# design 1

design_1/util_map.png
The bar under the picture is 50 um long. 18 x 18 tiles, from black (low) to pale yellow (high), 0 to 100% covered.
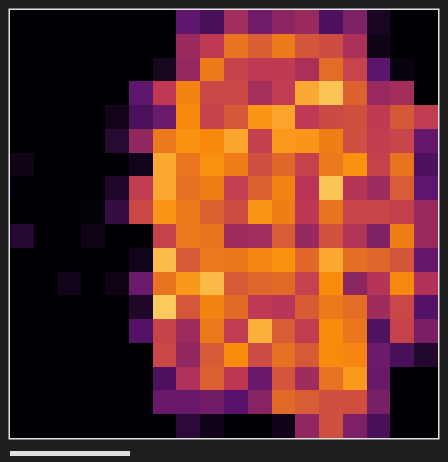

--- src/rtl/alu_issue_wb.sv ---
// alu_issue_wb: single-issue operand fetch / issue / writeback stage for the
// 16-bit ALU. Three-state FSM (IDLE -> ISSUE -> EXEC), internal register file
// with r0 hard-wired to zero, load-writeback port with read bypass at accept.
// Optional build macro DIV0_TRAP_EN: reject divide (op 6) whose resolved src2
// is zero at accept, reporting it through err like an illegal opcode.
module alu_issue_wb #(
  parameter int DATA_W = 16,
  parameter int NREGS  = 8,
  parameter int AW     = 3
) (
  input  logic              clk,
  input  logic              rst,
  input  logic              instr_valid,
  output logic              instr_ready,
  input  logic [15:0]       instr,
  input  logic              ld_we,
  input  logic [AW-1:0]     ld_addr,
  input  logic [DATA_W-1:0] ld_data,
  output logic [3:0]        alu_opcode,
  output logic              alu_ar,
  output logic [DATA_W-1:0] alu_src1,
  output logic [DATA_W-1:0] alu_src2,
  output logic              alu_out_en,
  input  logic [DATA_W-1:0] alu_out,
  input  logic [3:0]        alu_flags,
  output logic [3:0]        flags_q,
  output logic              done,
  output logic              err,
  output logic              busy
);

  typedef enum logic [1:0] {IDLE, ISSUE, EXEC} state_t;

  state_t            state, state_nxt;
  logic [DATA_W-1:0] regs [NREGS];
  logic [AW-1:0]     rd_q;

  // instruction fields
  logic [3:0]        op;
  logic [AW-1:0]     rd, rs1, rs2;
  logic              ar, imm;
  logic [3:0]        imm4;
  logic              accept, legal, trap, issue_ok;
  logic [DATA_W-1:0] src1_val, src2_val, rs2_val;

  assign op   = instr[15:12];
  assign rd   = AW'(instr[11:9]);
  assign rs1  = AW'(instr[8:6]);
  assign ar   = instr[5];
  assign imm  = instr[4];
  assign imm4 = instr[3:0];
  assign rs2  = AW'(instr[2:0]);

  assign instr_ready = (state == IDLE);
  assign busy        = (state != IDLE);

  // Operand read with load bypass: a load landing on the accept edge is
  // forwarded so the instruction sees the value being committed alongside it.
  always_comb begin
    src1_val = '0;
    rs2_val  = '0;
    if (rs1 != '0)
      src1_val = (ld_we && ld_addr == rs1) ? ld_data : regs[rs1];
    if (rs2 != '0)
      rs2_val = (ld_we && ld_addr == rs2) ? ld_data : regs[rs2];
    src2_val = imm ? DATA_W'(imm4) : rs2_val;
  end

  // Accept / legality decode and next-state selection
  always_comb begin
    state_nxt = state;
    accept    = instr_valid && (state == IDLE);
    legal     = (op >= 4'd3) && (op <= 4'd11);
`ifdef DIV0_TRAP_EN
    trap      = (op == 4'd6) && (src2_val == '0);
`else
    trap      = 1'b0;
`endif
    issue_ok  = accept && legal && !trap;
    case (state)
      IDLE:    if (issue_ok) state_nxt = ISSUE;
      ISSUE:   state_nxt = EXEC;
      EXEC:    state_nxt = IDLE;
      default: state_nxt = IDLE;
    endcase
  end

  // State register
  always_ff @(posedge clk) begin
    if (rst) state <= IDLE;
    else     state <= state_nxt;
  end

  // ALU drive, flags and status pulses; ALU inputs hold until the next accept
  always_ff @(posedge clk) begin
    if (rst) begin
      alu_opcode <= '0;
      alu_ar     <= 1'b0;
      alu_src1   <= '0;
      alu_src2   <= '0;
      alu_out_en <= 1'b0;
      flags_q    <= '0;
      done       <= 1'b0;
      err        <= 1'b0;
      rd_q       <= '0;
    end else begin
      done <= 1'b0;
      err  <= accept && !issue_ok;
      if (issue_ok) begin
        alu_opcode <= op;
        alu_ar     <= ar;
        alu_src1   <= src1_val;
        alu_src2   <= src2_val;
        rd_q       <= rd;
      end
      alu_out_en <= (state == ISSUE);
      if (state == EXEC) begin
        flags_q <= alu_flags;
        done    <= 1'b1;
      end
    end
  end

  // Register file: loads commit only in IDLE, ALU results at the end of EXEC;
  // the two never coincide so one write port per state suffices.
  always_ff @(posedge clk) begin
    if (rst) begin
      for (int i = 0; i < NREGS; i++) regs[i] <= '0;
    end else if (state == IDLE) begin
      if (ld_we && ld_addr != '0) regs[ld_addr] <= ld_data;
    end else if (state == EXEC) begin
      if (rd_q != '0) regs[rd_q] <= alu_out;
    end
  end

endmodule
--- config.mk ---
export PLATFORM = sky130hd
export DESIGN_NAME = alu_issue_wb
export DESIGN_NICKNAME = d
export VERILOG_FILES = /design/src/rtl/alu_issue_wb.sv
export SDC_FILE = /design/constraint.sdc
export NUM_CORES = 1
export LEC_CHECK = 0
export CAP_MARGIN = 0
export CORE_MARGIN = 2
export CORE_UTILIZATION = 30
export CTS_BUF_LIST = sky130_fd_sc_hd__clkbuf_8 sky130_fd_sc_hd__clkbuf_16
export DETAILED_ROUTE_END_ITERATION = 6
export GPL_TIMING_DRIVEN = 0
export HOLD_SLACK_MARGIN = 0.06
export SYNTH_ARGS = -nofsm -noshare
export SYNTH_HDL_FRONTEND = slang
export SYNTH_SLANG_ARGS = --single-unit
--- constraint.sdc ---
create_clock -name clk -period 3.2 [get_ports clk]
set_input_delay 0.64 -clock clk [delete_from_list [all_inputs] [get_ports clk]]
set_output_delay 0.64 -clock clk [all_outputs]
set_load 0.005 [all_outputs]
# design 2

[config.mk]
export PLATFORM = sky130hd
export DESIGN_NAME = ima_adpcm_enc_mc
export DESIGN_NICKNAME = d
export VERILOG_FILES = /design/src/rtl/ima_adpcm_pkg.sv /design/src/rtl/ima_adpcm_step_rom.sv /design/src/rtl/ima_adpcm_enc_mc.sv
export SDC_FILE = /design/constraint.sdc
export NUM_CORES = 1
export LEC_CHECK = 0
export CORE_MARGIN = 10
export CORE_UTILIZATION = 55
export DETAILED_ROUTE_END_ITERATION = 6
export PLACE_DENSITY = 0.73
export SETUP_SLACK_MARGIN = 0.02
export SYNTH_ARGS = -nofsm -noshare
export SYNTH_HDL_FRONTEND = slang
export SYNTH_SLANG_ARGS = --single-unit
[constraint.sdc]
create_clock -name clock -period 7.6 [get_ports clock]
set_clock_uncertainty 0.05 [all_clocks]
set_input_delay 1.52 -clock clock [delete_from_list [all_inputs] [get_ports clock]]
set_output_delay 1.52 -clock clock [all_outputs]
set_load 0.05 [all_outputs]
[src/rtl/ima_adpcm_pkg.sv]
// Shared types, constants and lookup helpers for the IMA ADPCM codec blocks.
package ima_adpcm_pkg;

    typedef enum logic [2:0] {
        StIdle,
        StFetch,
        StSign,
        StBit2,
        StBit1,
        StBit0,
        StDone
    } state_e;

    localparam int unsigned STEP_MAX_IDX = 88;

    localparam int STEP_TAB [89] = '{
        7, 8, 9, 10, 11, 12, 13, 14, 16, 17,
        19, 21, 23, 25, 28, 31, 34, 37, 41, 45,
        50, 55, 60, 66, 73, 80, 88, 97, 107, 118,
        130, 143, 157, 173, 190, 209, 230, 253, 279, 307,
        337, 371, 408, 449, 494, 544, 598, 658, 724, 796,
        876, 963, 1060, 1166, 1282, 1411, 1552, 1707, 1878, 2066,
        2272, 2499, 2749, 3024, 3327, 3660, 4026, 4428, 4871, 5358,
        5894, 6484, 7132, 7845, 8630, 9493, 10442, 11487, 12635, 13899,
        15289, 16818, 18500, 20350, 22385, 24623, 27086, 29794, 32767
    };

    // Indices past the end of the table saturate to the largest step.
    function automatic logic [14:0] step_lookup(input logic [6:0] idx);
        step_lookup = (idx > 7'(STEP_MAX_IDX)) ? 15'd32767 : 15'(STEP_TAB[idx]);
    endfunction

    // Step-index adjustment from the 3-bit magnitude code.
    function automatic logic signed [7:0] idx_delta(input logic [2:0] mag);
        case (mag)
            3'd4:    idx_delta = 8'sd2;
            3'd5:    idx_delta = 8'sd4;
            3'd6:    idx_delta = 8'sd6;
            3'd7:    idx_delta = 8'sd8;
            default: idx_delta = -8'sd1;
        endcase
    endfunction

endpackage

[src/rtl/ima_adpcm_step_rom.sv]
// Registered step-size lookup; one cycle from index to step.
module ima_adpcm_step_rom
    import ima_adpcm_pkg::*;
(
    input  logic        clock,
    input  logic [6:0]  index,
    output logic [14:0] step
);

    // Register the table output every cycle.
    always_ff @(posedge clock) begin
        step <= step_lookup(index);
    end

endmodule

[src/rtl/ima_adpcm_enc_mc.sv]
// Multi-channel IMA ADPCM encoder: one bit-serial quantiser shared by NUM_CH channels.
module ima_adpcm_enc_mc
    import ima_adpcm_pkg::*;
#(
    parameter int unsigned NUM_CH = 2,
    localparam int unsigned CH_W = (NUM_CH > 1) ? $clog2(NUM_CH) : 1
) (
    input  logic            clock,
    input  logic            reset,
    input  logic [15:0]     inSamp,
    input  logic [CH_W-1:0] inChan,
    input  logic            inValid,
    output logic            inReady,
    input  logic            ldValid,
    input  logic [CH_W-1:0] ldChan,
    input  logic [15:0]     ldPredict,
    input  logic [6:0]      ldStepIndex,
    output logic [3:0]      outPCM,
    output logic [CH_W-1:0] outChan,
    output logic            outValid,
    output logic [15:0]     outPredictSamp,
    output logic [6:0]      outStepIndex
);

    state_e             state_q, state_d;
    logic [15:0]        samp_q;
    logic [CH_W-1:0]    chan_q;
    logic signed [18:0] pred_q;
    logic [6:0]         idx_q;
    logic [19:0]        diff_q, diff_d;
    logic               sign_q, sign_d;
    logic [2:0]         code_q, code_d;
    logic [18:0]        dequant_q, dequant_d;

    logic signed [18:0] pred_mem [NUM_CH];
    logic [6:0]         idx_mem [NUM_CH];

    logic [6:0]         rom_index;
    logic [14:0]        step;

    logic               ld_take, samp_take, ld_chan_ok, in_chan_ok;
    logic signed [19:0] pre;
    logic signed [18:0] pred_new;
    logic signed [7:0]  idx_sum;
    logic [6:0]         idx_new;
    logic [15:0]        pred_round;

    // Reset gates ready combinationally so no request is taken while it is held.
    assign inReady    = (state_q == StIdle) && !reset;
    assign ld_take    = inReady && ldValid;
    assign samp_take  = inReady && inValid && !ldValid;
    assign ld_chan_ok = 32'(ldChan) < NUM_CH;
    assign in_chan_ok = 32'(inChan) < NUM_CH;

    // The ROM sees the channel's stored index during FETCH, then the latched copy.
    assign rom_index = (state_q == StFetch) ? idx_mem[chan_q] : idx_q;

    ima_adpcm_step_rom u_step_rom (
        .clock(clock),
        .index(rom_index),
        .step (step)
    );

    // State register.
    always_ff @(posedge clock) begin
        if (reset) state_q <= StIdle;
        else       state_q <= state_d;
    end

    // Next state: one step per cycle; out-of-range channels are dropped in IDLE.
    always_comb begin
        state_d = state_q;
        unique case (state_q)
            StIdle:  if (samp_take && in_chan_ok) state_d = StFetch;
            StFetch: state_d = StSign;
            StSign:  state_d = StBit2;
            StBit2:  state_d = StBit1;
            StBit1:  state_d = StBit0;
            StBit0:  state_d = StDone;
            StDone:  state_d = StIdle;
            default: state_d = StIdle;
        endcase
    end

    // Quantiser: difference, sign fold, then successive approximation of three bits.
    always_comb begin
        diff_d    = diff_q;
        sign_d    = sign_q;
        code_d    = code_q;
        dequant_d = dequant_q;
        unique case (state_q)
            StFetch: begin
                diff_d = {samp_q[15], samp_q, 3'b000} - {pred_mem[chan_q][18], pred_mem[chan_q]};
                sign_d = 1'b0;
                code_d = 3'b000;
            end
            StSign: begin
                if (diff_q[19]) begin
                    sign_d = 1'b1;
                    diff_d = -diff_q;
                end
                dequant_d = {4'b0000, step};
            end
            StBit2: begin
                if (diff_q[19:3] >= {2'b00, step}) begin
                    code_d[2]    = 1'b1;
                    diff_d[19:3] = diff_q[19:3] - {2'b00, step};
                    dequant_d    = dequant_q + {1'b0, step, 3'b000};
                end
            end
            StBit1: begin
                if (diff_q[19:2] >= {3'b000, step}) begin
                    code_d[1]    = 1'b1;
                    diff_d[19:2] = diff_q[19:2] - {3'b000, step};
                    dequant_d    = dequant_q + {2'b00, step, 2'b00};
                end
            end
            StBit0: begin
                if (diff_q[19:1] >= {4'b0000, step}) begin
                    code_d[0]    = 1'b1;
                    diff_d[19:1] = diff_q[19:1] - {4'b0000, step};
                    dequant_d    = dequant_q + {3'b000, step, 1'b0};
                end
            end
            default: ;
        endcase
    end

    // Predictor/index update and the rounded, saturated sample view.
    always_comb begin
        if (sign_q) pre = {pred_q[18], pred_q} - {1'b0, dequant_q};
        else        pre = {pred_q[18], pred_q} + {1'b0, dequant_q};
        if (pre[19] != pre[18]) pred_new = pre[19] ? 19'h40000 : 19'h3FFFF;
        else                    pred_new = pre[18:0];
        idx_sum = $signed({1'b0, idx_q}) + idx_delta(code_q);
        if (idx_sum < 8'sd0)       idx_new = 7'd0;
        else if (idx_sum > 8'sd88) idx_new = 7'(STEP_MAX_IDX);
        else                       idx_new = idx_sum[6:0];
        if (pred_new[18:3] == 16'h7FFF && pred_new[2]) pred_round = 16'h7FFF;
        else pred_round = pred_new[18:3] + {15'd0, pred_new[2]};
    end

    // Datapath registers, per-channel state and registered outputs.
    always_ff @(posedge clock) begin
        if (reset) begin
            samp_q         <= '0;
            chan_q         <= '0;
            pred_q         <= '0;
            idx_q          <= '0;
            diff_q         <= '0;
            sign_q         <= 1'b0;
            code_q         <= '0;
            dequant_q      <= '0;
            outPCM         <= '0;
            outChan        <= '0;
            outValid       <= 1'b0;
            outPredictSamp <= '0;
            outStepIndex   <= '0;
            for (int i = 0; i < NUM_CH; i++) begin
                pred_mem[i] <= '0;
                idx_mem[i]  <= '0;
            end
        end else begin
            diff_q    <= diff_d;
            sign_q    <= sign_d;
            code_q    <= code_d;
            dequant_q <= dequant_d;
            outValid  <= 1'b0;
            if (samp_take) begin
                samp_q <= inSamp;
                chan_q <= inChan;
            end
            if (ld_take && ld_chan_ok) begin
                pred_mem[ldChan] <= {ldPredict, 3'b000};
                idx_mem[ldChan]  <= (ldStepIndex > 7'(STEP_MAX_IDX)) ?
                                    7'(STEP_MAX_IDX) : ldStepIndex;
            end
            if (state_q == StFetch) begin
                pred_q <= pred_mem[chan_q];
                idx_q  <= idx_mem[chan_q];
            end
            if (state_q == StDone) begin
                pred_mem[chan_q] <= pred_new;
                idx_mem[chan_q]  <= idx_new;
                outPCM           <= {sign_q, code_q};
                outChan          <= chan_q;
                outValid         <= 1'b1;
                outPredictSamp   <= pred_round;
                outStepIndex     <= idx_new;
            end
        end
    end

endmodule

design_1/m2.png
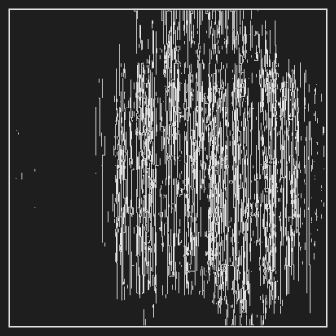
longest straight run: 94.5 um
wire length on this layer: 14300 um
nets with wire on the layer: 812
global routing met2 resource utilization: 0.307
total length of routed wires: 30.0 mm

design_1/m1.png
The bar under the picture is 50 um long.
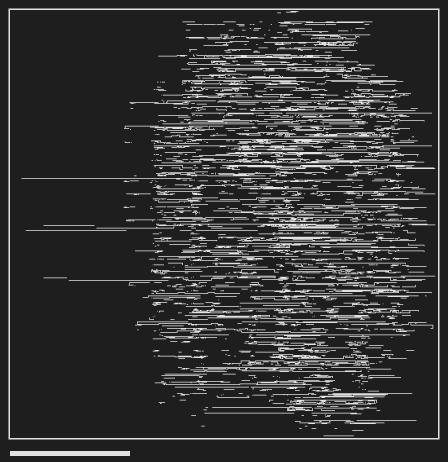
wire length on this layer: 12200 um
share of all routed wire: 40%
longest straight run: 70.8 um
nets with wire on the layer: 864
main direction: horizontal
routed via count: 7013
global-route track usage on met1: 0.248

Notes on design_1/util_map.png above:
emptiest ninth of the die: south-west
densest ninth of the die: center
mean over tiles: 34%

==> report_table.html, design 1 <==
<h3>Flow metrics</h3>
<table>
<tr><th>Metric</th><th>Value</th></tr>
<tr><th colspan="2">Pwr</th></tr>
<tr><td>Switching power summed over all nets</td><td>1.53 mW</td></tr>
<tr><td>Clock share of power</td><td>0.374</td></tr>
<tr><th colspan="2">Synth</th></tr>
<tr><td>Async set-reset flop share out of synthesis</td><td>0</td></tr>
<tr><th colspan="2">Route</th></tr>
<tr><td>Violation count after the first detailed-route iteration</td><td>474</td></tr>
<tr><td>Count of nets left with antenna violations after detail routing</td><td>0</td></tr>
<tr><td>Highest routed layer</td><td>met5</td></tr>
<tr><th colspan="2">Final layout</th></tr>
<tr><td>Number of inverters outside the clock class in the layout</td><td>2</td></tr>
<tr><td>Clkbuf count</td><td>17</td></tr>
<tr><td>Diodes inserted</td><td>0</td></tr>
<tr><th colspan="2">Job</th></tr>
<tr><td>Max Cap Viol</td><td>0</td></tr>
<tr><th colspan="2">Critical path</th></tr>
<tr><td>Critical path type</td><td>in -&gt; reg</td></tr>
<tr><td>Largest fanout on the critical path</td><td>10</td></tr>
<tr><td>Number of gates on the worst path with buffers counted</td><td>7</td></tr>
<tr><td>Critical path data arrival time</td><td>3.45 ns</td></tr>
<tr><th colspan="2">STA</th></tr>
<tr><td>Setup total negative slack</td><td>0 ns</td></tr>
<tr><th colspan="2">Outcome</th></tr>
<tr><td>Run status</td><td>complete, no violations</td></tr>
</table>
design 1: Yosys cell counts (10+ instances only):
master,count,share of area
nand2_1,26,0.011
mux4_2,32,0.079
edfxtp_1,128,0.42
a21oi_1,17,0.0093
a32o_1,21,0.023
nand3_1,26,0.014
o22ai_1,12,0.0082
nor2_1,21,0.0086
nor3_1,86,0.047
a211o_1,10,0.0096
buf_2,18,0.0099
mux2_2,28,0.035
nand2b_1,37,0.025
nor3_2,29,0.032
dfxtp_1,49,0.11
mux2i_1,60,0.066
clkbuf_1,43,0.018
a22oi_1,20,0.016
design_2/congestion_map.png
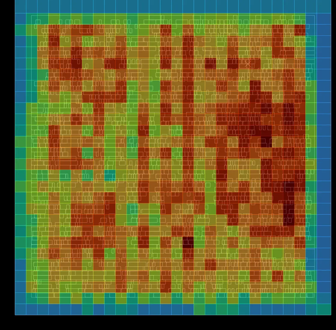
met3 usage in global routing: 0.0570
total global-route track usage: 0.293

==> report_table.html, design 2 <==
<h3>Flow metrics</h3>
<table>
<tr><th>Metric</th><th>Value</th></tr>
<tr><th colspan="2">Final layout</th></tr>
<tr><td>Post-Route Utilization</td><td>0.606</td></tr>
<tr><td>Synth-to-layout area growth</td><td>9.33%</td></tr>
<tr><td>Diodes inserted</td><td>0</td></tr>
<tr><td>Top cell category</td><td>multi-input combinational cells</td></tr>
<tr><th colspan="2">Critical path</th></tr>
<tr><td>Depth of the worst register-to-register path</td><td>24</td></tr>
<tr><td>R2R Setup Slk</td><td>1.42 ns</td></tr>
<tr><td>Critical path data arrival time</td><td>6.43 ns</td></tr>
<tr><th colspan="2">Place</th></tr>
<tr><td>IO Port Bufs</td><td>74</td></tr>
<tr><th colspan="2">Outcome</th></tr>
<tr><td>Violations in the final reports</td><td>design-rule violations</td></tr>
<tr><td>Run status</td><td>finished with violations</td></tr>
<tr><th colspan="2">Pwr</th></tr>
<tr><td>Power density cells</td><td>313 nW/um^2</td></tr>
<tr><th colspan="2">Route</th></tr>
<tr><td>DRC</td><td>1</td></tr>
<tr><td>Total length of routed wires</td><td>58.3 mm</td></tr>
<tr><th colspan="2">Synth</th></tr>
<tr><td>Avg Inst Size Synth</td><td>7.88 sq um</td></tr>
<tr><td>Simple-gate share of the synthesized area</td><td>0.188</td></tr>
<tr><td>Count of synthesis-stage warnings from yosys</td><td>0</td></tr>
<tr><td>Number of cell instances after yosys synthesis</td><td>2138</td></tr>
<tr><td>EDFF count, synth</td><td>52</td></tr>
<tr><td>Dominant kind of combinational cell</td><td>AND-OR/OR-AND gates</td></tr>
<tr><th colspan="2">STA</th></tr>
<tr><td>Achievable Freq</td><td>162 MHz</td></tr>
<tr><td>Slew margin rel.</td><td>0.250</td></tr>
<tr><td>Worst hold margin</td><td>0.405 ns</td></tr>
<tr><th colspan="2">Die</th></tr>
<tr><td>Number of placed I/O pins</td><td>75</td></tr>
<tr><td>Vertical die size</td><td>195 um</td></tr>
<tr><th colspan="2">CTS</th></tr>
<tr><td>Clock tree from TritonCTS</td><td>yes</td></tr>
<tr><th colspan="2">Job</th></tr>
<tr><td>Tool warnings</td><td>34</td></tr>
</table>
design 2: worst reg2reg max path, delay by kind of cell (launching register included):
family | cells | cell delay (ns)
and+or+nand+nor | 9 | 2.43
DFF | 1 | 0.43
buffers and inverters | 3 | 0.39
AOI/OAI and AO/OA | 7 | 1.22
adders and majority gates | 3 | 1.15
xor gates and xnor gates | 2 | 0.35

# design 3

design_3/route_heat.png
The bar under the picture is 20 um long. 20 x 16 tiles, from black (low) to pale yellow (high), scaled to the fullest tile. Values are wire area over tile area, all layers added.
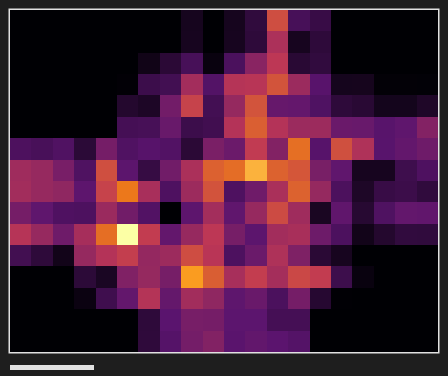

File: config.mk
export PLATFORM = sky130hd
export DESIGN_NAME = block_map_rd_arbiter
export DESIGN_NICKNAME = d
export VERILOG_FILES = /design/src/rtl/block_map_rd_arbiter.sv
export SDC_FILE = /design/constraint.sdc
export NUM_CORES = 1
export LEC_CHECK = 0
export CORE_ASPECT_RATIO = 0.75
export CORE_MARGIN = 10
export CORE_UTILIZATION = 30
export CTS_BUF_LIST = sky130_fd_sc_hd__clkbuf_4
export DETAILED_ROUTE_END_ITERATION = 8
export PLACE_DENSITY = 0.6
export SYNTH_ARGS = -nofsm -noshare
export SYNTH_HDL_FRONTEND = slang
export SYNTH_SLANG_ARGS = --single-unit
File: constraint.sdc
create_clock -name clk_i -period 2.4 [get_ports clk_i]
set_input_delay 0.24 -clock clk_i [delete_from_list [all_inputs] [get_ports clk_i]]
set_output_delay 0.24 -clock clk_i [all_outputs]
set_load 0.1 [all_outputs]
File: src/rtl/block_map_rd_arbiter.sv
// ---------------------------------------------------------------------------
// block_map_rd_arbiter
//
// Round-robin arbiter that shares the single synchronous read port of the
// block map RAM among N_REQ requesters (bomberman movement, enemy direction
// checkers, explosion spread).  One RAM read is issued per cycle; each read
// carries a tag through a delay line matched to the RAM latency so the data
// is returned to the requester that asked for it.
//
// Ports
//   clk_i        system clock, all logic on the rising edge
//   reset_i      synchronous active-high reset
//   clear_i      synchronous flush: drops all outstanding reads, keeps ptr
//   req_i        per-requester read request (level)
//   req_addr_i   packed addresses, requester i at [i*ADDR_W +: ADDR_W]
//   gnt_o        one-hot pulse, requester's address accepted
//   rd_valid_o   one-hot pulse, rd_data_o belongs to this requester
//   rd_data_o    read data, zero when no rd_valid_o bit is set
//   busy_o       requester has a read outstanding
//   ram_en_o     RAM read enable
//   ram_addr_o   RAM read address
//   ram_dout_i   RAM read data, RD_LAT cycles after the sampling edge
// ---------------------------------------------------------------------------
module block_map_rd_arbiter #(
  parameter int N_REQ  = 4,
  parameter int ADDR_W = 10,
  parameter int DATA_W = 2,
  parameter int RD_LAT = 1
) (
  input  logic                      clk_i,
  input  logic                      reset_i,
  input  logic                      clear_i,
  input  logic [N_REQ-1:0]          req_i,
  input  logic [N_REQ*ADDR_W-1:0]   req_addr_i,
  output logic [N_REQ-1:0]          gnt_o,
  output logic [N_REQ-1:0]          rd_valid_o,
  output logic [DATA_W-1:0]         rd_data_o,
  output logic [N_REQ-1:0]          busy_o,
  output logic                      ram_en_o,
  output logic [ADDR_W-1:0]         ram_addr_o,
  input  logic [DATA_W-1:0]         ram_dout_i
);

  localparam int PTR_W   = $clog2(N_REQ);
  localparam int TAG_LEN = RD_LAT + 1;

  function automatic logic [N_REQ-1:0] onehot(input logic [PTR_W-1:0] idx);
    logic [N_REQ-1:0] v;
    v      = '0;
    v[idx] = 1'b1;
    return v;
  endfunction

  logic [N_REQ-1:0]  gnt_q, gnt_d;
  logic [N_REQ-1:0]  rd_valid_q, rd_valid_d;
  logic [N_REQ-1:0]  busy_q, busy_d;
  logic              ram_en_q, ram_en_d;
  logic [ADDR_W-1:0] ram_addr_q, ram_addr_d;
  logic [PTR_W-1:0]  ptr_q, ptr_d;
  logic [TAG_LEN-1:0] tag_vld_q, tag_vld_d;
  logic [PTR_W-1:0]  tag_idx_q [TAG_LEN];
  logic [PTR_W-1:0]  tag_idx_d [TAG_LEN];

  logic [N_REQ-1:0]  eligible;
  logic              win_valid;
  logic [PTR_W-1:0]  win_idx;
  logic [PTR_W:0]    cand_sum;
  logic [PTR_W-1:0]  cand;
  logic [ADDR_W-1:0] addr_sel;

  // Round-robin search starting at ptr; a requester whose previous read is
  // still outstanding is masked by its busy bit.
  always_comb begin
    eligible  = req_i & ~busy_q;
    win_valid = 1'b0;
    win_idx   = '0;
    cand_sum  = '0;
    cand      = '0;
    for (int k = 0; k < N_REQ; k++) begin
      cand_sum = {1'b0, ptr_q} + (PTR_W+1)'(k);
      if (cand_sum >= (PTR_W+1)'(N_REQ)) begin
        cand_sum = cand_sum - (PTR_W+1)'(N_REQ);
      end
      cand = cand_sum[PTR_W-1:0];
      if (!win_valid && eligible[cand]) begin
        win_valid = 1'b1;
        win_idx   = cand;
      end
    end
  end

  always_comb begin
    addr_sel = '0;
    for (int k = 0; k < N_REQ; k++) begin
      if (win_idx == PTR_W'(k)) begin
        addr_sel = req_addr_i[k*ADDR_W +: ADDR_W];
      end
    end
  end

  always_comb begin
    gnt_d      = '0;
    ram_en_d   = 1'b0;
    ram_addr_d = ram_addr_q;
    ptr_d      = ptr_q;
    // busy drops at the edge that ends the rd_valid cycle
    busy_d     = busy_q & ~rd_valid_q;
    tag_vld_d  = {tag_vld_q[TAG_LEN-2:0], 1'b0};
    tag_idx_d[0] = win_idx;
    for (int k = 1; k < TAG_LEN; k++) begin
      tag_idx_d[k] = tag_idx_q[k-1];
    end
    rd_valid_d = tag_vld_q[TAG_LEN-1] ? onehot(tag_idx_q[TAG_LEN-1]) : '0;

    if (clear_i) begin
      busy_d     = '0;
      tag_vld_d  = '0;
      rd_valid_d = '0;
    end else if (win_valid) begin
      gnt_d        = onehot(win_idx);
      ram_en_d     = 1'b1;
      ram_addr_d   = addr_sel;
      ptr_d        = (win_idx == PTR_W'(N_REQ-1)) ? '0 : win_idx + 1'b1;
      busy_d       = busy_d | onehot(win_idx);
      tag_vld_d[0] = 1'b1;
    end
  end

  always_ff @(posedge clk_i) begin
    if (reset_i) begin
      gnt_q      <= '0;
      rd_valid_q <= '0;
      busy_q     <= '0;
      ram_en_q   <= 1'b0;
      ram_addr_q <= '0;
      ptr_q      <= '0;
      tag_vld_q  <= '0;
      for (int k = 0; k < TAG_LEN; k++) begin
        tag_idx_q[k] <= '0;
      end
    end else begin
      gnt_q      <= gnt_d;
      rd_valid_q <= rd_valid_d;
      busy_q     <= busy_d;
      ram_en_q   <= ram_en_d;
      ram_addr_q <= ram_addr_d;
      ptr_q      <= ptr_d;
      tag_vld_q  <= tag_vld_d;
      for (int k = 0; k < TAG_LEN; k++) begin
        tag_idx_q[k] <= tag_idx_d[k];
      end
    end
  end

  assign gnt_o      = gnt_q;
  assign rd_valid_o = rd_valid_q;
  assign busy_o     = busy_q;
  assign ram_en_o   = ram_en_q;
  assign ram_addr_o = ram_addr_q;
  // RAM data is only meaningful in the cycle a tag emerges
  assign rd_data_o  = (|rd_valid_q) ? ram_dout_i : '0;

endmodule
# design 4

## config.mk

```make
export PLATFORM = sky130hd
export DESIGN_NAME = product_match_monitor
export DESIGN_NICKNAME = d
export VERILOG_FILES = /design/src/rtl/product_match_monitor.sv
export SDC_FILE = /design/constraint.sdc
export NUM_CORES = 1
export LEC_CHECK = 0
export ABC_AREA = 1
export CAP_MARGIN = 10
export CORE_UTILIZATION = 49
export CTS_CLUSTER_DIAMETER = 150
export DETAILED_ROUTE_END_ITERATION = 16
export PLACE_DENSITY_LB_ADDON = 0.08
export SLEW_MARGIN = 40
export SYNTH_ARGS = -nofsm -noshare
export SYNTH_HDL_FRONTEND = slang
export SYNTH_SLANG_ARGS = --single-unit
```

## constraint.sdc

```tcl
create_clock -name clk -period 2.3 [get_ports clk]
set_clock_uncertainty 0.15 [all_clocks]
set_input_delay 0.345 -clock clk [delete_from_list [all_inputs] [get_ports clk]]
set_output_delay 0.345 -clock clk [all_outputs]
set_load 0.01 [all_outputs]
```

## src/rtl/product_match_monitor.sv

```systemverilog
// Scores (a, b, product) samples against a target over a programmable window.
// Optional product checker enabled by defining PRODUCT_CHECK_EN.
module product_match_monitor #(
    parameter int unsigned A_W   = 4,
    parameter int unsigned B_W   = 4,
    parameter int unsigned P_W   = 8,
    parameter int unsigned CNT_W = 16
) (
    input  logic             clk,
    input  logic             rst,
    input  logic             start,
    input  logic [P_W-1:0]   target,
    input  logic [CNT_W-1:0] window,
    input  logic             in_valid,
    output logic             in_ready,
    input  logic [A_W-1:0]   a_in,
    input  logic [B_W-1:0]   b_in,
    input  logic [P_W-1:0]   p_in,
    output logic             busy,
    output logic             done,
    output logic             found,
    output logic [CNT_W-1:0] hit_count,
    output logic [CNT_W-1:0] sample_count,
    output logic [A_W-1:0]   first_a,
    output logic [B_W-1:0]   first_b,
    output logic             chk_err
);

    typedef enum logic [1:0] {StIdle, StRun, StDone} state_e;

    state_e           state_q, state_d;
    logic [P_W-1:0]   target_q, target_d;
    logic [CNT_W-1:0] window_q, window_d;
    logic [CNT_W-1:0] hit_q, hit_d;
    logic [CNT_W-1:0] sample_q, sample_d;
    logic [CNT_W-1:0] sample_inc;
    logic             found_q, found_d;
    logic [A_W-1:0]   first_a_q, first_a_d;
    logic [B_W-1:0]   first_b_q, first_b_d;
    logic             handshake;
    logic             run_start;

    assign handshake  = in_valid && (state_q == StRun);
    assign run_start  = start && (state_q == StIdle);
    assign sample_inc = sample_q + CNT_W'(1);

    always_comb begin
        state_d   = state_q;
        target_d  = target_q;
        window_d  = window_q;
        hit_d     = hit_q;
        sample_d  = sample_q;
        found_d   = found_q;
        first_a_d = first_a_q;
        first_b_d = first_b_q;
        unique case (state_q)
            StIdle: begin
                if (start) begin
                    target_d  = target;
                    window_d  = window;
                    hit_d     = '0;
                    sample_d  = '0;
                    found_d   = 1'b0;
                    first_a_d = '0;
                    first_b_d = '0;
                    state_d   = (window == '0) ? StDone : StRun;
                end
            end
            StRun: begin
                if (handshake) begin
                    sample_d = sample_inc;
                    if (p_in == target_q) begin
                        hit_d = hit_q + CNT_W'(1);
                        if (!found_q) begin
                            found_d   = 1'b1;
                            first_a_d = a_in;
                            first_b_d = b_in;
                        end
                    end
                    if (sample_inc == window_q) begin
                        state_d = StDone;
                    end
                end
            end
            StDone:  state_d = StIdle;
            default: state_d = StIdle;
        endcase
    end

    always_ff @(posedge clk) begin
        if (rst) begin
            state_q   <= StIdle;
            target_q  <= '0;
            window_q  <= '0;
            hit_q     <= '0;
            sample_q  <= '0;
            found_q   <= 1'b0;
            first_a_q <= '0;
            first_b_q <= '0;
        end else begin
            state_q   <= state_d;
            target_q  <= target_d;
            window_q  <= window_d;
            hit_q     <= hit_d;
            sample_q  <= sample_d;
            found_q   <= found_d;
            first_a_q <= first_a_d;
            first_b_q <= first_b_d;
        end
    end

`ifdef PRODUCT_CHECK_EN
    logic [P_W-1:0] prod_chk;
    logic           err_q, err_d;

    assign prod_chk = P_W'(a_in) * P_W'(b_in);

    always_comb begin
        err_d = err_q;
        if (run_start) begin
            err_d = 1'b0;
        end else if (handshake && (prod_chk != p_in)) begin
            err_d = 1'b1;
        end
    end

    always_ff @(posedge clk) begin
        if (rst) begin
            err_q <= 1'b0;
        end else begin
            err_q <= err_d;
        end
    end

    assign chk_err = err_q;
`else
    assign chk_err = 1'b0;
`endif

    assign in_ready     = (state_q == StRun);
    assign busy         = (state_q == StRun);
    assign done         = (state_q == StDone);
    assign found        = found_q;
    assign hit_count    = hit_q;
    assign sample_count = sample_q;
    assign first_a      = first_a_q;
    assign first_b      = first_b_q;

endmodule

```

# design 5

==> src/rtl/gpc_pkg.sv <==
// gpc_pkg: shared width helpers, column weights and accumulator states for the GPC accumulator.
package gpc_pkg;
    typedef enum logic {IDLE = 1'b0, ACCUM = 1'b1} state_t;

    function automatic int max_sum(input int h0, input int h1, input int h2, input int h3);
        return h0 + 2 * h1 + 4 * h2 + 8 * h3;
    endfunction

    // Never narrower than one bit, so an all-empty configuration still has a sum port.
    function automatic int sum_w(input int h0, input int h1, input int h2, input int h3);
        return (max_sum(h0, h1, h2, h3) < 2) ? 1 : $clog2(max_sum(h0, h1, h2, h3) + 1);
    endfunction

    function automatic int bit_weight(input int i, input int h0, input int h1, input int h2);
        return (i < h0) ? 1 : (i < h0 + h1) ? 2 : (i < h0 + h1 + h2) ? 4 : 8;
    endfunction
endpackage

==> src/rtl/gpc_colsum.sv <==
// gpc_colsum: weighted popcount of up to four packed columns (weights 1, 2, 4, 8).
module gpc_colsum
    import gpc_pkg::*;
#(
    parameter int H0 = 5,
    parameter int H1 = 1,
    parameter int H2 = 2,
    parameter int H3 = 0,
    localparam int SUM_W = sum_w(H0, H1, H2, H3),
    localparam int SRC_W = H0 + H1 + H2 + H3
) (
    input  logic [SRC_W-1:0] i_src,
    output logic [SUM_W-1:0] o_sum
);
    always_comb begin
        o_sum = '0;
        for (int i = 0; i < SRC_W; i++)
            o_sum = o_sum + (i_src[i] ? SUM_W'(bit_weight(i, H0, H1, H2)) : SUM_W'(0));
    end
endmodule

==> src/rtl/gpc_accum.sv <==
// gpc_accum: column-sum beats through a one-deep input stage into a group accumulator
// with a registered, back-pressured result and sticky overflow per group.
module gpc_accum
    import gpc_pkg::*;
#(
    parameter int H0 = 5,
    parameter int H1 = 1,
    parameter int H2 = 2,
    parameter int H3 = 0,
    parameter int ACC_W = 8,
    localparam int SUM_W = sum_w(H0, H1, H2, H3),
    localparam int SRC_W = H0 + H1 + H2 + H3
) (
    input  logic             clk,
    input  logic             rst_n,
    input  logic [SRC_W-1:0] src,
    input  logic             in_valid,
    input  logic             in_last,
    output logic             in_ready,
    input  logic             mode,
    output logic [ACC_W-1:0] out_data,
    output logic             out_ovf,
    output logic             out_valid,
    input  logic             out_ready,
    output logic             busy
);
    logic [SUM_W-1:0] w_beat, r_s1_beat;
    logic             r_s1_valid, r_s1_last, r_mode, r_sticky;
    logic [ACC_W-1:0] r_acc, r_out_data, w_acc_in;
    logic             r_out_valid, r_out_ovf;
    logic [ACC_W:0]   w_sum_x;
    logic             w_adv, w_fire, w_grp_open, w_mode, w_ovf;
    state_t           r_state, w_state_nxt;

    gpc_colsum #(.H0(H0), .H1(H1), .H2(H2), .H3(H3)) u_colsum (
        .i_src (src),
        .o_sum (w_beat)
    );

    // A group is open once a non-last beat has been accepted; its captured mode then sticks.
    assign w_grp_open = (r_state == ACCUM) | (r_s1_valid & ~r_s1_last);
    assign w_mode     = w_grp_open ? r_mode : mode;
    assign w_fire     = in_valid & in_ready;
    assign w_acc_in   = (r_state == ACCUM) ? r_acc : '0;
    assign w_sum_x    = {1'b0, w_acc_in} + {1'b0, ACC_W'(r_s1_beat)};
    assign w_ovf      = ((r_state == ACCUM) & r_sticky) | w_sum_x[ACC_W];
    assign out_data   = r_out_data;
    assign out_ovf    = r_out_ovf;
    assign out_valid  = r_out_valid;

    always_comb begin
        w_adv       = r_s1_valid & (~r_out_valid | out_ready);
        in_ready    = ~r_s1_valid | w_adv;
        busy        = (r_state == ACCUM) | r_s1_valid;
        w_state_nxt = w_adv ? (r_s1_last ? IDLE : ACCUM) : r_state;
    end

    always_ff @(posedge clk or negedge rst_n) begin
        if (!rst_n)
            r_state <= IDLE;
        else
            r_state <= w_state_nxt;
    end

    always_ff @(posedge clk or negedge rst_n) begin
        if (!rst_n) begin
            r_s1_valid <= 1'b0;
            r_s1_beat  <= '0;
            r_s1_last  <= 1'b0;
            r_mode     <= 1'b0;
        end else if (w_fire) begin
            r_s1_valid <= 1'b1;
            r_s1_beat  <= w_beat;
            r_s1_last  <= in_last | ~w_mode;
            r_mode     <= w_mode;
        end else if (w_adv) begin
            r_s1_valid <= 1'b0;
        end
    end

    always_ff @(posedge clk or negedge rst_n) begin
        if (!rst_n) begin
            r_acc    <= '0;
            r_sticky <= 1'b0;
        end else if (w_adv) begin
            r_acc    <= r_s1_last ? '0 : w_sum_x[ACC_W-1:0];
            r_sticky <= ~r_s1_last & w_ovf;
        end
    end

    always_ff @(posedge clk or negedge rst_n) begin
        if (!rst_n) begin
            r_out_valid <= 1'b0;
            r_out_data  <= '0;
            r_out_ovf   <= 1'b0;
        end else if (w_adv & r_s1_last) begin
            r_out_valid <= 1'b1;
            r_out_data  <= w_sum_x[ACC_W-1:0];
            r_out_ovf   <= w_ovf;
        end else if (out_ready) begin
            r_out_valid <= 1'b0;
        end
    end
endmodule

==> config.mk <==
export PLATFORM = sky130hd
export DESIGN_NAME = gpc_accum
export DESIGN_NICKNAME = d
export VERILOG_FILES = /design/src/rtl/gpc_pkg.sv /design/src/rtl/gpc_colsum.sv /design/src/rtl/gpc_accum.sv
export SDC_FILE = /design/constraint.sdc
export NUM_CORES = 1
export LEC_CHECK = 0
export ABC_AREA = 1
export ABC_CLOCK_PERIOD_IN_PS = 1800
export CORE_ASPECT_RATIO = 2
export CORE_MARGIN = 5
export CORE_UTILIZATION = 47
export CTS_CLUSTER_DIAMETER = 200
export CTS_CLUSTER_SIZE = 24
export DETAILED_ROUTE_END_ITERATION = 8
export PLACE_DENSITY_LB_ADDON = 0.3
export SKIP_LAST_GASP = 1
export SLEW_MARGIN = 20
export SYNTH_ARGS = -nofsm -noshare
export SYNTH_HDL_FRONTEND = slang
export SYNTH_HIERARCHICAL = 1
export SYNTH_SLANG_ARGS = --single-unit
==> constraint.sdc <==
create_clock -name clk -period 1.8 [get_ports clk]
set_input_delay 0.36 -clock clk [delete_from_list [all_inputs] [get_ports clk]]
set_output_delay 0.36 -clock clk [all_outputs]
set_load 0.02 [all_outputs]
# design 6

--- config.mk ---
export PLATFORM = sky130hd
export DESIGN_NAME = vt_esc_parser
export DESIGN_NICKNAME = d
export VERILOG_FILES = /design/src/rtl/vt_esc_parser.sv
export SDC_FILE = /design/constraint.sdc
export NUM_CORES = 1
export LEC_CHECK = 0
export CORE_AREA = 4 4 101 103
export DETAILED_ROUTE_END_ITERATION = 8
export DIE_AREA = 0 0 105 107
export PLACE_DENSITY = 0.65
export SKIP_CTS_REPAIR_TIMING = 1
export SLEW_MARGIN = 15
export SYNTH_ARGS = -nofsm -noshare
export SYNTH_HDL_FRONTEND = slang
export SYNTH_SLANG_ARGS = --single-unit
export TNS_END_PERCENT = 100
--- constraint.sdc ---
create_clock -name clk -period 3.74 [get_ports clk]
set_input_delay 0.935 -clock clk [delete_from_list [all_inputs] [get_ports clk]]
set_output_delay 0.935 -clock clk [all_outputs]
set_load 0.005 [all_outputs]
--- src/rtl/vt_esc_parser.sv ---
`default_nettype none
// ============================================================================
// Module   : vt_esc_parser
// Brief    : Byte-stream decoder for printable chars, C0 controls and a small
//            VT100/ANSI CSI subset; emits one registered command per action.
// Revision : 1.0 - initial release
// ============================================================================
module vt_esc_parser #(
    parameter int COLS = 80,
    parameter int ROWS = 30
) (
    input  logic       clk,
    input  logic       resetn,
    input  logic [7:0] in_data,
    input  logic       in_valid,
    output logic       in_ready,
    output logic       cmd_valid,
    input  logic       cmd_ready,
    output logic [2:0] cmd_op,
    output logic [7:0] cmd_char,
    output logic [6:0] cmd_arg0,
    output logic [6:0] cmd_arg1
);

    localparam logic [2:0] c_OP_PUT    = 3'd0;
    localparam logic [2:0] c_OP_CR     = 3'd1;
    localparam logic [2:0] c_OP_LF     = 3'd2;
    localparam logic [2:0] c_OP_BS     = 3'd3;
    localparam logic [2:0] c_OP_SETPOS = 3'd4;
    localparam logic [2:0] c_OP_MOVE   = 3'd5;
    localparam logic [2:0] c_OP_ED     = 3'd6;
    localparam logic [2:0] c_OP_EL     = 3'd7;

    localparam logic [6:0] c_ROW_MAX = 7'(ROWS - 1);
    localparam logic [6:0] c_COL_MAX = 7'(COLS - 1);

    typedef enum logic [1:0] {
        S_GROUND = 2'd0,
        S_ESC    = 2'd1,
        S_CSI    = 2'd2
    } state_e;

    state_e     state_q, state_d;
    logic [6:0] p0_q, p0_d;
    logic [6:0] p1_q, p1_d;
    logic [1:0] idx_q, idx_d;
    logic       cmd_valid_q, cmd_valid_d;
    logic [2:0] op_q, op_d;
    logic [7:0] char_q, char_d;
    logic [6:0] arg0_q, arg0_d;
    logic [6:0] arg1_q, arg1_d;

    logic        accept;
    logic        emit;
    logic [2:0]  e_op;
    logic [7:0]  e_char;
    logic [6:0]  e_arg0;
    logic [6:0]  e_arg1;
    logic [6:0]  p_sel;
    logic [10:0] prod;
    logic [6:0]  p_sat;
    logic [6:0]  row_raw;
    logic [6:0]  col_raw;
    logic [6:0]  row_clamp;
    logic [6:0]  col_clamp;

    assign in_ready  = !cmd_valid_q && resetn;
    assign accept    = in_valid && in_ready;
    assign cmd_valid = cmd_valid_q;
    assign cmd_op    = op_q;
    assign cmd_char  = char_q;
    assign cmd_arg0  = arg0_q;
    assign cmd_arg1  = arg1_q;

    // Parameter accumulation: widen before multiply so 127*10+9 cannot wrap.
    always_comb begin
        p_sel     = (idx_q == 2'd0) ? p0_q : p1_q;
        prod      = ({4'd0, p_sel} * 11'd10) + {7'd0, in_data[3:0]};
        p_sat     = (prod > 11'd127) ? 7'd127 : prod[6:0];
        row_raw   = (p0_q == 7'd0) ? 7'd0 : p0_q - 7'd1;
        col_raw   = (p1_q == 7'd0) ? 7'd0 : p1_q - 7'd1;
        row_clamp = (row_raw > c_ROW_MAX) ? c_ROW_MAX : row_raw;
        col_clamp = (col_raw > c_COL_MAX) ? c_COL_MAX : col_raw;
    end

    always_comb begin
        state_d     = state_q;
        p0_d        = p0_q;
        p1_d        = p1_q;
        idx_d       = idx_q;
        cmd_valid_d = cmd_valid_q && !cmd_ready;
        op_d        = op_q;
        char_d      = char_q;
        arg0_d      = arg0_q;
        arg1_d      = arg1_q;
        emit        = 1'b0;
        e_op        = 3'd0;
        e_char      = 8'd0;
        e_arg0      = 7'd0;
        e_arg1      = 7'd0;

        if (accept) begin
            if (in_data == 8'h18 || in_data == 8'h1A) begin
                state_d = S_GROUND;
            end else begin
                case (state_q)
                    S_GROUND: begin
                        if (in_data >= 8'h20 && in_data <= 8'h7E) begin
                            emit   = 1'b1;
                            e_op   = c_OP_PUT;
                            e_char = in_data;
                        end else if (in_data == 8'h0D) begin
                            emit = 1'b1;
                            e_op = c_OP_CR;
                        end else if (in_data == 8'h0A) begin
                            emit = 1'b1;
                            e_op = c_OP_LF;
                        end else if (in_data == 8'h08) begin
                            emit = 1'b1;
                            e_op = c_OP_BS;
                        end else if (in_data == 8'h1B) begin
                            state_d = S_ESC;
                        end
                    end
                    S_ESC: begin
                        if (in_data == 8'h5B) begin
                            state_d = S_CSI;
                            p0_d    = 7'd0;
                            p1_d    = 7'd0;
                            idx_d   = 2'd0;
                        end else if (in_data != 8'h1B) begin
                            state_d = S_GROUND;
                        end
                    end
                    S_CSI: begin
                        // Anything not recognised below aborts silently.
                        state_d = S_GROUND;
                        if (in_data >= 8'h30 && in_data <= 8'h39) begin
                            state_d = S_CSI;
                            if (idx_q == 2'd0) begin
                                p0_d = p_sat;
                            end else if (idx_q == 2'd1) begin
                                p1_d = p_sat;
                            end
                        end else if (in_data == 8'h3B) begin
                            state_d = S_CSI;
                            if (idx_q != 2'd2) begin
                                idx_d = idx_q + 2'd1;
                            end
                        end else if (in_data == 8'h48 || in_data == 8'h66) begin
                            emit   = 1'b1;
                            e_op   = c_OP_SETPOS;
                            e_arg0 = row_clamp;
                            e_arg1 = col_clamp;
                        end else if (in_data >= 8'h41 && in_data <= 8'h44) begin
                            emit   = 1'b1;
                            e_op   = c_OP_MOVE;
                            e_char = in_data;
                            e_arg0 = (p0_q == 7'd0) ? 7'd1 : p0_q;
                        end else if (in_data == 8'h4A || in_data == 8'h4B) begin
                            emit   = (p0_q <= 7'd2);
                            e_op   = (in_data == 8'h4A) ? c_OP_ED : c_OP_EL;
                            e_arg0 = p0_q;
                        end else if (in_data == 8'h1B) begin
                            state_d = S_ESC;
                        end
                    end
                    default: state_d = S_GROUND;
                endcase
            end
        end

        if (emit) begin
            cmd_valid_d = 1'b1;
            op_d        = e_op;
            char_d      = e_char;
            arg0_d      = e_arg0;
            arg1_d      = e_arg1;
        end
    end

    always_ff @(posedge clk) begin
        if (!resetn) begin
            state_q     <= S_GROUND;
            p0_q        <= 7'd0;
            p1_q        <= 7'd0;
            idx_q       <= 2'd0;
            cmd_valid_q <= 1'b0;
            op_q        <= 3'd0;
            char_q      <= 8'd0;
            arg0_q      <= 7'd0;
            arg1_q      <= 7'd0;
        end else begin
            state_q     <= state_d;
            p0_q        <= p0_d;
            p1_q        <= p1_d;
            idx_q       <= idx_d;
            cmd_valid_q <= cmd_valid_d;
            op_q        <= op_d;
            char_q      <= char_d;
            arg0_q      <= arg0_d;
            arg1_q      <= arg1_d;
        end
    end

endmodule
`default_nettype wire


==> screenshots <==
Congestion heat map.
image #1
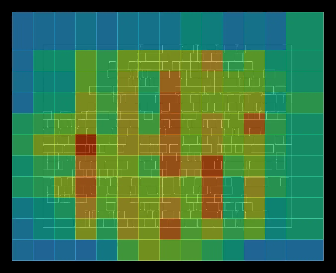
image #2
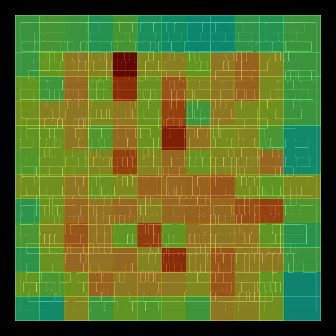
image #3
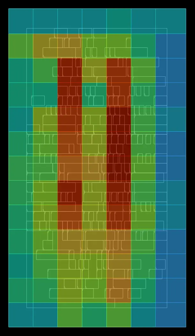
design 4: image #2
design 5: image #3
design 3: image #1

design_3/m2.png
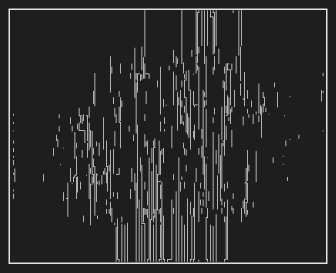
share of all routed wire: 44%
nets with wire on the layer: 242

design_3/util_map.png
The bar under the picture is 20 um long. 10 x 8 tiles, from black (low) to pale yellow (high), 0 to 100% covered.
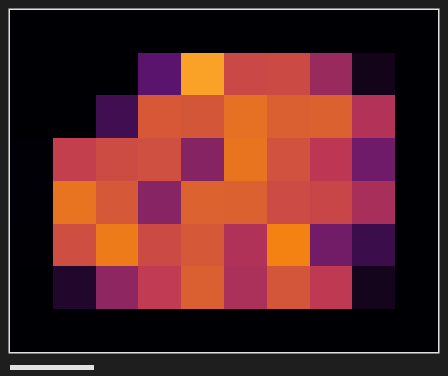
densest ninth of the die: center
nearly empty tiles: 44%
fullest tile: 80%
mean over tiles: 28%
emptiest ninth of the die: north-west
tiles over 75% full: 1.3%

## Picture notes: design_3/route_heat.png
tiles over half the peak: 9.1%
mean over tiles: 0.090
fullest tile: 0.43
emptiest ninth of the die: north-west
densest ninth of the die: center
nearly empty tiles: 32%
Routed wire per std cell: 14.8 um
routed via count: 1500
total length of routed wires: 4.69 mm

==> report_table.html, design 3 <==
<h3>Flow metrics</h3>
<table>
<tr><th>Metric</th><th>Value</th></tr>
<tr><th colspan="2">Outcome</th></tr>
<tr><td>Run status</td><td>complete, no violations</td></tr>
<tr><th colspan="2">STA</th></tr>
<tr><td>Share of the clock period used by the worst path after layout</td><td>0.857</td></tr>
<tr><td>Clock tree skew after final layout</td><td>0.00718 ns</td></tr>
<tr><td>Hold violation total from the final report</td><td>0</td></tr>
<tr><td>Setup total negative slack</td><td>0 ns</td></tr>
<tr><th colspan="2">Route</th></tr>
<tr><td>DRC</td><td>0</td></tr>
<tr><td>Vias per inst</td><td>4.73</td></tr>
<tr><td>Initial DRT Pass Iterations</td><td>4</td></tr>
<tr><th colspan="2">Pwr</th></tr>
<tr><td>Biggest power consumer among the groups</td><td>combinational logic</td></tr>
<tr><td>VDD IR max</td><td>0.000249 V</td></tr>
<tr><th colspan="2">Critical path</th></tr>
<tr><td>Endpoint type of the worst setup path</td><td>flip-flop</td></tr>
<tr><td>Worst setup SP type</td><td>flip-flop</td></tr>
<tr><td>WP buf/inv</td><td>2</td></tr>
<tr><th colspan="2">Die</th></tr>
<tr><td>Num tapcells</td><td>60</td></tr>
<tr><th colspan="2">Final layout</th></tr>
<tr><td>Clkbuf count</td><td>5</td></tr>
<tr><td>Top cell category</td><td>buffers</td></tr>
<tr><td>Clock buf/inv share</td><td>0.0226</td></tr>
<tr><th colspan="2">Global routing</th></tr>
<tr><td>Number of antenna violations at the first check in global routing</td><td>0</td></tr>
<tr><td>Most Used Layer, Global Route</td><td>met2</td></tr>
<tr><th colspan="2">Synth</th></tr>
<tr><td>Area of the synthesized netlist per yosys stat</td><td>1510 sq um</td></tr>
<tr><td>Simple-gate share of the synthesized area</td><td>0.189</td></tr>
<tr><th colspan="2">CTS</th></tr>
<tr><td>Root buffer cell</td><td>clkbuf_4</td></tr>
<tr><td>Clock latency on the worst-skew pair</td><td>0.33 ns</td></tr>
</table>
==> design 3: per-stage QoR <==
stage               std cells  setup slack (ns)  cell area (sq um)
detailed placement        309            0.0350               2320
global placement          309            0.0460               2320
global route              317             0.164               2380
finish                    317             0.343               2380
CTS                       317             0.360               2380
floorplan                 175            -0.348               1520
==> design 3: state kept, by name, summed over array words and instances (netlist names) <==
signal,count
busy_o,4
gnt_o,4
ptr_q,2
ram_addr_o,10
rd_valid_o,4
tag_idx_q,4
tag_vld_q,2
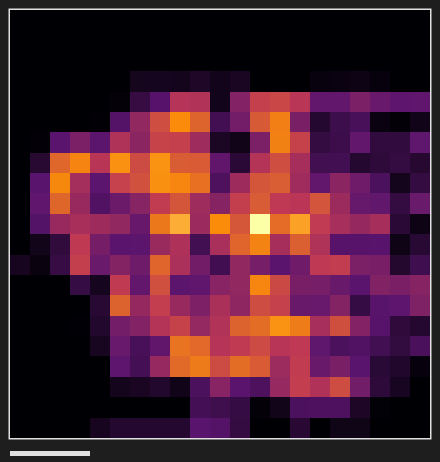
design_6/route_heat.png
The bar under the picture is 20 um long. 21 x 21 tiles, from black (low) to pale yellow (high), scaled to the fullest tile. Values are wire area over tile area, all layers added.
densest ninth of the die: center
nearly empty tiles: 33%
fullest tile: 0.59
total length of routed wires: 9.82 mm
total global-route track usage: 0.176
routed via count: 3574
Routed wire per std cell: 16.2 um

design_6/m2.png
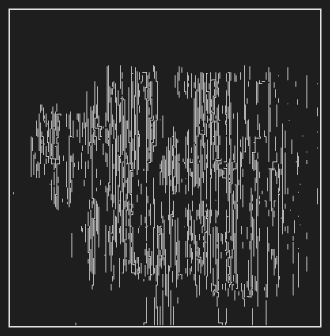
share of all routed wire: 47%
wire length on this layer: 4620 um
nets with wire on the layer: 431
main direction: vertical

==> report_table.html, design 6 <==
<h3>Flow metrics</h3>
<table>
<tr><th>Metric</th><th>Value</th></tr>
<tr><th colspan="2">Synth</th></tr>
<tr><td>Avg Inst Size Synth</td><td>7.92 sq um</td></tr>
<tr><td>Area share of fa/ha/maj cells after synthesis</td><td>0.0870</td></tr>
<tr><td>Post-synthesis share of cell area spent on xor and xnor gates</td><td>0.0266</td></tr>
<tr><td>Simple-gate share of the synthesized area</td><td>0.269</td></tr>
<tr><th colspan="2">Place</th></tr>
<tr><td>Standard cell area after detailed placement</td><td>4180 sq um</td></tr>
<tr><td>IO Port Bufs</td><td>38</td></tr>
<tr><th colspan="2">Route</th></tr>
<tr><td>Violation count after the first detailed-route iteration</td><td>214</td></tr>
<tr><th colspan="2">Critical path</th></tr>
<tr><td>Endpoint type of the worst setup path</td><td>flip-flop</td></tr>
<tr><td>R2R Setup Slk</td><td>0.25 ns</td></tr>
<tr><td>Worst setup SP type</td><td>flip-flop</td></tr>
<tr><td>Data required time of the worst path</td><td>3.92 ns</td></tr>
<tr><td>Largest fanout on the critical path</td><td>12</td></tr>
<tr><td>Endpoint of the lowest-slack register-to-register path</td><td>p1_q[4]</td></tr>
<tr><th colspan="2">Pwr</th></tr>
<tr><td>Fraction of power spent switching nets</td><td>0.239</td></tr>
<tr><td>Internal power summed over all cells</td><td>730 uW</td></tr>
<tr><td>Proportion of power drawn by flip-flops and latches</td><td>0.491</td></tr>
<tr><td>Biggest power consumer among the groups</td><td>sequential cells</td></tr>
<tr><th colspan="2">Final layout</th></tr>
<tr><td>Most common logic cells in the final layout</td><td>44 x dfxtp_1, 38 x clkdlybuf4s50_1, 36 x a21oi_1</td></tr>
<tr><td>Number of flip-flops and latches</td><td>44</td></tr>
<tr><td>Multi-input logic cell count</td><td>358</td></tr>
<tr><th colspan="2">CTS</th></tr>
<tr><td>Maximum buffer depth of the clock tree</td><td>2</td></tr>
<tr><td>Num CTS Buffers</td><td>5</td></tr>
<tr><td>CTS H-Tree Depth</td><td>2</td></tr>
<tr><td>Root buffer cell</td><td>clkbuf_8</td></tr>
<tr><th colspan="2">Outcome</th></tr>
<tr><td>Run status</td><td>complete, no violations</td></tr>
<tr><th colspan="2">STA</th></tr>
<tr><td>Minimum period implied by the final worst setup slack</td><td>3.49 ns</td></tr>
</table>
==> design 6: worst max-delay path: stages (launching register included) <==
cell and delay, ns:
dfxtp_1 0.35, inv_1 0.10, ha_2 0.36, mux2i_1 0.37, inv_1 0.08, ha_1 0.20
ha_1 0.21, fa_1 0.41, and3_1 0.20, or2_2 0.32, nand2_1 0.10, mux2i_1 0.15
o31ai_4 0.38, nand3_1 0.12
==> design 6: metal layers <==
metal | vias up | global-route usage
li1 | 1788 | -
met1 | 1693 | 0.232
met2 | 76 | 0.296
met3 | 17 | 0.0259
met4 | 0 | 0.0544
met5 | - | 0
design_4/util_map.png
The bar under the picture is 20 um long. 9 x 9 tiles, from black (low) to pale yellow (high), 0 to 100% covered.
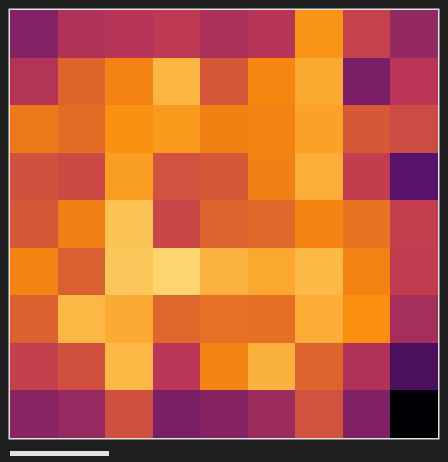
mean over tiles: 61%
tiles over 75% full: 25%
nearly empty tiles: 1.2%
Post-Route Utilization: 0.684
Placeable Area: 6830 sq um
fp_density: 0.510

==> report_table.html, design 4 <==
<h3>Flow metrics</h3>
<table>
<tr><th>Metric</th><th>Value</th></tr>
<tr><th colspan="2">Critical path</th></tr>
<tr><td>WP buf/inv</td><td>2</td></tr>
<tr><td>Number of gates on the worst path with buffers counted</td><td>3</td></tr>
<tr><th colspan="2">Synth</th></tr>
<tr><td>Flops &amp; latches, synth</td><td>67</td></tr>
<tr><td>Avg Inst Size Synth</td><td>6.80 sq um</td></tr>
<tr><td>Main flop type</td><td>dfxtp_1</td></tr>
<tr><th colspan="2">STA</th></tr>
<tr><td>Hold violation total from the final report</td><td>0</td></tr>
<tr><th colspan="2">Outcome</th></tr>
<tr><td>Run status</td><td>complete, no violations</td></tr>
<tr><th colspan="2">Pwr</th></tr>
<tr><td>VDD IR max</td><td>0.000365 V</td></tr>
<tr><td>Fraction of power spent switching nets</td><td>0.289</td></tr>
<tr><td>Switching power summed over all nets</td><td>779 uW</td></tr>
<tr><td>Sequential power</td><td>1.28 mW</td></tr>
<tr><td>Comb. pwr</td><td>536 uW</td></tr>
<tr><th colspan="2">Place</th></tr>
<tr><td>Final weighted congestion in routability-driven placement</td><td>0.877</td></tr>
<tr><th colspan="2">Route</th></tr>
<tr><td>Wl on met1</td><td>4.17 mm</td></tr>
<tr><td>DRC</td><td>0</td></tr>
<tr><td>Routed met2 length</td><td>4.18 mm</td></tr>
<tr><th colspan="2">Final layout</th></tr>
<tr><td>Seq. cell area</td><td>1340 sq um</td></tr>
<tr><td>Clkbuf count</td><td>14</td></tr>
<tr><td>Portion of the layout cell area used by non-clock buffers</td><td>0.204</td></tr>
<tr><th colspan="2">Global routing</th></tr>
<tr><td>Global route total overflow</td><td>0</td></tr>
<tr><th colspan="2">Job</th></tr>
<tr><td>Tool warnings</td><td>26</td></tr>
</table>
## design 4: flip-flops by register name, summed over array words and instances, names as in the netlist
| register | count |
|---|---|
| state_q | 2 |
| hit_count | 16 |
| window_q | 16 |
| found | 1 |
| first_a | 4 |
| target_q | 8 |
| sample_count | 16 |
| first_b | 4 |
## design 4: worst reg2reg max path: cells and delay by family, from the launching register on
kind,cells,cell delay (ns)
AND/OR/NAND/NOR,10,1.16
flip-flops,1,0.39
adder cells (fa/ha/maj),1,0.21
AND-OR/OR-AND,1,0.05
design_5/m1.png
The bar under the picture is 10 um long.
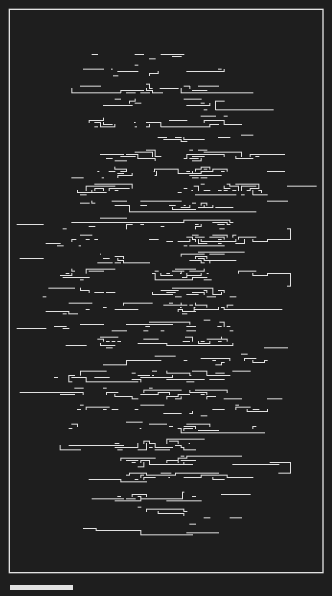
longest straight run: 20.2 um
share of all routed wire: 36%
wire length on this layer: 1110 um
global-route track usage on met1: 0.145
total length of routed wires: 3.09 mm
routed via count: 1270

design_5/util_map.png
The bar under the picture is 10 um long. 5 x 9 tiles, from black (low) to pale yellow (high), 0 to 100% covered.
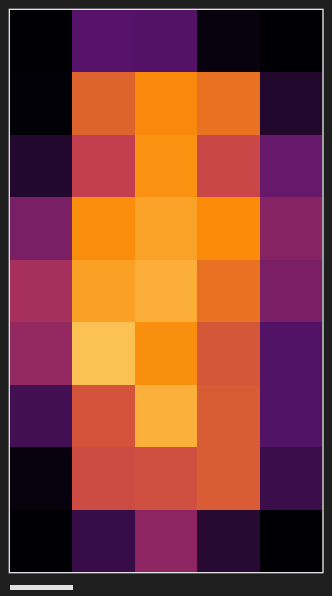
fullest tile: 87%
nearly empty tiles: 11%
densest ninth of the die: center
mean over tiles: 42%
Placeable Area: 3120 sq um
Post-Route Utilization: 0.612
fp_density: 0.481

==> report_table.html, design 5 <==
<h3>Flow metrics</h3>
<table>
<tr><th>Metric</th><th>Value</th></tr>
<tr><th colspan="2">Final layout</th></tr>
<tr><td>Filler cell count</td><td>288</td></tr>
<tr><td>Number of flip-flops and latches</td><td>27</td></tr>
<tr><td>Combinational share of cell area</td><td>0.385</td></tr>
<tr><th colspan="2">Synth</th></tr>
<tr><td>Leading cell type by number of instances after synthesis</td><td>nand2_1</td></tr>
<tr><td>Avg Inst Size Synth</td><td>8.07 sq um</td></tr>
<tr><td>Compound-Gate Fraction of Synth Area</td><td>0.0509</td></tr>
<tr><td>Flops &amp; latches, synth</td><td>27</td></tr>
<tr><td>Multiplexer fraction of the synthesized cell area</td><td>0</td></tr>
<tr><td>Syn Nets</td><td>210</td></tr>
<tr><td>Count of cell types in the netlist</td><td>17</td></tr>
<tr><th colspan="2">Critical path</th></tr>
<tr><td>CP Launch Point</td><td>src[0]</td></tr>
<tr><td>Number of gates on the worst path with buffers counted</td><td>7</td></tr>
<tr><td>Critical path type</td><td>in -&gt; reg</td></tr>
<tr><td>Data required time of the worst path</td><td>1.97 ns</td></tr>
<tr><th colspan="2">Route</th></tr>
<tr><td>DRC</td><td>0</td></tr>
<tr><th colspan="2">Outcome</th></tr>
<tr><td>Run status</td><td>complete, no violations</td></tr>
<tr><th colspan="2">CTS</th></tr>
<tr><td>Total of hold buffers inserted after clock tree synthesis</td><td>0</td></tr>
<tr><td>Clock tree from TritonCTS</td><td>yes</td></tr>
<tr><th colspan="2">STA</th></tr>
<tr><td>Share of the clock period used by the worst path after layout</td><td>0.990</td></tr>
<tr><td>Worst hold margin</td><td>0.470 ns</td></tr>
<tr><td>Achievable Freq</td><td>561 MHz</td></tr>
<tr><th colspan="2">Pwr</th></tr>
<tr><td>Leakage power of the design</td><td>1.06 nW</td></tr>
<tr><td>Comb. pwr</td><td>876 uW</td></tr>
<tr><th colspan="2">Die</th></tr>
<tr><td>Die Size</td><td>4490 sq um</td></tr>
</table>
design 5: metal layers:
| layer | global-route usage | up-vias | wire (um) |
|---|---|---|---|
| li1 | - | 649 | - |
| met1 | 0.145 | 583 | 1110 |
| met2 | 0.274 | 28 | 1770 |
| met3 | 0.0116 | 10 | 112 |
| met4 | 0.0656 | 0 | 96 |
| met5 | 0 | - | 0 |
design 5: cell usage in the layout, fill, tap and decap left out, drive strengths merged:
cell,count
o21ai,11
a21oi,2
dfrtp,27
buf,13
or2,1
ha,6
clkbuf,5
nand3,22
dlygate4sd2,2
nor2,9
inv,25
fa,4
clkdlybuf4s50,20
xor2,2
nand2,74

# design 7

design_7/route_heat.png
The bar under the picture is 20 um long. 12 x 11 tiles, from black (low) to pale yellow (high), scaled to the fullest tile. Values are wire area over tile area, all layers added.
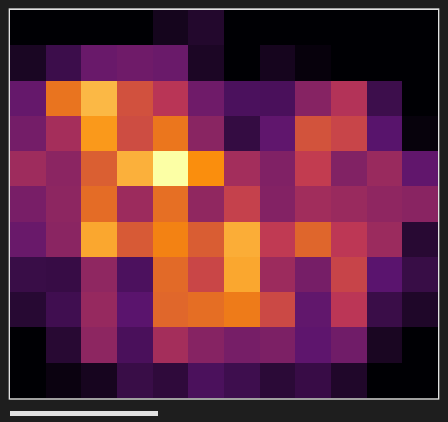

### config.mk
export PLATFORM = sky130hd
export DESIGN_NAME = registro_universal_n_flat
export DESIGN_NICKNAME = d
export VERILOG_FILES = /design/src/rtl/registro_universal_n_pkg.sv /design/src/rtl/registro_universal_n_if.sv /design/src/rtl/registro_universal_n_nucleo.sv /design/src/rtl/registro_universal_n.sv /design/src/flat_wrapper.sv
export SDC_FILE = /design/constraint.sdc
export NUM_CORES = 1
export LEC_CHECK = 0
export CORE_ASPECT_RATIO = 0.9
export CORE_MARGIN = 2
export CORE_UTILIZATION = 41
export DETAILED_ROUTE_END_ITERATION = 16
export PLACE_DENSITY = 0.74
export SLEW_MARGIN = 20
export SYNTH_ARGS = -nofsm -noshare
export SYNTH_HDL_FRONTEND = slang
export SYNTH_SLANG_ARGS = --single-unit
### constraint.sdc
create_clock -name clk -period 1.6 [get_ports clk]
set_input_delay 0.32 -clock clk [delete_from_list [all_inputs] [get_ports clk]]
set_output_delay 0.32 -clock clk [all_outputs]
set_load 0.005 [all_outputs]
### src/rtl/registro_universal_n_pkg.sv
//==============================================================================
// registro_pkg : operation codes, FSM states and the shared step function
//                of the universal shift register. Rev 1.0
//==============================================================================
`default_nettype none

package registro_pkg;

    localparam int MAX_W = 64;

    typedef enum logic [2:0] {
        HOLD = 3'd0,
        SHL  = 3'd1,
        SHR  = 3'd2,
        LOAD = 3'd3,
        ROL  = 3'd4,
        ROR  = 3'd5
    } modo_t;

    typedef enum logic [1:0] {
        IDLE = 2'd0,
        RUN  = 2'd1,
        FIN  = 2'd2
    } estado_t;

    function automatic logic es_desplazamiento(input logic [2:0] modo);
        return (modo == SHL) || (modo == SHR) || (modo == ROL) || (modo == ROR);
    endfunction

    // Operates on a MAX_W-wide container; w is the live width, upper bits are cleared.
    function automatic logic [MAX_W-1:0] siguiente(
        input logic [MAX_W-1:0] q,
        input logic [2:0]       modo,
        input logic             din_msb,
        input logic             din_lsb,
        input logic [MAX_W-1:0] d_par,
        input int unsigned      w
    );
        logic [MAX_W-1:0] mask;
        logic [MAX_W-1:0] r;
        mask = (w >= MAX_W) ? '1 : ((MAX_W'(1) << w) - MAX_W'(1));
        case (modo)
            SHL:     r = (q << 1) | MAX_W'(din_lsb);
            SHR:     r = (q >> 1) | (MAX_W'(din_msb) << (w - 1));
            ROL:     r = (q << 1) | ((q >> (w - 1)) & MAX_W'(1));
            ROR:     r = (q >> 1) | ((q & MAX_W'(1)) << (w - 1));
            LOAD:    r = d_par;
            default: r = q;
        endcase
        return r & mask;
    endfunction

endpackage

`default_nettype wire

### src/rtl/registro_universal_n_if.sv
//==============================================================================
// registro_universal_n_if : control/data bundle of the universal shift register.
// Rev 1.0
//==============================================================================
`default_nettype none

interface registro_universal_n_if #(
    parameter int WIDTH = 8,
    parameter int CNT_W = $clog2(WIDTH + 1)
);
    logic [2:0]       modo;
    logic             en;
    logic             start;
    logic [CNT_W-1:0] cuenta;
    logic             din_msb;
    logic             din_lsb;
    logic [WIDTH-1:0] d_par;
    logic [WIDTH-1:0] q;
    logic             q_msb;
    logic             q_lsb;
    logic             busy;
    logic             done;

    modport master (
        output modo, en, start, cuenta, din_msb, din_lsb, d_par,
        input  q, q_msb, q_lsb, busy, done
    );

    modport slave (
        input  modo, en, start, cuenta, din_msb, din_lsb, d_par,
        output q, q_msb, q_lsb, busy, done
    );
endinterface

`default_nettype wire

### src/rtl/registro_universal_n_nucleo.sv
//==============================================================================
// nucleo_desplazamiento : WIDTH-bit register with the step multiplexer.
// Rev 1.0
//==============================================================================
`default_nettype none

module nucleo_desplazamiento
    import registro_pkg::*;
#(
    parameter int WIDTH = 8
) (
    input  wire logic             clk,
    input  wire logic             rst,
    input  wire logic             step_i,
    input  wire logic [2:0]       modo_i,
    input  wire logic             din_msb_i,
    input  wire logic             din_lsb_i,
    input  wire logic [WIDTH-1:0] d_par_i,
    output logic      [WIDTH-1:0] q_o
);
    logic [WIDTH-1:0] q_q;
    logic [WIDTH-1:0] q_d;
    logic [MAX_W-1:0] w_next;

    assign w_next = siguiente(MAX_W'(q_q), modo_i, din_msb_i, din_lsb_i,
                              MAX_W'(d_par_i), WIDTH);

    generate
        if (WIDTH < MAX_W) begin : g_pad
            logic w_unused_hi;
            assign w_unused_hi = ^w_next[MAX_W-1:WIDTH];
        end
    endgenerate

    always_comb begin
        q_d = q_q;
        if (step_i) begin
            q_d = w_next[WIDTH-1:0];
        end
    end

    always_ff @(posedge clk) begin
        if (rst) begin
            q_q <= '0;
        end else begin
            q_q <= q_d;
        end
    end

    assign q_o = q_q;
endmodule

`default_nettype wire

### src/rtl/registro_universal_n.sv
//==============================================================================
// registro_universal_n : universal shift register with single-step and burst
//                        control (IDLE/RUN/FIN). Rev 1.0
//==============================================================================
`default_nettype none

module registro_universal_n
    import registro_pkg::*;
#(
    parameter int WIDTH = 8,
    parameter int CNT_W = $clog2(WIDTH + 1)
) (
    input wire logic              clk,
    input wire logic              rst,
    registro_universal_n_if.slave bus
);
    estado_t          state_q, state_d;
    logic [CNT_W-1:0] ctr_q, ctr_d;
    logic [2:0]       modo_q, modo_d;
    logic             step_en;
    logic [2:0]       step_modo;
    logic [CNT_W-1:0] w_n;
    logic [WIDTH-1:0] w_q;

    assign w_n = (bus.cuenta > CNT_W'(WIDTH)) ? CNT_W'(WIDTH) : bus.cuenta;

    always_comb begin
        state_d   = state_q;
        ctr_d     = ctr_q;
        modo_d    = modo_q;
        step_en   = 1'b0;
        step_modo = bus.modo;
        case (state_q)
            IDLE: begin
                // start takes priority over en and never steps on its own edge
                if (bus.start) begin
                    modo_d = bus.modo;
                    if ((w_n != '0) && es_desplazamiento(bus.modo)) begin
                        state_d = RUN;
                        ctr_d   = w_n;
                    end else begin
                        state_d = FIN;
                    end
                end else if (bus.en) begin
                    step_en = 1'b1;
                end
            end
            RUN: begin
                step_en   = 1'b1;
                step_modo = modo_q;
                ctr_d     = ctr_q - CNT_W'(1);
                if (ctr_q == CNT_W'(1)) begin
                    state_d = FIN;
                end
            end
            FIN: begin
                state_d = IDLE;
            end
            default: begin
                state_d = IDLE;
            end
        endcase
    end

    always_ff @(posedge clk) begin
        if (rst) begin
            state_q <= IDLE;
            ctr_q   <= '0;
            modo_q  <= HOLD;
        end else begin
            state_q <= state_d;
            ctr_q   <= ctr_d;
            modo_q  <= modo_d;
        end
    end

    nucleo_desplazamiento #(
        .WIDTH (WIDTH)
    ) u_nucleo (
        .clk       (clk),
        .rst       (rst),
        .step_i    (step_en),
        .modo_i    (step_modo),
        .din_msb_i (bus.din_msb),
        .din_lsb_i (bus.din_lsb),
        .d_par_i   (bus.d_par),
        .q_o       (w_q)
    );

    assign bus.q     = w_q;
    assign bus.q_msb = w_q[WIDTH-1];
    assign bus.q_lsb = w_q[0];
    assign bus.busy  = (state_q == RUN);
    assign bus.done  = (state_q == FIN);
endmodule

`default_nettype wire
### src/flat_wrapper.sv
// flat-port wrapper written by rule: the top's interface ports become plain ports
module registro_universal_n_flat import registro_pkg::*;
#(
    parameter int WIDTH = 8,
    parameter int CNT_W = $clog2(WIDTH + 1)
)
  (clk, rst, bus_modo, bus_en, bus_start, bus_cuenta, bus_din_msb, bus_din_lsb, bus_d_par, bus_q, bus_q_msb, bus_q_lsb, bus_busy, bus_done);
  registro_universal_n_if #(.WIDTH(WIDTH), .CNT_W(CNT_W)) bus_i ();
  input wire logic clk;
  input wire logic rst;
  input wire logic [$bits(bus_i.modo)-1:0] bus_modo;
  input wire logic [$bits(bus_i.en)-1:0] bus_en;
  input wire logic [$bits(bus_i.start)-1:0] bus_start;
  input wire logic [$bits(bus_i.cuenta)-1:0] bus_cuenta;
  input wire logic [$bits(bus_i.din_msb)-1:0] bus_din_msb;
  input wire logic [$bits(bus_i.din_lsb)-1:0] bus_din_lsb;
  input wire logic [$bits(bus_i.d_par)-1:0] bus_d_par;
  output wire logic [$bits(bus_i.q)-1:0] bus_q;
  output wire logic [$bits(bus_i.q_msb)-1:0] bus_q_msb;
  output wire logic [$bits(bus_i.q_lsb)-1:0] bus_q_lsb;
  output wire logic [$bits(bus_i.busy)-1:0] bus_busy;
  output wire logic [$bits(bus_i.done)-1:0] bus_done;
  assign bus_i.modo = bus_modo;
  assign bus_i.en = bus_en;
  assign bus_i.start = bus_start;
  assign bus_i.cuenta = bus_cuenta;
  assign bus_i.din_msb = bus_din_msb;
  assign bus_i.din_lsb = bus_din_lsb;
  assign bus_i.d_par = bus_d_par;
  assign bus_q = bus_i.q;
  assign bus_q_msb = bus_i.q_msb;
  assign bus_q_lsb = bus_i.q_lsb;
  assign bus_busy = bus_i.busy;
  assign bus_done = bus_i.done;
  registro_universal_n #(.WIDTH(WIDTH), .CNT_W(CNT_W)) u_core (.clk(clk), .rst(rst), .bus(bus_i));
endmodule
# design 8

`config.mk`:
```
export PLATFORM = sky130hd
export DESIGN_NAME = eda_local_max_scan
export DESIGN_NICKNAME = d
export VERILOG_FILES = /design/src/rtl/eda_local_max_scan.sv
export SDC_FILE = /design/constraint.sdc
export NUM_CORES = 1
export LEC_CHECK = 0
export CORE_AREA = 5 5 116 118
export CTS_BUF_LIST = sky130_fd_sc_hd__clkbuf_8
export DETAILED_ROUTE_END_ITERATION = 10
export DIE_AREA = 0 0 121 123
export PLACE_DENSITY_LB_ADDON = 0.15
export SLEW_MARGIN = 20
export SYNTH_ARGS = -nofsm -noshare
export SYNTH_HDL_FRONTEND = slang
export SYNTH_SLANG_ARGS = --single-unit
```
`constraint.sdc`:
```
create_clock -name clk -period 3.65 [get_ports clk]
set_clock_uncertainty 0.15 [all_clocks]
set_input_delay 0.9125 -clock clk [delete_from_list [all_inputs] [get_ports clk]]
set_output_delay 0.9125 -clock clk [all_outputs]
set_load 0.01 [all_outputs]
```
`src/rtl/eda_local_max_scan.sv`:
```
// Raster-scan controller and 3x3 local-maximum classifier feeding the regional-max flood stage.
// Optional build macro EDA_SCAN_STATS_EN adds strict/plateau result counters.
//
//   state   | meaning
//   IDLE    | waiting for start; done pulses here after a frame
//   SCAN    | walking center_addr over the image, one result per accepted load
//   DRAIN   | last pixel classified, waiting for its handshake
module eda_local_max_scan #(
   parameter int M            = 16,
   parameter int N            = 16,
   parameter int PIXEL_WIDTH  = 8,
   parameter int WINDOW_WIDTH = 9,
   parameter int I_WIDTH      = $clog2(N),
   parameter int J_WIDTH      = $clog2(M),
   parameter int ADDR_WIDTH   = I_WIDTH + J_WIDTH
) (
   input  logic                                clk,
   input  logic                                reset_n,
   input  logic                                start,
   output logic                                busy,
   output logic                                done,
   output logic [ADDR_WIDTH-1:0]               center_addr,
   input  logic [PIXEL_WIDTH*WINDOW_WIDTH-1:0] window_values,
   input  logic [7:0]                          neigh_addr_valid,
   output logic                                out_valid,
   input  logic                                out_ready,
   output logic [ADDR_WIDTH-1:0]               out_addr,
   output logic [1:0]                          out_class,
   output logic [7:0]                          out_eq_mask
`ifdef EDA_SCAN_STATS_EN
   ,
   output logic [ADDR_WIDTH:0]                 strict_cnt,
   output logic [ADDR_WIDTH:0]                 plateau_cnt
`endif
);

   localparam logic [1:0] S_IDLE  = 2'd0;
   localparam logic [1:0] S_SCAN  = 2'd1;
   localparam logic [1:0] S_DRAIN = 2'd2;

   localparam logic [1:0] C_NOT_MAX = 2'd0;
   localparam logic [1:0] C_STRICT  = 2'd1;
   localparam logic [1:0] C_PLATEAU = 2'd2;

   localparam logic [J_WIDTH-1:0] J_LAST = J_WIDTH'(M - 1);
   localparam logic [I_WIDTH-1:0] I_LAST = I_WIDTH'(N - 1);

   logic [1:0]             state;
   logic [PIXEL_WIDTH-1:0] center_px;
   logic [PIXEL_WIDTH-1:0] neigh_px [8];
   logic [7:0]             gt_v, eq_v, lt_v;
   logic [1:0]             cls;
   logic [7:0]             cls_mask;
   logic [J_WIDTH-1:0]     j_cur;
   logic [I_WIDTH-1:0]     i_cur;
   logic                   last_pix;
   logic [ADDR_WIDTH-1:0]  next_addr;
   logic                   load;
   logic                   handshake;

   // Neighbour bit 7..0 maps to window slots 0..3 and 5..8 (slot 4 is the center).
   always_comb begin
      center_px = window_values[(WINDOW_WIDTH-4)*PIXEL_WIDTH-1 -: PIXEL_WIDTH];
      gt_v      = '0;
      eq_v      = '0;
      lt_v      = '0;
      for (int k = 0; k < 8; k++) begin
         neigh_px[k] = window_values[(WINDOW_WIDTH-((k < 4) ? k : k+1))*PIXEL_WIDTH-1 -: PIXEL_WIDTH];
         gt_v[7-k]   = neigh_addr_valid[7-k] && (center_px >  neigh_px[k]);
         eq_v[7-k]   = neigh_addr_valid[7-k] && (center_px == neigh_px[k]);
         lt_v[7-k]   = neigh_addr_valid[7-k] && (center_px <  neigh_px[k]);
      end
   end

   always_comb begin
      cls      = C_PLATEAU;
      cls_mask = eq_v;
      if (|lt_v) begin
         cls      = C_NOT_MAX;
         cls_mask = '0;
      end else if (gt_v == neigh_addr_valid) begin
         cls      = C_STRICT;
         cls_mask = '0;
      end
   end

   // Wrap by compare so non-power-of-two images never walk off the edge.
   always_comb begin
      j_cur    = center_addr[J_WIDTH-1:0];
      i_cur    = center_addr[ADDR_WIDTH-1:J_WIDTH];
      last_pix = (i_cur == I_LAST) && (j_cur == J_LAST);
      if (j_cur == J_LAST)
         next_addr = {i_cur + I_WIDTH'(1), {J_WIDTH{1'b0}}};
      else
         next_addr = {i_cur, j_cur + J_WIDTH'(1)};
   end

   assign load      = !out_valid || out_ready;
   assign handshake = out_valid && out_ready;
   assign busy      = (state == S_SCAN) || (state == S_DRAIN);

   always_ff @(posedge clk or negedge reset_n) begin
      if (!reset_n) begin
         state       <= S_IDLE;
         center_addr <= '0;
         out_valid   <= 1'b0;
         out_addr    <= '0;
         out_class   <= C_NOT_MAX;
         out_eq_mask <= '0;
         done        <= 1'b0;
      end else begin
         done <= 1'b0;
         case (state)
            S_IDLE: begin
               if (start) begin
                  center_addr <= '0;
                  state       <= S_SCAN;
               end
            end
            S_SCAN: begin
               if (load) begin
                  out_valid   <= 1'b1;
                  out_addr    <= center_addr;
                  out_class   <= cls;
                  out_eq_mask <= cls_mask;
                  if (last_pix)
                     state <= S_DRAIN;
                  else
                     center_addr <= next_addr;
               end
            end
            S_DRAIN: begin
               if (handshake) begin
                  out_valid <= 1'b0;
                  done      <= 1'b1;
                  state     <= S_IDLE;
               end
            end
            default: state <= S_IDLE;
         endcase
      end
   end

`ifdef EDA_SCAN_STATS_EN
   always_ff @(posedge clk or negedge reset_n) begin
      if (!reset_n) begin
         strict_cnt  <= '0;
         plateau_cnt <= '0;
      end else if ((state == S_IDLE) && start) begin
         strict_cnt  <= '0;
         plateau_cnt <= '0;
      end else if (handshake) begin
         if (out_class == C_STRICT)
            strict_cnt <= strict_cnt + (ADDR_WIDTH+1)'(1);
         if (out_class == C_PLATEAU)
            plateau_cnt <= plateau_cnt + (ADDR_WIDTH+1)'(1);
      end
   end
`endif

endmodule

```
# design 9

--- src/rtl/lsu_mem_if.sv ---
// lsu_mem_if -- load/store unit between execute and the data-memory bus.
//
// Accepts one load or store from decode/execute. Each access becomes a single
// valid/ready bus request with byte strobes. Load data is aligned and
// sign/zero-extended. The pipeline is stalled until the access completes.
//
// Ports
//   clk, rst                 clock (rising edge), async active-high reset
//   mem_read, mem_write      access request (write wins if both are set)
//   data_size, data_sign     00 byte / 01 half / 1x word; 0 = sign-extend load
//   addr, wdata              byte address and store data
//   stall                    hold the pipeline while high
//   rdata, done              extended load result; one-cycle completion pulse
//   misaligned               misaligned-access trap flag (0 unless trap enabled)
//   req_*                    bus request channel (valid/ready)
//   rsp_valid, rsp_rdata     bus read response
//
// Build option: define LSU_MISALIGN_TRAP_EN to trap a half access with
// addr[0] set, or a word access with addr[1:0] != 0. A trapped access issues
// no bus request and completes at once with misaligned = 1 and rdata = 0.
// When the option is not defined, the offending low address bits are ignored.

// One byte lane of the store path. It selects the store byte and the strobe
// bit for this lane.
module lsu_mem_if_lane #(
  parameter int LANE = 0
) (
  input  logic [1:0] data_size,
  input  logic [1:0] off,
  input  logic [7:0] b_byte,   // wdata[7:0]
  input  logic [7:0] b_half,   // byte of wdata[15:0] for this lane
  input  logic [7:0] b_word,   // byte of wdata for this lane
  output logic [7:0] lane_data,
  output logic       lane_strb
);
  localparam logic HI = (LANE >= 2);

  always_comb begin
    lane_data = b_word;
    lane_strb = 1'b1;
    case (data_size)
      2'b00: begin
        lane_data = b_byte;
        lane_strb = (off == 2'(LANE));
      end
      2'b01: begin
        lane_data = b_half;
        lane_strb = (off[1] == HI);
      end
      default: ;
    endcase
  end
endmodule

module lsu_mem_if #(
  parameter int WORD_SIZE  = 32,
  parameter int ADDR_WIDTH = 32
) (
  input  logic                  clk,
  input  logic                  rst,
  input  logic                  mem_read,
  input  logic                  mem_write,
  input  logic [1:0]            data_size,
  input  logic                  data_sign,
  input  logic [ADDR_WIDTH-1:0] addr,
  input  logic [WORD_SIZE-1:0]  wdata,
  output logic                  stall,
  output logic [WORD_SIZE-1:0]  rdata,
  output logic                  done,
  output logic                  misaligned,
  output logic                  req_valid,
  input  logic                  req_ready,
  output logic                  req_we,
  output logic [ADDR_WIDTH-1:0] req_addr,
  output logic [WORD_SIZE-1:0]  req_wdata,
  output logic [3:0]            req_wstrb,
  input  logic                  rsp_valid,
  input  logic [WORD_SIZE-1:0]  rsp_rdata
);
  localparam int NUM_LANES = WORD_SIZE / 8;

  typedef enum logic [1:0] {IDLE, REQ, WAIT_RSP, DONE} state_t;

  state_t state, state_nxt;

  logic       we_q, sign_q;
  logic [1:0] size_q, off_q;
  logic       start, trap;

  logic [NUM_LANES-1:0][7:0] st_data;
  logic [NUM_LANES-1:0]      st_strb;
  logic [WORD_SIZE-1:0]      ld_ext;

  assign start = mem_read | mem_write;

`ifdef LSU_MISALIGN_TRAP_EN
  logic misal_q;
  assign trap = ((data_size == 2'b01) && addr[0]) ||
                (data_size[1] && (addr[1:0] != 2'b00));
`else
  assign trap = 1'b0;
`endif

  // Store-lane steering, one instance per byte lane.
  for (genvar i = 0; i < NUM_LANES; i++) begin : g_lane
    lsu_mem_if_lane #(.LANE(i)) u_lane (
      .data_size (data_size),
      .off       (addr[1:0]),
      .b_byte    (wdata[7:0]),
      .b_half    (wdata[8*(i%2) +: 8]),
      .b_word    (wdata[8*i +: 8]),
      .lane_data (st_data[i]),
      .lane_strb (st_strb[i])
    );
  end

  // Load extract/extend. The latched offset and size are used because the
  // pipeline inputs may already have moved on.
  logic [WORD_SIZE-1:0] sh_b, sh_h;
  logic [7:0]           ld_b;
  logic [15:0]          ld_h;

  always_comb begin
    sh_b   = rsp_rdata >> {off_q, 3'b000};
    sh_h   = rsp_rdata >> {off_q[1], 4'b0000};
    ld_b   = sh_b[7:0];
    ld_h   = sh_h[15:0];
    ld_ext = rsp_rdata;
    case (size_q)
      2'b00:   ld_ext = {{(WORD_SIZE-8){~sign_q & ld_b[7]}}, ld_b};
      2'b01:   ld_ext = {{(WORD_SIZE-16){~sign_q & ld_h[15]}}, ld_h};
      default: ;
    endcase
  end

  // The bus fields are registered when the access is accepted. This holds
  // them stable for the whole REQ phase, whatever the pipeline drives.
  always_ff @(posedge clk or posedge rst) begin
    if (rst) begin
      state     <= IDLE;
      we_q      <= 1'b0;
      sign_q    <= 1'b0;
      size_q    <= 2'b00;
      off_q     <= 2'b00;
      rdata     <= '0;
      req_addr  <= '0;
      req_wdata <= '0;
      req_wstrb <= '0;
`ifdef LSU_MISALIGN_TRAP_EN
      misal_q   <= 1'b0;
`endif
    end else begin
      state <= state_nxt;
      if (state == IDLE && start) begin
        we_q      <= mem_write;
        sign_q    <= data_sign;
        size_q    <= data_size;
        off_q     <= addr[1:0];
        req_addr  <= {addr[ADDR_WIDTH-1:2], 2'b00};
        req_wdata <= st_data;
        req_wstrb <= mem_write ? st_strb : '0;
`ifdef LSU_MISALIGN_TRAP_EN
        misal_q   <= trap;
        if (trap) rdata <= '0;
`endif
      end
      if (state == WAIT_RSP && rsp_valid) rdata <= ld_ext;
    end
  end

  always_comb begin
    state_nxt = state;
    req_valid = 1'b0;
    req_we    = 1'b0;
    done      = 1'b0;
    stall     = 1'b0;
    case (state)
      IDLE: begin
        stall = start;
        if (start) state_nxt = trap ? DONE : REQ;
      end
      REQ: begin
        stall     = 1'b1;
        req_valid = 1'b1;
        req_we    = we_q;
        if (req_ready) state_nxt = we_q ? DONE : WAIT_RSP;
      end
      WAIT_RSP: begin
        stall = 1'b1;
        if (rsp_valid) state_nxt = DONE;
      end
      DONE: begin
        // stall stays low here so the pipeline retires this access and the
        // same request is not issued a second time.
        done      = 1'b1;
        state_nxt = IDLE;
      end
      default: state_nxt = IDLE;
    endcase
  end

`ifdef LSU_MISALIGN_TRAP_EN
  assign misaligned = (state == DONE) && misal_q;
`else
  assign misaligned = 1'b0;
`endif

endmodule
--- config.mk ---
export PLATFORM = sky130hd
export DESIGN_NAME = lsu_mem_if
export DESIGN_NICKNAME = d
export VERILOG_FILES = /design/src/rtl/lsu_mem_if.sv
export SDC_FILE = /design/constraint.sdc
export NUM_CORES = 1
export LEC_CHECK = 0
export ABC_AREA = 1
export CAP_MARGIN = 10
export CORE_UTILIZATION = 31
export CTS_CLUSTER_SIZE = 24
export DETAILED_ROUTE_END_ITERATION = 8
export GPL_TIMING_DRIVEN = 0
export PLACE_DENSITY = 0.66
export REMOVE_ABC_BUFFERS = 1
export SYNTH_ARGS = -nofsm -noshare
export SYNTH_HDL_FRONTEND = slang
export SYNTH_HIERARCHICAL = 1
export SYNTH_SLANG_ARGS = --single-unit
--- constraint.sdc ---
create_clock -name clk -period 3.67 [get_ports clk]
set_input_delay 0.367 -clock clk [delete_from_list [all_inputs] [get_ports clk]]
set_output_delay 0.367 -clock clk [all_outputs]
set_load 0.01 [all_outputs]

==> layout pictures side by side <==
Congestion heat map.
shot_01.png
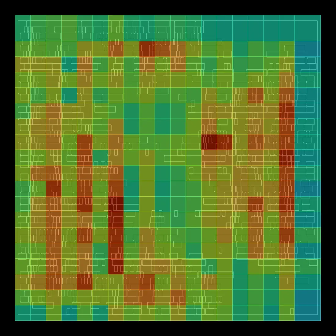
shot_02.png
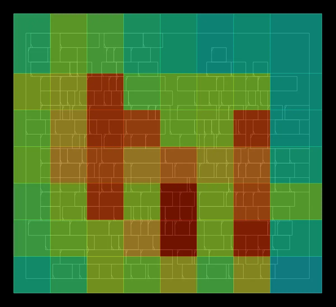
shot_03.png
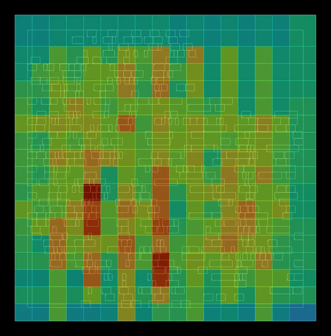
- highest utilization: shot_02.png
- highest track usage: shot_02.png
shot_01.png: design 9
shot_03.png: design 8
shot_02.png: design 7

design_7/m1.png
The bar under the picture is 20 um long.
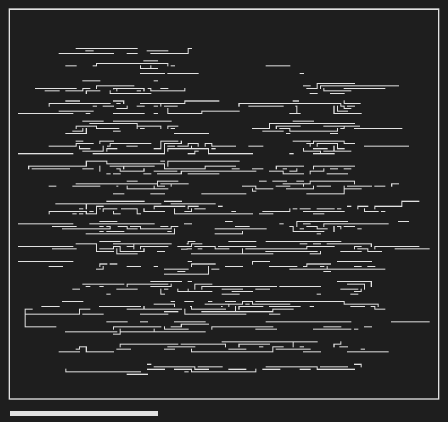
share of all routed wire: 43%
wire length on this layer: 1420 um

design_7/util_map.png
The bar under the picture is 20 um long. 12 x 11 tiles, from black (low) to pale yellow (high), 0 to 100% covered.
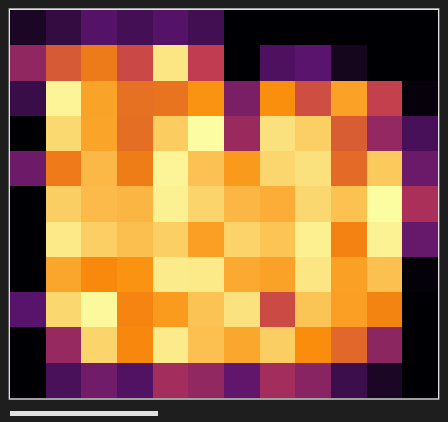
mean over tiles: 56%
fullest tile: 100%
nearly empty tiles: 15%

About design_7/route_heat.png:
fullest tile: 0.54
densest ninth of the die: center
emptiest ninth of the die: north-east
mean over tiles: 0.17
nearly empty tiles: 17%
total global-route track usage: 0.224
routed via count: 1196

==> report_table.html, design 7 <==
<h3>Flow metrics</h3>
<table>
<tr><th>Metric</th><th>Value</th></tr>
<tr><th colspan="2">Outcome</th></tr>
<tr><td>Violations in the final reports</td><td>negative setup slack</td></tr>
<tr><td>Run status</td><td>finished with violations</td></tr>
<tr><th colspan="2">STA</th></tr>
<tr><td>PnR worst setup slack</td><td>-0.160 ns</td></tr>
<tr><td>Minimum period implied by the final worst setup slack</td><td>1.76 ns</td></tr>
<tr><td>Final setup violation count</td><td>8</td></tr>
<tr><td>Achievable Freq</td><td>568 MHz</td></tr>
<tr><th colspan="2">Place</th></tr>
<tr><td>Final weighted congestion in routability-driven placement</td><td>0.807</td></tr>
<tr><td>Standard cell area after detailed placement</td><td>1590 sq um</td></tr>
<tr><th colspan="2">Final layout</th></tr>
<tr><td>Most instantiated logic cell after routing</td><td>buf_4</td></tr>
<tr><th colspan="2">Route</th></tr>
<tr><td>Routed wire per std cell</td><td>15.9 um</td></tr>
<tr><th colspan="2">Critical path</th></tr>
<tr><td>Worst Setup EP</td><td>u_core.u_nucleo.q_o[0]</td></tr>
<tr><td>R2R Setup Slk</td><td>-0.16 ns</td></tr>
<tr><td>Critical path type</td><td>reg -&gt; reg</td></tr>
<tr><th colspan="2">Synth</th></tr>
<tr><td>Synth top area share</td><td>0.316</td></tr>
<tr><td>Multiplexer fraction of the synthesized cell area</td><td>0.0790</td></tr>
<tr><td>Largest cells by area after synthesis</td><td>dfxtp_1 32%, nor2_1 6.3%, a311oi_1 5.7%</td></tr>
<tr><td>Flops &amp; latches, synth</td><td>17</td></tr>
<tr><th colspan="2">Pwr</th></tr>
<tr><td>Leakage power of the design</td><td>0.681 nW</td></tr>
<tr><td>Power density cells</td><td>718 nW/um^2</td></tr>
<tr><th colspan="2">CTS</th></tr>
<tr><td>Post-CTS resize count</td><td>13</td></tr>
<tr><td>Maximum buffer depth of the clock tree</td><td>2</td></tr>
</table>
==> design 7: flip-flops by register name, indices dropped and copies added (netlist names) <==
name / flops
u_core.state_q: 2
u_core.modo_q: 3
u_core.ctr_q: 4
u_core.u_nucleo.q_o: 8
==> design 7: worst max-delay path: stages (launching register included) <==
cell and delay [ns]:
dfxtp_4 0.40, nand2b_4 0.19, mux2i_4 0.32, buf_4 0.17, buf_4 0.11, nand2_1 0.05, o21a_1 0.17, a311oi_1 0.26
==> design 7: power by group <==
group	internal (mW)	total, mW	switching, mW
Sequential	0.469	0.519	0.0504
Combinational	0.282	0.499	0.217
Clock	0.0973	0.243	0.146
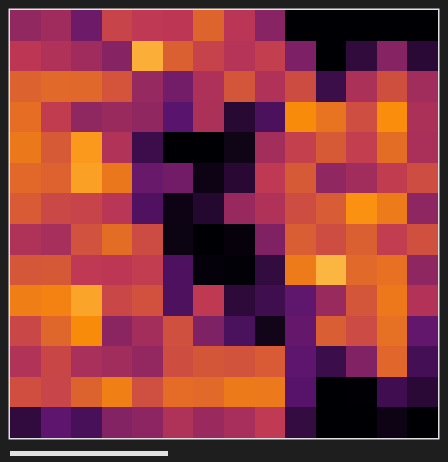
design_9/util_map.png
The bar under the picture is 50 um long. 14 x 14 tiles, from black (low) to pale yellow (high), 0 to 100% covered.
emptiest ninth of the die: center
tiles over 75% full: 3.6%
fullest tile: 84%
nearly empty tiles: 8.7%
mean over tiles: 43%

==> report_table.html, design 9 <==
<h3>Flow metrics</h3>
<table>
<tr><th>Metric</th><th>Value</th></tr>
<tr><th colspan="2">Critical path</th></tr>
<tr><td>Delay of the slowest cell on the worst path</td><td>0.58 ns</td></tr>
<tr><td>Critical path type</td><td>in -&gt; out</td></tr>
<tr><th colspan="2">Final layout</th></tr>
<tr><td>Registers with the most flip-flops</td><td>rdata: 32 flops, req_wdata: 32 flops, req_addr: 30 flops</td></tr>
<tr><td>Most instantiated logic cell after routing</td><td>nand2_1</td></tr>
<tr><td>Diodes inserted</td><td>0</td></tr>
<tr><td>Share of post-route cells with drive strength above 1</td><td>0.0622</td></tr>
<tr><th colspan="2">Die</th></tr>
<tr><td>Placeable Area</td><td>17400 sq um</td></tr>
<tr><td>Vertical die size</td><td>136 um</td></tr>
<tr><th colspan="2">Synth</th></tr>
<tr><td>Count of cell types in the netlist</td><td>25</td></tr>
<tr><td>Number of cell instances after yosys synthesis</td><td>742</td></tr>
<tr><th colspan="2">STA</th></tr>
<tr><td>Final setup violation count</td><td>0</td></tr>
<tr><td>Setup total negative slack</td><td>0 ns</td></tr>
<tr><td>Clock tree skew after final layout</td><td>0.0153 ns</td></tr>
<tr><td>Slew margin rel.</td><td>0.432</td></tr>
<tr><th colspan="2">Pwr</th></tr>
<tr><td>Clock share of power</td><td>0.164</td></tr>
<tr><td>Power density cells</td><td>786 nW/um^2</td></tr>
<tr><th colspan="2">Route</th></tr>
<tr><td>Initial DRT Pass Iterations</td><td>4</td></tr>
<tr><th colspan="2">Place</th></tr>
<tr><td>Post-Place Worst Slack</td><td>0.934 ns</td></tr>
<tr><th colspan="2">CTS</th></tr>
<tr><td>CTS H-Tree Depth</td><td>3</td></tr>
<tr><th colspan="2">Job</th></tr>
<tr><td>Max Cap Viol</td><td>0</td></tr>
<tr><th colspan="2">Outcome</th></tr>
<tr><td>Run status</td><td>complete, no violations</td></tr>
</table>
## design 9: per-layer routing
layer | share of wire | global-route usage | up-vias
met5 | 0 | 0 | -
met2 | 0.45 | 0.287 | 191
met3 | 0.10 | 0.0584 | 16
li1 | - | - | 2715
met1 | 0.43 | 0.242 | 2483
met4 | 0.018 | 0.0687 | 0
## design 9: cell type report
class / instances / area (sq um) / area share
sequential: 106 / 2650 / 0.326
multi-input combinational: 562 / 2500 / 0.308
timing repair buffer: 213 / 2220 / 0.273
tap: 225 / 282 / 0.0346
clock buffer: 9 / 225 / 0.0277
inverter: 36 / 153 / 0.0188
clock inverter: 7 / 92.6 / 0.0114
design_8/m1.png
The bar under the picture is 20 um long.
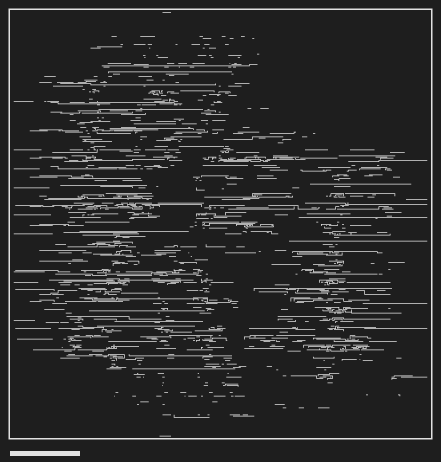
share of all routed wire: 45%
longest straight run: 42.3 um
main direction: horizontal
routed via count: 2924
total length of routed wires: 9.40 mm

design_8/util_map.png
The bar under the picture is 20 um long. 12 x 12 tiles, from black (low) to pale yellow (high), 0 to 100% covered.
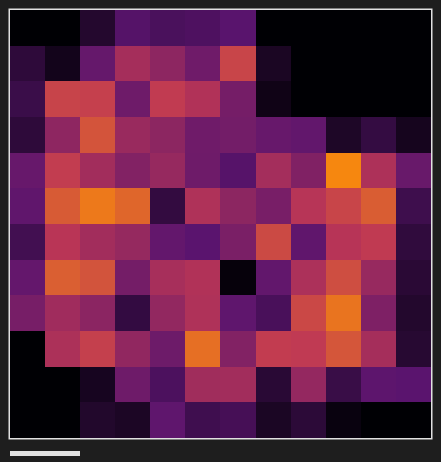
fullest tile: 74%
mean over tiles: 28%
densest ninth of the die: west
nearly empty tiles: 16%
emptiest ninth of the die: north-east
fp_density: 0.242
Post-Route Utilization: 0.360
Placeable Area: 12400 sq um

==> report_table.html, design 8 <==
<h3>Flow metrics</h3>
<table>
<tr><th>Metric</th><th>Value</th></tr>
<tr><th colspan="2">STA</th></tr>
<tr><td>Share of the clock period used by the worst path after layout</td><td>0.911</td></tr>
<tr><td>Slew margin rel.</td><td>0.611</td></tr>
<tr><td>PnR worst setup slack</td><td>0.324 ns</td></tr>
<tr><td>Worst hold margin</td><td>0.335 ns</td></tr>
<tr><th colspan="2">Final layout</th></tr>
<tr><td>Seq. cell area</td><td>751 sq um</td></tr>
<tr><td>Filler cell count</td><td>1292</td></tr>
<tr><td>Number of non-filler instances in the completed layout</td><td>646</td></tr>
<tr><td>Number of flip-flops and latches</td><td>30</td></tr>
<tr><td>Final instance area</td><td>4460 sq um</td></tr>
<tr><td>Number of inverters outside the clock class in the layout</td><td>67</td></tr>
<tr><th colspan="2">CTS</th></tr>
<tr><td>Clock latency on the worst-skew pair</td><td>0.28 ns</td></tr>
<tr><td>Maximum buffer depth of the clock tree</td><td>2</td></tr>
<tr><th colspan="2">Synth</th></tr>
<tr><td>Main flop type</td><td>dfrtp_1</td></tr>
<tr><td>Avg Inst Size Synth</td><td>8.51 sq um</td></tr>
<tr><th colspan="2">Pwr</th></tr>
<tr><td>Proportion of power drawn by flip-flops and latches</td><td>0.327</td></tr>
<tr><td>Internal power summed over all cells</td><td>803 uW</td></tr>
<tr><td>Comb. pwr</td><td>553 uW</td></tr>
<tr><th colspan="2">Global routing</th></tr>
<tr><td>Most Used Layer, Global Route</td><td>met2</td></tr>
<tr><td>Wire length of the first global-routing pass</td><td>14.9 mm</td></tr>
<tr><th colspan="2">Place</th></tr>
<tr><td>Inst Count DP</td><td>638</td></tr>
<tr><th colspan="2">Outcome</th></tr>
<tr><td>Run status</td><td>complete, no violations</td></tr>
<tr><th colspan="2">Critical path</th></tr>
<tr><td>WP buf/inv</td><td>1</td></tr>
</table>
[design 8: state kept, by name, summed over array words and instances, names as in the netlist]
register	cells
out_class	2
done	1
out_eq_mask	8
out_addr	8
state	2
out_valid	1
center_addr	8
[design 8: kinds of logic after synthesis]
group	Yosys count
multiplexers	10
AND-OR/OR-AND	71
buffers and inverters	72
AND/OR/NAND/NOR	100
flip-flops	30
adder cells (fa/ha/maj)	69
[design 8: tightest hold or removal path, cell delays in order (launching register included)]
cell	delay, ns
dfrtp_1	0.35
nand2_1	0.05
o31ai_1	0.05

# design 10

design_10/m2.png
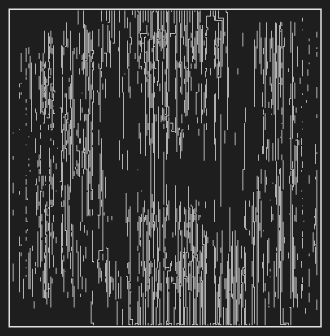

===== config.mk =====
export PLATFORM = sky130hd
export DESIGN_NAME = mem_arbiter
export DESIGN_NICKNAME = d
export VERILOG_FILES = /design/src/rtl/mem_arbiter_pkg.sv /design/src/rtl/mem_arbiter_rr_arb2.sv /design/src/rtl/mem_arbiter.sv
export SDC_FILE = /design/constraint.sdc
export NUM_CORES = 1
export LEC_CHECK = 0
export ABC_AREA = 1
export CAP_MARGIN = 20
export CORE_AREA = 3 3 107 109
export DETAILED_ROUTE_END_ITERATION = 7
export DIE_AREA = 0 0 110 112
export GPL_TIMING_DRIVEN = 0
export PLACE_DENSITY = 0.71
export SETUP_SLACK_MARGIN = 0.5
export SYNTH_ARGS = -nofsm -noshare
export SYNTH_HDL_FRONTEND = slang
export SYNTH_SLANG_ARGS = --single-unit

===== constraint.sdc =====
create_clock -name clk -period 1.55 [get_ports clk]
set_input_delay 0.155 -clock clk [delete_from_list [all_inputs] [get_ports clk]]
set_output_delay 0.155 -clock clk [all_outputs]
set_load 0.02 [all_outputs]

===== src/rtl/mem_arbiter_pkg.sv =====
// rtl/mem_arbiter_pkg.sv - shared state encoding and port-index constants for the memory arbiter
package mem_arbiter_pkg;

    typedef enum logic [1:0] {
        ST_IDLE    = 2'd0,
        ST_ACCESS  = 2'd1,
        ST_CAPTURE = 2'd2
    } state_t;

    localparam logic PORT0 = 1'b0;
    localparam logic PORT1 = 1'b1;

endpackage


===== src/rtl/mem_arbiter_rr_arb2.sv =====
// rtl/mem_arbiter_rr_arb2.sv - two-input picker: round-robin or fixed priority (port 0 first)
module mem_arbiter_rr_arb2
    import mem_arbiter_pkg::*;
(
    input  logic [1:0] req,
    input  logic       last,
    input  logic       rr_en,
    output logic [1:0] gnt
);

    always_comb begin
        gnt = 2'b00;
        case (req)
            2'b01:   gnt = 2'b01;
            2'b10:   gnt = 2'b10;
            // On conflict, round-robin hands the win to whoever did not go last.
            2'b11:   gnt = (rr_en && (last == PORT0)) ? 2'b10 : 2'b01;
            default: gnt = 2'b00;
        endcase
    end

endmodule


===== src/rtl/mem_arbiter.sv =====
// rtl/mem_arbiter.sv - two-port single-RAM arbiter, one access per IDLE/ACCESS/CAPTURE pass
module mem_arbiter
    import mem_arbiter_pkg::*;
#(
    parameter logic RR_EN = 1'b1,
    parameter int   AW    = 10
)(
    input  logic          clk,
    input  logic          rst,
    input  logic          m0_req,
    input  logic          m0_we,
    input  logic [31:0]   m0_addr,
    input  logic [31:0]   m0_wdata,
    output logic [31:0]   m0_rdata,
    output logic          m0_ready,
    input  logic          m1_req,
    input  logic          m1_we,
    input  logic [31:0]   m1_addr,
    input  logic [31:0]   m1_wdata,
    output logic [31:0]   m1_rdata,
    output logic          m1_ready,
    output logic [AW-1:0] ram_addr,
    output logic [31:0]   ram_din,
    output logic          ram_we,
    input  logic [31:0]   ram_dout,
    output logic          busy,
    output logic [1:0]    grant
);

    state_t          r_state;
    state_t          w_next;
    logic [1:0]      r_grant;
    logic            r_last;
    logic            r_ram_we;
    logic [AW-1:0]   r_ram_addr;
    logic [31:0]     r_ram_din;
    logic [1:0]      w_gnt;
    logic            w_capture;

    // Byte-lane and out-of-range address bits are deliberately ignored.
    logic w_unused_addr;
    assign w_unused_addr = ^{m0_addr[1:0], m0_addr[31:AW+2], m1_addr[1:0], m1_addr[31:AW+2]};

    mem_arbiter_rr_arb2 u_arb (
        .req   ({m1_req, m0_req}),
        .last  (r_last),
        .rr_en (RR_EN),
        .gnt   (w_gnt)
    );

    always_ff @(posedge clk) begin
        if (rst) begin
            r_state <= ST_IDLE;
        end else begin
            r_state <= w_next;
        end
    end

    always_comb begin
        w_next = r_state;
        case (r_state)
            ST_IDLE:    if (|w_gnt) w_next = ST_ACCESS;
            ST_ACCESS:  w_next = ST_CAPTURE;
            ST_CAPTURE: w_next = ST_IDLE;
            default:    w_next = ST_IDLE;
        endcase
    end

    // Payload is captured once at grant so requesters may move on immediately.
    always_ff @(posedge clk) begin
        if (rst) begin
            r_ram_we   <= 1'b0;
            r_ram_addr <= '0;
            r_ram_din  <= '0;
            r_grant    <= 2'b00;
            r_last     <= PORT1;
        end else begin
            case (r_state)
                ST_IDLE: begin
                    if (w_gnt[0]) begin
                        r_grant    <= 2'b01;
                        r_ram_we   <= m0_we;
                        r_ram_addr <= m0_addr[AW+1:2];
                        r_ram_din  <= m0_wdata;
                    end else if (w_gnt[1]) begin
                        r_grant    <= 2'b10;
                        r_ram_we   <= m1_we;
                        r_ram_addr <= m1_addr[AW+1:2];
                        r_ram_din  <= m1_wdata;
                    end
                end
                ST_ACCESS: r_ram_we <= 1'b0;
                ST_CAPTURE: begin
                    r_last  <= r_grant[1] ? PORT1 : PORT0;
                    r_grant <= 2'b00;
                end
                default: r_ram_we <= 1'b0;
            endcase
        end
    end

    assign w_capture = (r_state == ST_CAPTURE);
    assign m0_ready  = w_capture & r_grant[0];
    assign m1_ready  = w_capture & r_grant[1];
    assign m0_rdata  = m0_ready ? ram_dout : 32'h0;
    assign m1_rdata  = m1_ready ? ram_dout : 32'h0;
    assign ram_we    = r_ram_we;
    assign ram_addr  = r_ram_addr;
    assign ram_din   = r_ram_din;
    assign grant     = r_grant;
    assign busy      = (r_state != ST_IDLE);

endmodule


# design 11

===== src/rtl/hazard_stall_unit.sv =====
// Load-use stall and branch-flush control for a 5-stage pipeline.
// Tracks the instructions in EX and MEM; only loads stall, ALU results are forwarded.
module hazard_stall_unit #(
  parameter int unsigned REG_W = 3,
  parameter int unsigned CNT_W = 16
) (
  input  logic             clk,
  input  logic             rst_n,
  input  logic             id_valid,
  input  logic [REG_W-1:0] id_rs,
  input  logic [REG_W-1:0] id_rd,
  input  logic             id_use_rs,
  input  logic             id_use_rd,
  input  logic             id_regwrite,
  input  logic [REG_W-1:0] id_wdst,
  input  logic             id_is_load,
  input  logic             ex_br_taken,
  output logic             pc_we,
  output logic             ifid_we,
  output logic             ifid_flush,
  output logic             idex_bubble,
  output logic [1:0]       state,
  output logic [CNT_W-1:0] stall_cnt
);

  typedef enum logic [1:0] {
    StRun    = 2'd0,
    StLstall = 2'd1,
    StFlush  = 2'd2
  } state_e;

  typedef struct packed {
    logic             valid;
    logic             regwrite;
    logic             is_load;
    logic [REG_W-1:0] dst;
  } sb_entry_t;

  sb_entry_t        ex_q, ex_d;
  sb_entry_t        mem_q, mem_d;
  state_e           state_q, state_d;
  logic [CNT_W-1:0] stall_cnt_q, stall_cnt_d;

  logic ex_hit, mem_hit, load_hazard;

  always_comb begin
    ex_hit  = ex_q.valid & ex_q.regwrite & ex_q.is_load &
              ((id_use_rs & (ex_q.dst == id_rs)) | (id_use_rd & (ex_q.dst == id_rd)));
    mem_hit = mem_q.valid & mem_q.regwrite & mem_q.is_load &
              ((id_use_rs & (mem_q.dst == id_rs)) | (id_use_rd & (mem_q.dst == id_rd)));
    load_hazard = id_valid & (ex_hit | mem_hit);
  end

  always_comb begin
    pc_we       = 1'b1;
    ifid_we     = 1'b1;
    ifid_flush  = 1'b0;
    idex_bubble = 1'b0;
    state_d     = StRun;
    stall_cnt_d = stall_cnt_q;

    // A taken branch squashes the stalled instruction anyway, so it wins over a load hazard.
    if (ex_br_taken) begin
      ifid_flush  = 1'b1;
      idex_bubble = 1'b1;
      state_d     = StFlush;
    end else if (load_hazard) begin
      pc_we       = 1'b0;
      ifid_we     = 1'b0;
      idex_bubble = 1'b1;
      state_d     = StLstall;
      if (stall_cnt_q != {CNT_W{1'b1}}) begin
        stall_cnt_d = stall_cnt_q + CNT_W'(1);
      end
    end

    mem_d = ex_q;
    if (!idex_bubble && id_valid) begin
      ex_d = '{valid: 1'b1, regwrite: id_regwrite, is_load: id_is_load, dst: id_wdst};
    end else begin
      ex_d = '0;
    end
  end

  always_ff @(posedge clk or negedge rst_n) begin
    if (!rst_n) begin
      ex_q        <= '0;
      mem_q       <= '0;
      state_q     <= StRun;
      stall_cnt_q <= '0;
    end else begin
      ex_q        <= ex_d;
      mem_q       <= mem_d;
      state_q     <= state_d;
      stall_cnt_q <= stall_cnt_d;
    end
  end

  assign state     = state_q;
  assign stall_cnt = stall_cnt_q;

endmodule


===== config.mk =====
export PLATFORM = sky130hd
export DESIGN_NAME = hazard_stall_unit
export DESIGN_NICKNAME = d
export VERILOG_FILES = /design/src/rtl/hazard_stall_unit.sv
export SDC_FILE = /design/constraint.sdc
export NUM_CORES = 1
export LEC_CHECK = 0
export CORE_MARGIN = 4
export CORE_UTILIZATION = 42
export DETAILED_ROUTE_END_ITERATION = 16
export DONT_BUFFER_PORTS = 1
export GPL_TIMING_DRIVEN = 1
export MAX_ROUTING_LAYER = met4
export PLACE_DENSITY_LB_ADDON = 0.08
export REMOVE_ABC_BUFFERS = 1
export SYNTH_ARGS = -nofsm -noshare
export SYNTH_HDL_FRONTEND = slang
export SYNTH_SLANG_ARGS = --single-unit
export TNS_END_PERCENT = 5

===== constraint.sdc =====
create_clock -name clk -period 3.5 [get_ports clk]
set_clock_uncertainty 0.1 [all_clocks]
set_input_delay 0.7 -clock clk [delete_from_list [all_inputs] [get_ports clk]]
set_output_delay 0.7 -clock clk [all_outputs]
set_load 0.01 [all_outputs]

design_11/util_map.png
The bar under the picture is 20 um long. 7 x 7 tiles, from black (low) to pale yellow (high), 0 to 100% covered.
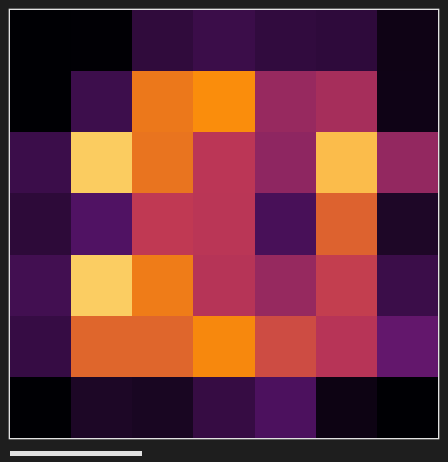
fullest tile: 89%
emptiest ninth of the die: north-west
tiles over 75% full: 8.2%
mean over tiles: 34%
densest ninth of the die: center
Placeable Area: 3080 sq um
fp_density: 0.445
Post-Route Utilization: 0.484

==> report_table.html, design 11 <==
<h3>Flow metrics</h3>
<table>
<tr><th>Metric</th><th>Value</th></tr>
<tr><th colspan="2">Synth</th></tr>
<tr><td>Synth top area share</td><td>0.548</td></tr>
<tr><td>Most numerous cell types in the synthesized netlist</td><td>30 x dfrtp_1, 19 x xnor2_1, 11 x nand2_1, 9 x nor2_1, 8 x nand3_1</td></tr>
<tr><td>Post-synthesis cell area</td><td>1370 sq um</td></tr>
<tr><th colspan="2">STA</th></tr>
<tr><td>Achievable Freq</td><td>413 MHz</td></tr>
<tr><td>Setup total negative slack</td><td>0 ns</td></tr>
<tr><td>Worst hold margin</td><td>0.0769 ns</td></tr>
<tr><td>Slew margin rel.</td><td>0.588</td></tr>
<tr><td>Slew at the pin with the worst max-slew slack</td><td>0.613 ns</td></tr>
<tr><th colspan="2">Place</th></tr>
<tr><td>Post-Place Worst Slack</td><td>1.17 ns</td></tr>
<tr><td>Inst Count DP</td><td>163</td></tr>
<tr><th colspan="2">Global routing</th></tr>
<tr><td>Met3 usage in global routing</td><td>0.0598</td></tr>
<tr><td>Vias in the first global route</td><td>849</td></tr>
<tr><th colspan="2">Pwr</th></tr>
<tr><td>Leakage power of the design</td><td>0.703 nW</td></tr>
<tr><td>Biggest power consumer among the groups</td><td>sequential cells</td></tr>
<tr><td>Power density cells</td><td>412 nW/um^2</td></tr>
<tr><td>Clock share of power</td><td>0.350</td></tr>
<tr><th colspan="2">CTS</th></tr>
<tr><td>Maximum buffer depth of the clock tree</td><td>2</td></tr>
<tr><td>Post-CTS resize count</td><td>0</td></tr>
<tr><th colspan="2">Die</th></tr>
<tr><td>Vertical die size</td><td>65.1 um</td></tr>
<tr><th colspan="2">Outcome</th></tr>
<tr><td>Run status</td><td>complete, no violations</td></tr>
<tr><th colspan="2">Critical path</th></tr>
<tr><td>WP buf/inv</td><td>0</td></tr>
<tr><td>Endpoint of the lowest-slack register-to-register path</td><td>stall_cnt[1]</td></tr>
<tr><th colspan="2">Final layout</th></tr>
<tr><td>Seq. cell area</td><td>751 sq um</td></tr>
</table>
==> design 11: cells by family after synthesis <==
group	count (synthesis)	synth area share
flops	30	0.548
xor+xnor	26	0.166
mux	2	0.0165
fa+ha+maj	1	0.00914
compound gates	7	0.0603
buf+inv	5	0.0192
simple gates	50	0.180
==> design 11: flip-flops by register name, summed over array words and instances, names as in the netlist <==
register	flops
stall_cnt	16
state	2
mem_q	6
ex_q	6
==> design 11: metrics by stage <==
step,cell area (sq um),power [mW]
finish,1490,0.613
detailed placement,1410,0.397
global placement,1410,0.396
floorplan,1350,0.392
global route,1490,0.643
CTS,1490,0.621
design_10/m1.png
The bar under the picture is 20 um long.
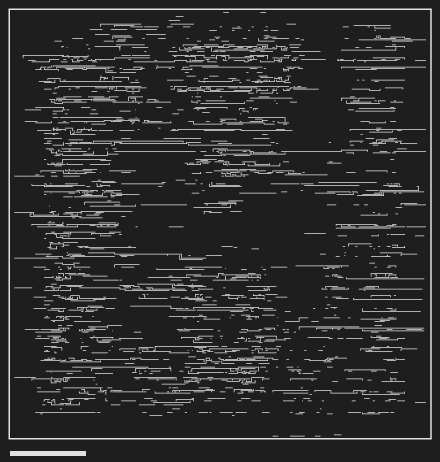
nets with wire on the layer: 775
longest straight run: 23.5 um
share of all routed wire: 35%
wire length on this layer: 4580 um
main direction: horizontal

design_10/util_map.png
The bar under the picture is 20 um long. 11 x 11 tiles, from black (low) to pale yellow (high), 0 to 100% covered.
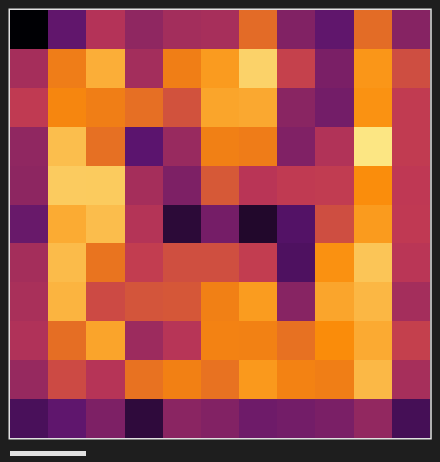
tiles over 75% full: 22%
mean over tiles: 55%
nearly empty tiles: 0.80%
Post-Route Utilization: 0.648
fp_density: 0.273
Placeable Area: 10700 sq um

Notes on design_10/m2.png above:
nets with wire on the layer: 754
share of all routed wire: 52%
longest straight run: 49.0 um
main direction: vertical
global routing met2 resource utilization: 0.368
total length of routed wires: 12.9 mm
routed via count: 4069

==> report_table.html, design 10 <==
<h3>Flow metrics</h3>
<table>
<tr><th>Metric</th><th>Value</th></tr>
<tr><th colspan="2">Critical path</th></tr>
<tr><td>Critical path data arrival time</td><td>1.52 ns</td></tr>
<tr><th colspan="2">STA</th></tr>
<tr><td>PnR worst setup slack</td><td>-0.127 ns</td></tr>
<tr><td>Final setup violation count</td><td>62</td></tr>
<tr><th colspan="2">Final layout</th></tr>
<tr><td>Net count, final</td><td>945</td></tr>
<tr><td>Sequential portion of the cell area</td><td>0.140</td></tr>
<tr><td>Share of post-route cells with drive strength above 1</td><td>0.410</td></tr>
<tr><th colspan="2">Pwr</th></tr>
<tr><td>Proportion of power drawn by flip-flops and latches</td><td>0.329</td></tr>
<tr><th colspan="2">Die</th></tr>
<tr><td>Number of placed I/O pins</td><td>278</td></tr>
<tr><th colspan="2">Outcome</th></tr>
<tr><td>Violations in the final reports</td><td>negative setup slack</td></tr>
<tr><td>Run status</td><td>finished with violations</td></tr>
<tr><th colspan="2">CTS</th></tr>
<tr><td>Maximum buffer depth of the clock tree</td><td>2</td></tr>
<tr><td>CTS Sinks</td><td>48</td></tr>
<tr><td>Clock latency on the worst-skew pair</td><td>0.31 ns</td></tr>
<tr><th colspan="2">Route</th></tr>
<tr><td>Count of nets left with antenna violations after detail routing</td><td>0</td></tr>
<tr><th colspan="2">Hold path</th></tr>
<tr><td>Hold Path Cell Cnt</td><td>2</td></tr>
</table>
==> design 10: timing repair <==
action / CTS / global route
gates resized: 599 / 121
gates cloned: 7 / 3
hold endpoints to repair: 0 / 0
endpoints found under the setup margin: 157 / 115
buffers inserted: 16 / 6
pin swaps: 14 / 17
==> design 10: synthesized netlist by cell type <==
cell type	count
inv_1	125
nand2_1	98
nand3_1	89
nor2_1	67
dfxtp_1	48
a21oi_1	43
buf_2	16
buf_4	8
buf_1	4
nand2_2	4
clkbuf_1	3
inv_2	1
nor2_2	1
nor3_1	1

## Gallery

Congestion heat map.
(a)
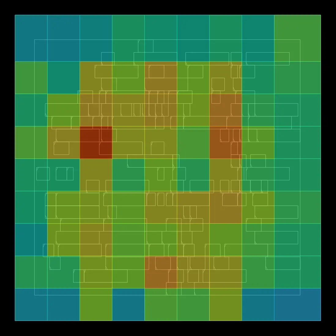
(b)
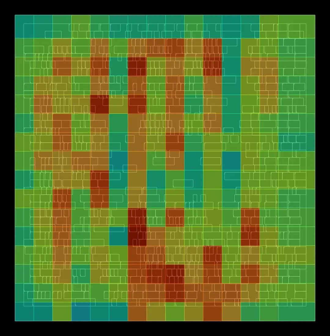
- (a) = design 11
- (b) = design 10



==> layout pictures side by side <==
M1 wires.
Plate I
The bar under the picture is 20 um long.
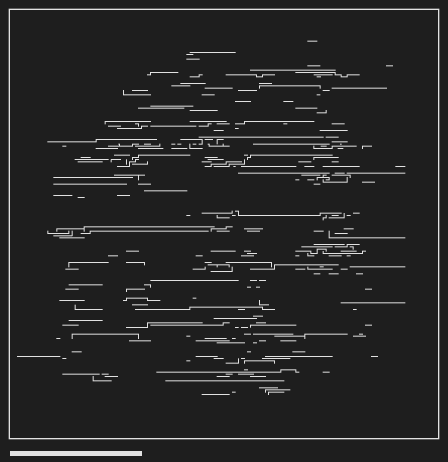
Plate II
The bar under the picture is 20 um long.
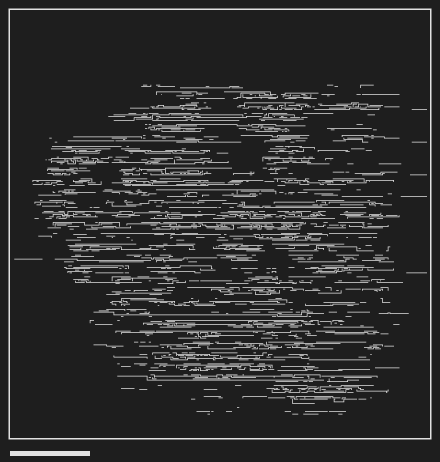
Plate III
The bar under the picture is 20 um long.
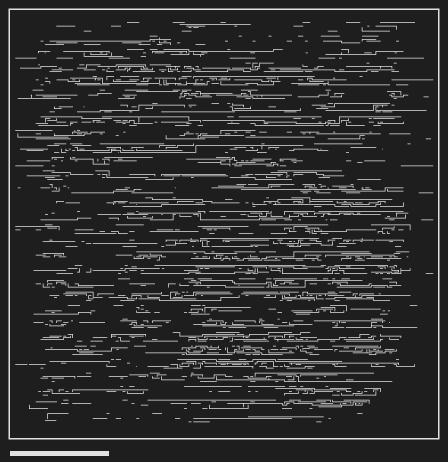
Plate IV
The bar under the picture is 50 um long.
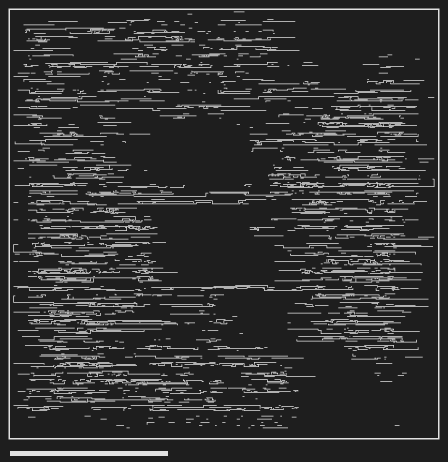
Plate V
The bar under the picture is 20 um long.
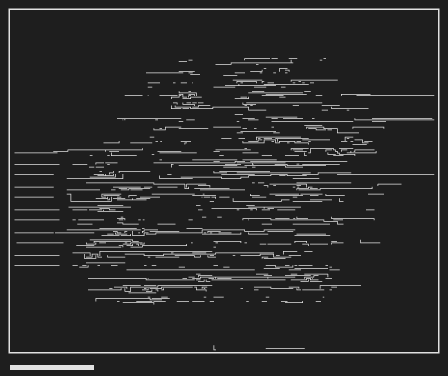
Plate VI
The bar under the picture is 50 um long.
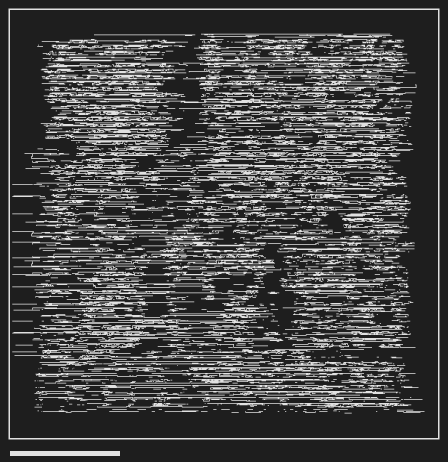
For design 2, see Plate VI.
For design 11, see Plate I.
For design 6, see Plate II.
For design 3, see Plate V.
For design 4, see Plate III.
For design 9, see Plate IV.
The one with the largest die is Plate VI.

Key to Plate IV:
wire length on this layer: 7280 um
main direction: horizontal
longest straight run: 27.1 um
share of all routed wire: 43%
nets with wire on the layer: 863


==> screenshots <==
Routed metal per tile.
panel A
The bar under the picture is 20 um long. 24 x 25 tiles, from black (low) to pale yellow (high), scaled to the fullest tile. Values are wire area over tile area, all layers added.
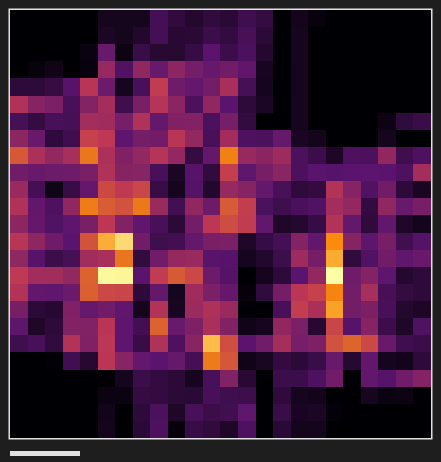
panel B
The bar under the picture is 10 um long. 10 x 18 tiles, from black (low) to pale yellow (high), scaled to the fullest tile. Values are wire area over tile area, all layers added.
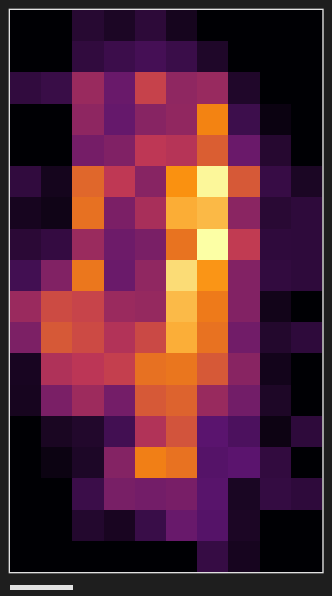
panel C
The bar under the picture is 20 um long. 22 x 22 tiles, from black (low) to pale yellow (high), scaled to the fullest tile. Values are wire area over tile area, all layers added.
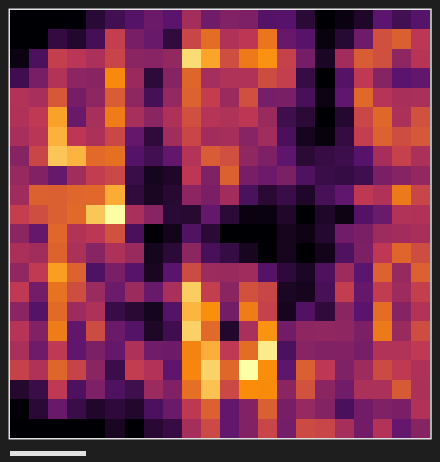
panel D
The bar under the picture is 20 um long. 17 x 17 tiles, from black (low) to pale yellow (high), scaled to the fullest tile. Values are wire area over tile area, all layers added.
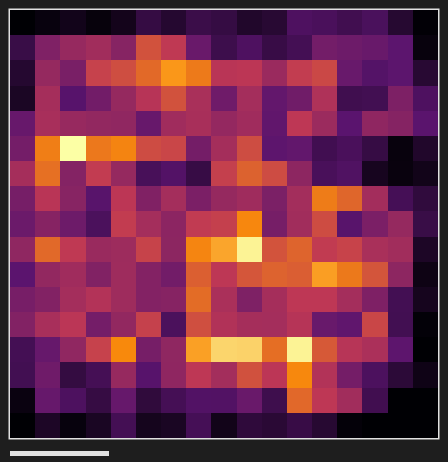
panel E
The bar under the picture is 50 um long. 39 x 39 tiles, from black (low) to pale yellow (high), scaled to the fullest tile. Values are wire area over tile area, all layers added.
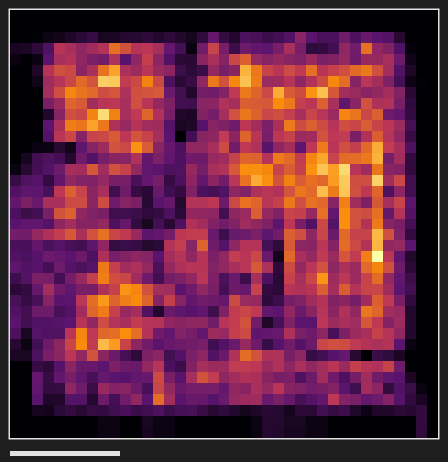
panel F
The bar under the picture is 20 um long. 13 x 13 tiles, from black (low) to pale yellow (high), scaled to the fullest tile. Values are wire area over tile area, all layers added.
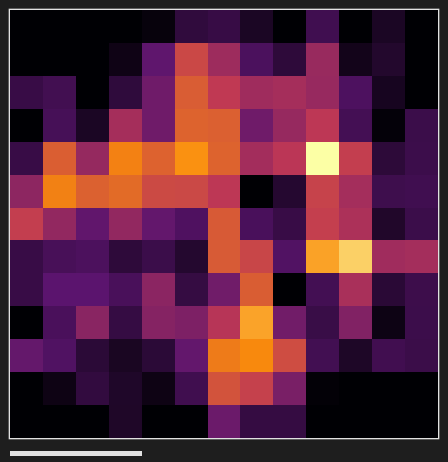
panel F -> design 11
panel A -> design 8
panel C -> design 10
panel D -> design 4
panel E -> design 2
panel B -> design 5
The one with the largest die is panel E.

Power is estimated from default activity; no workload was simulated.
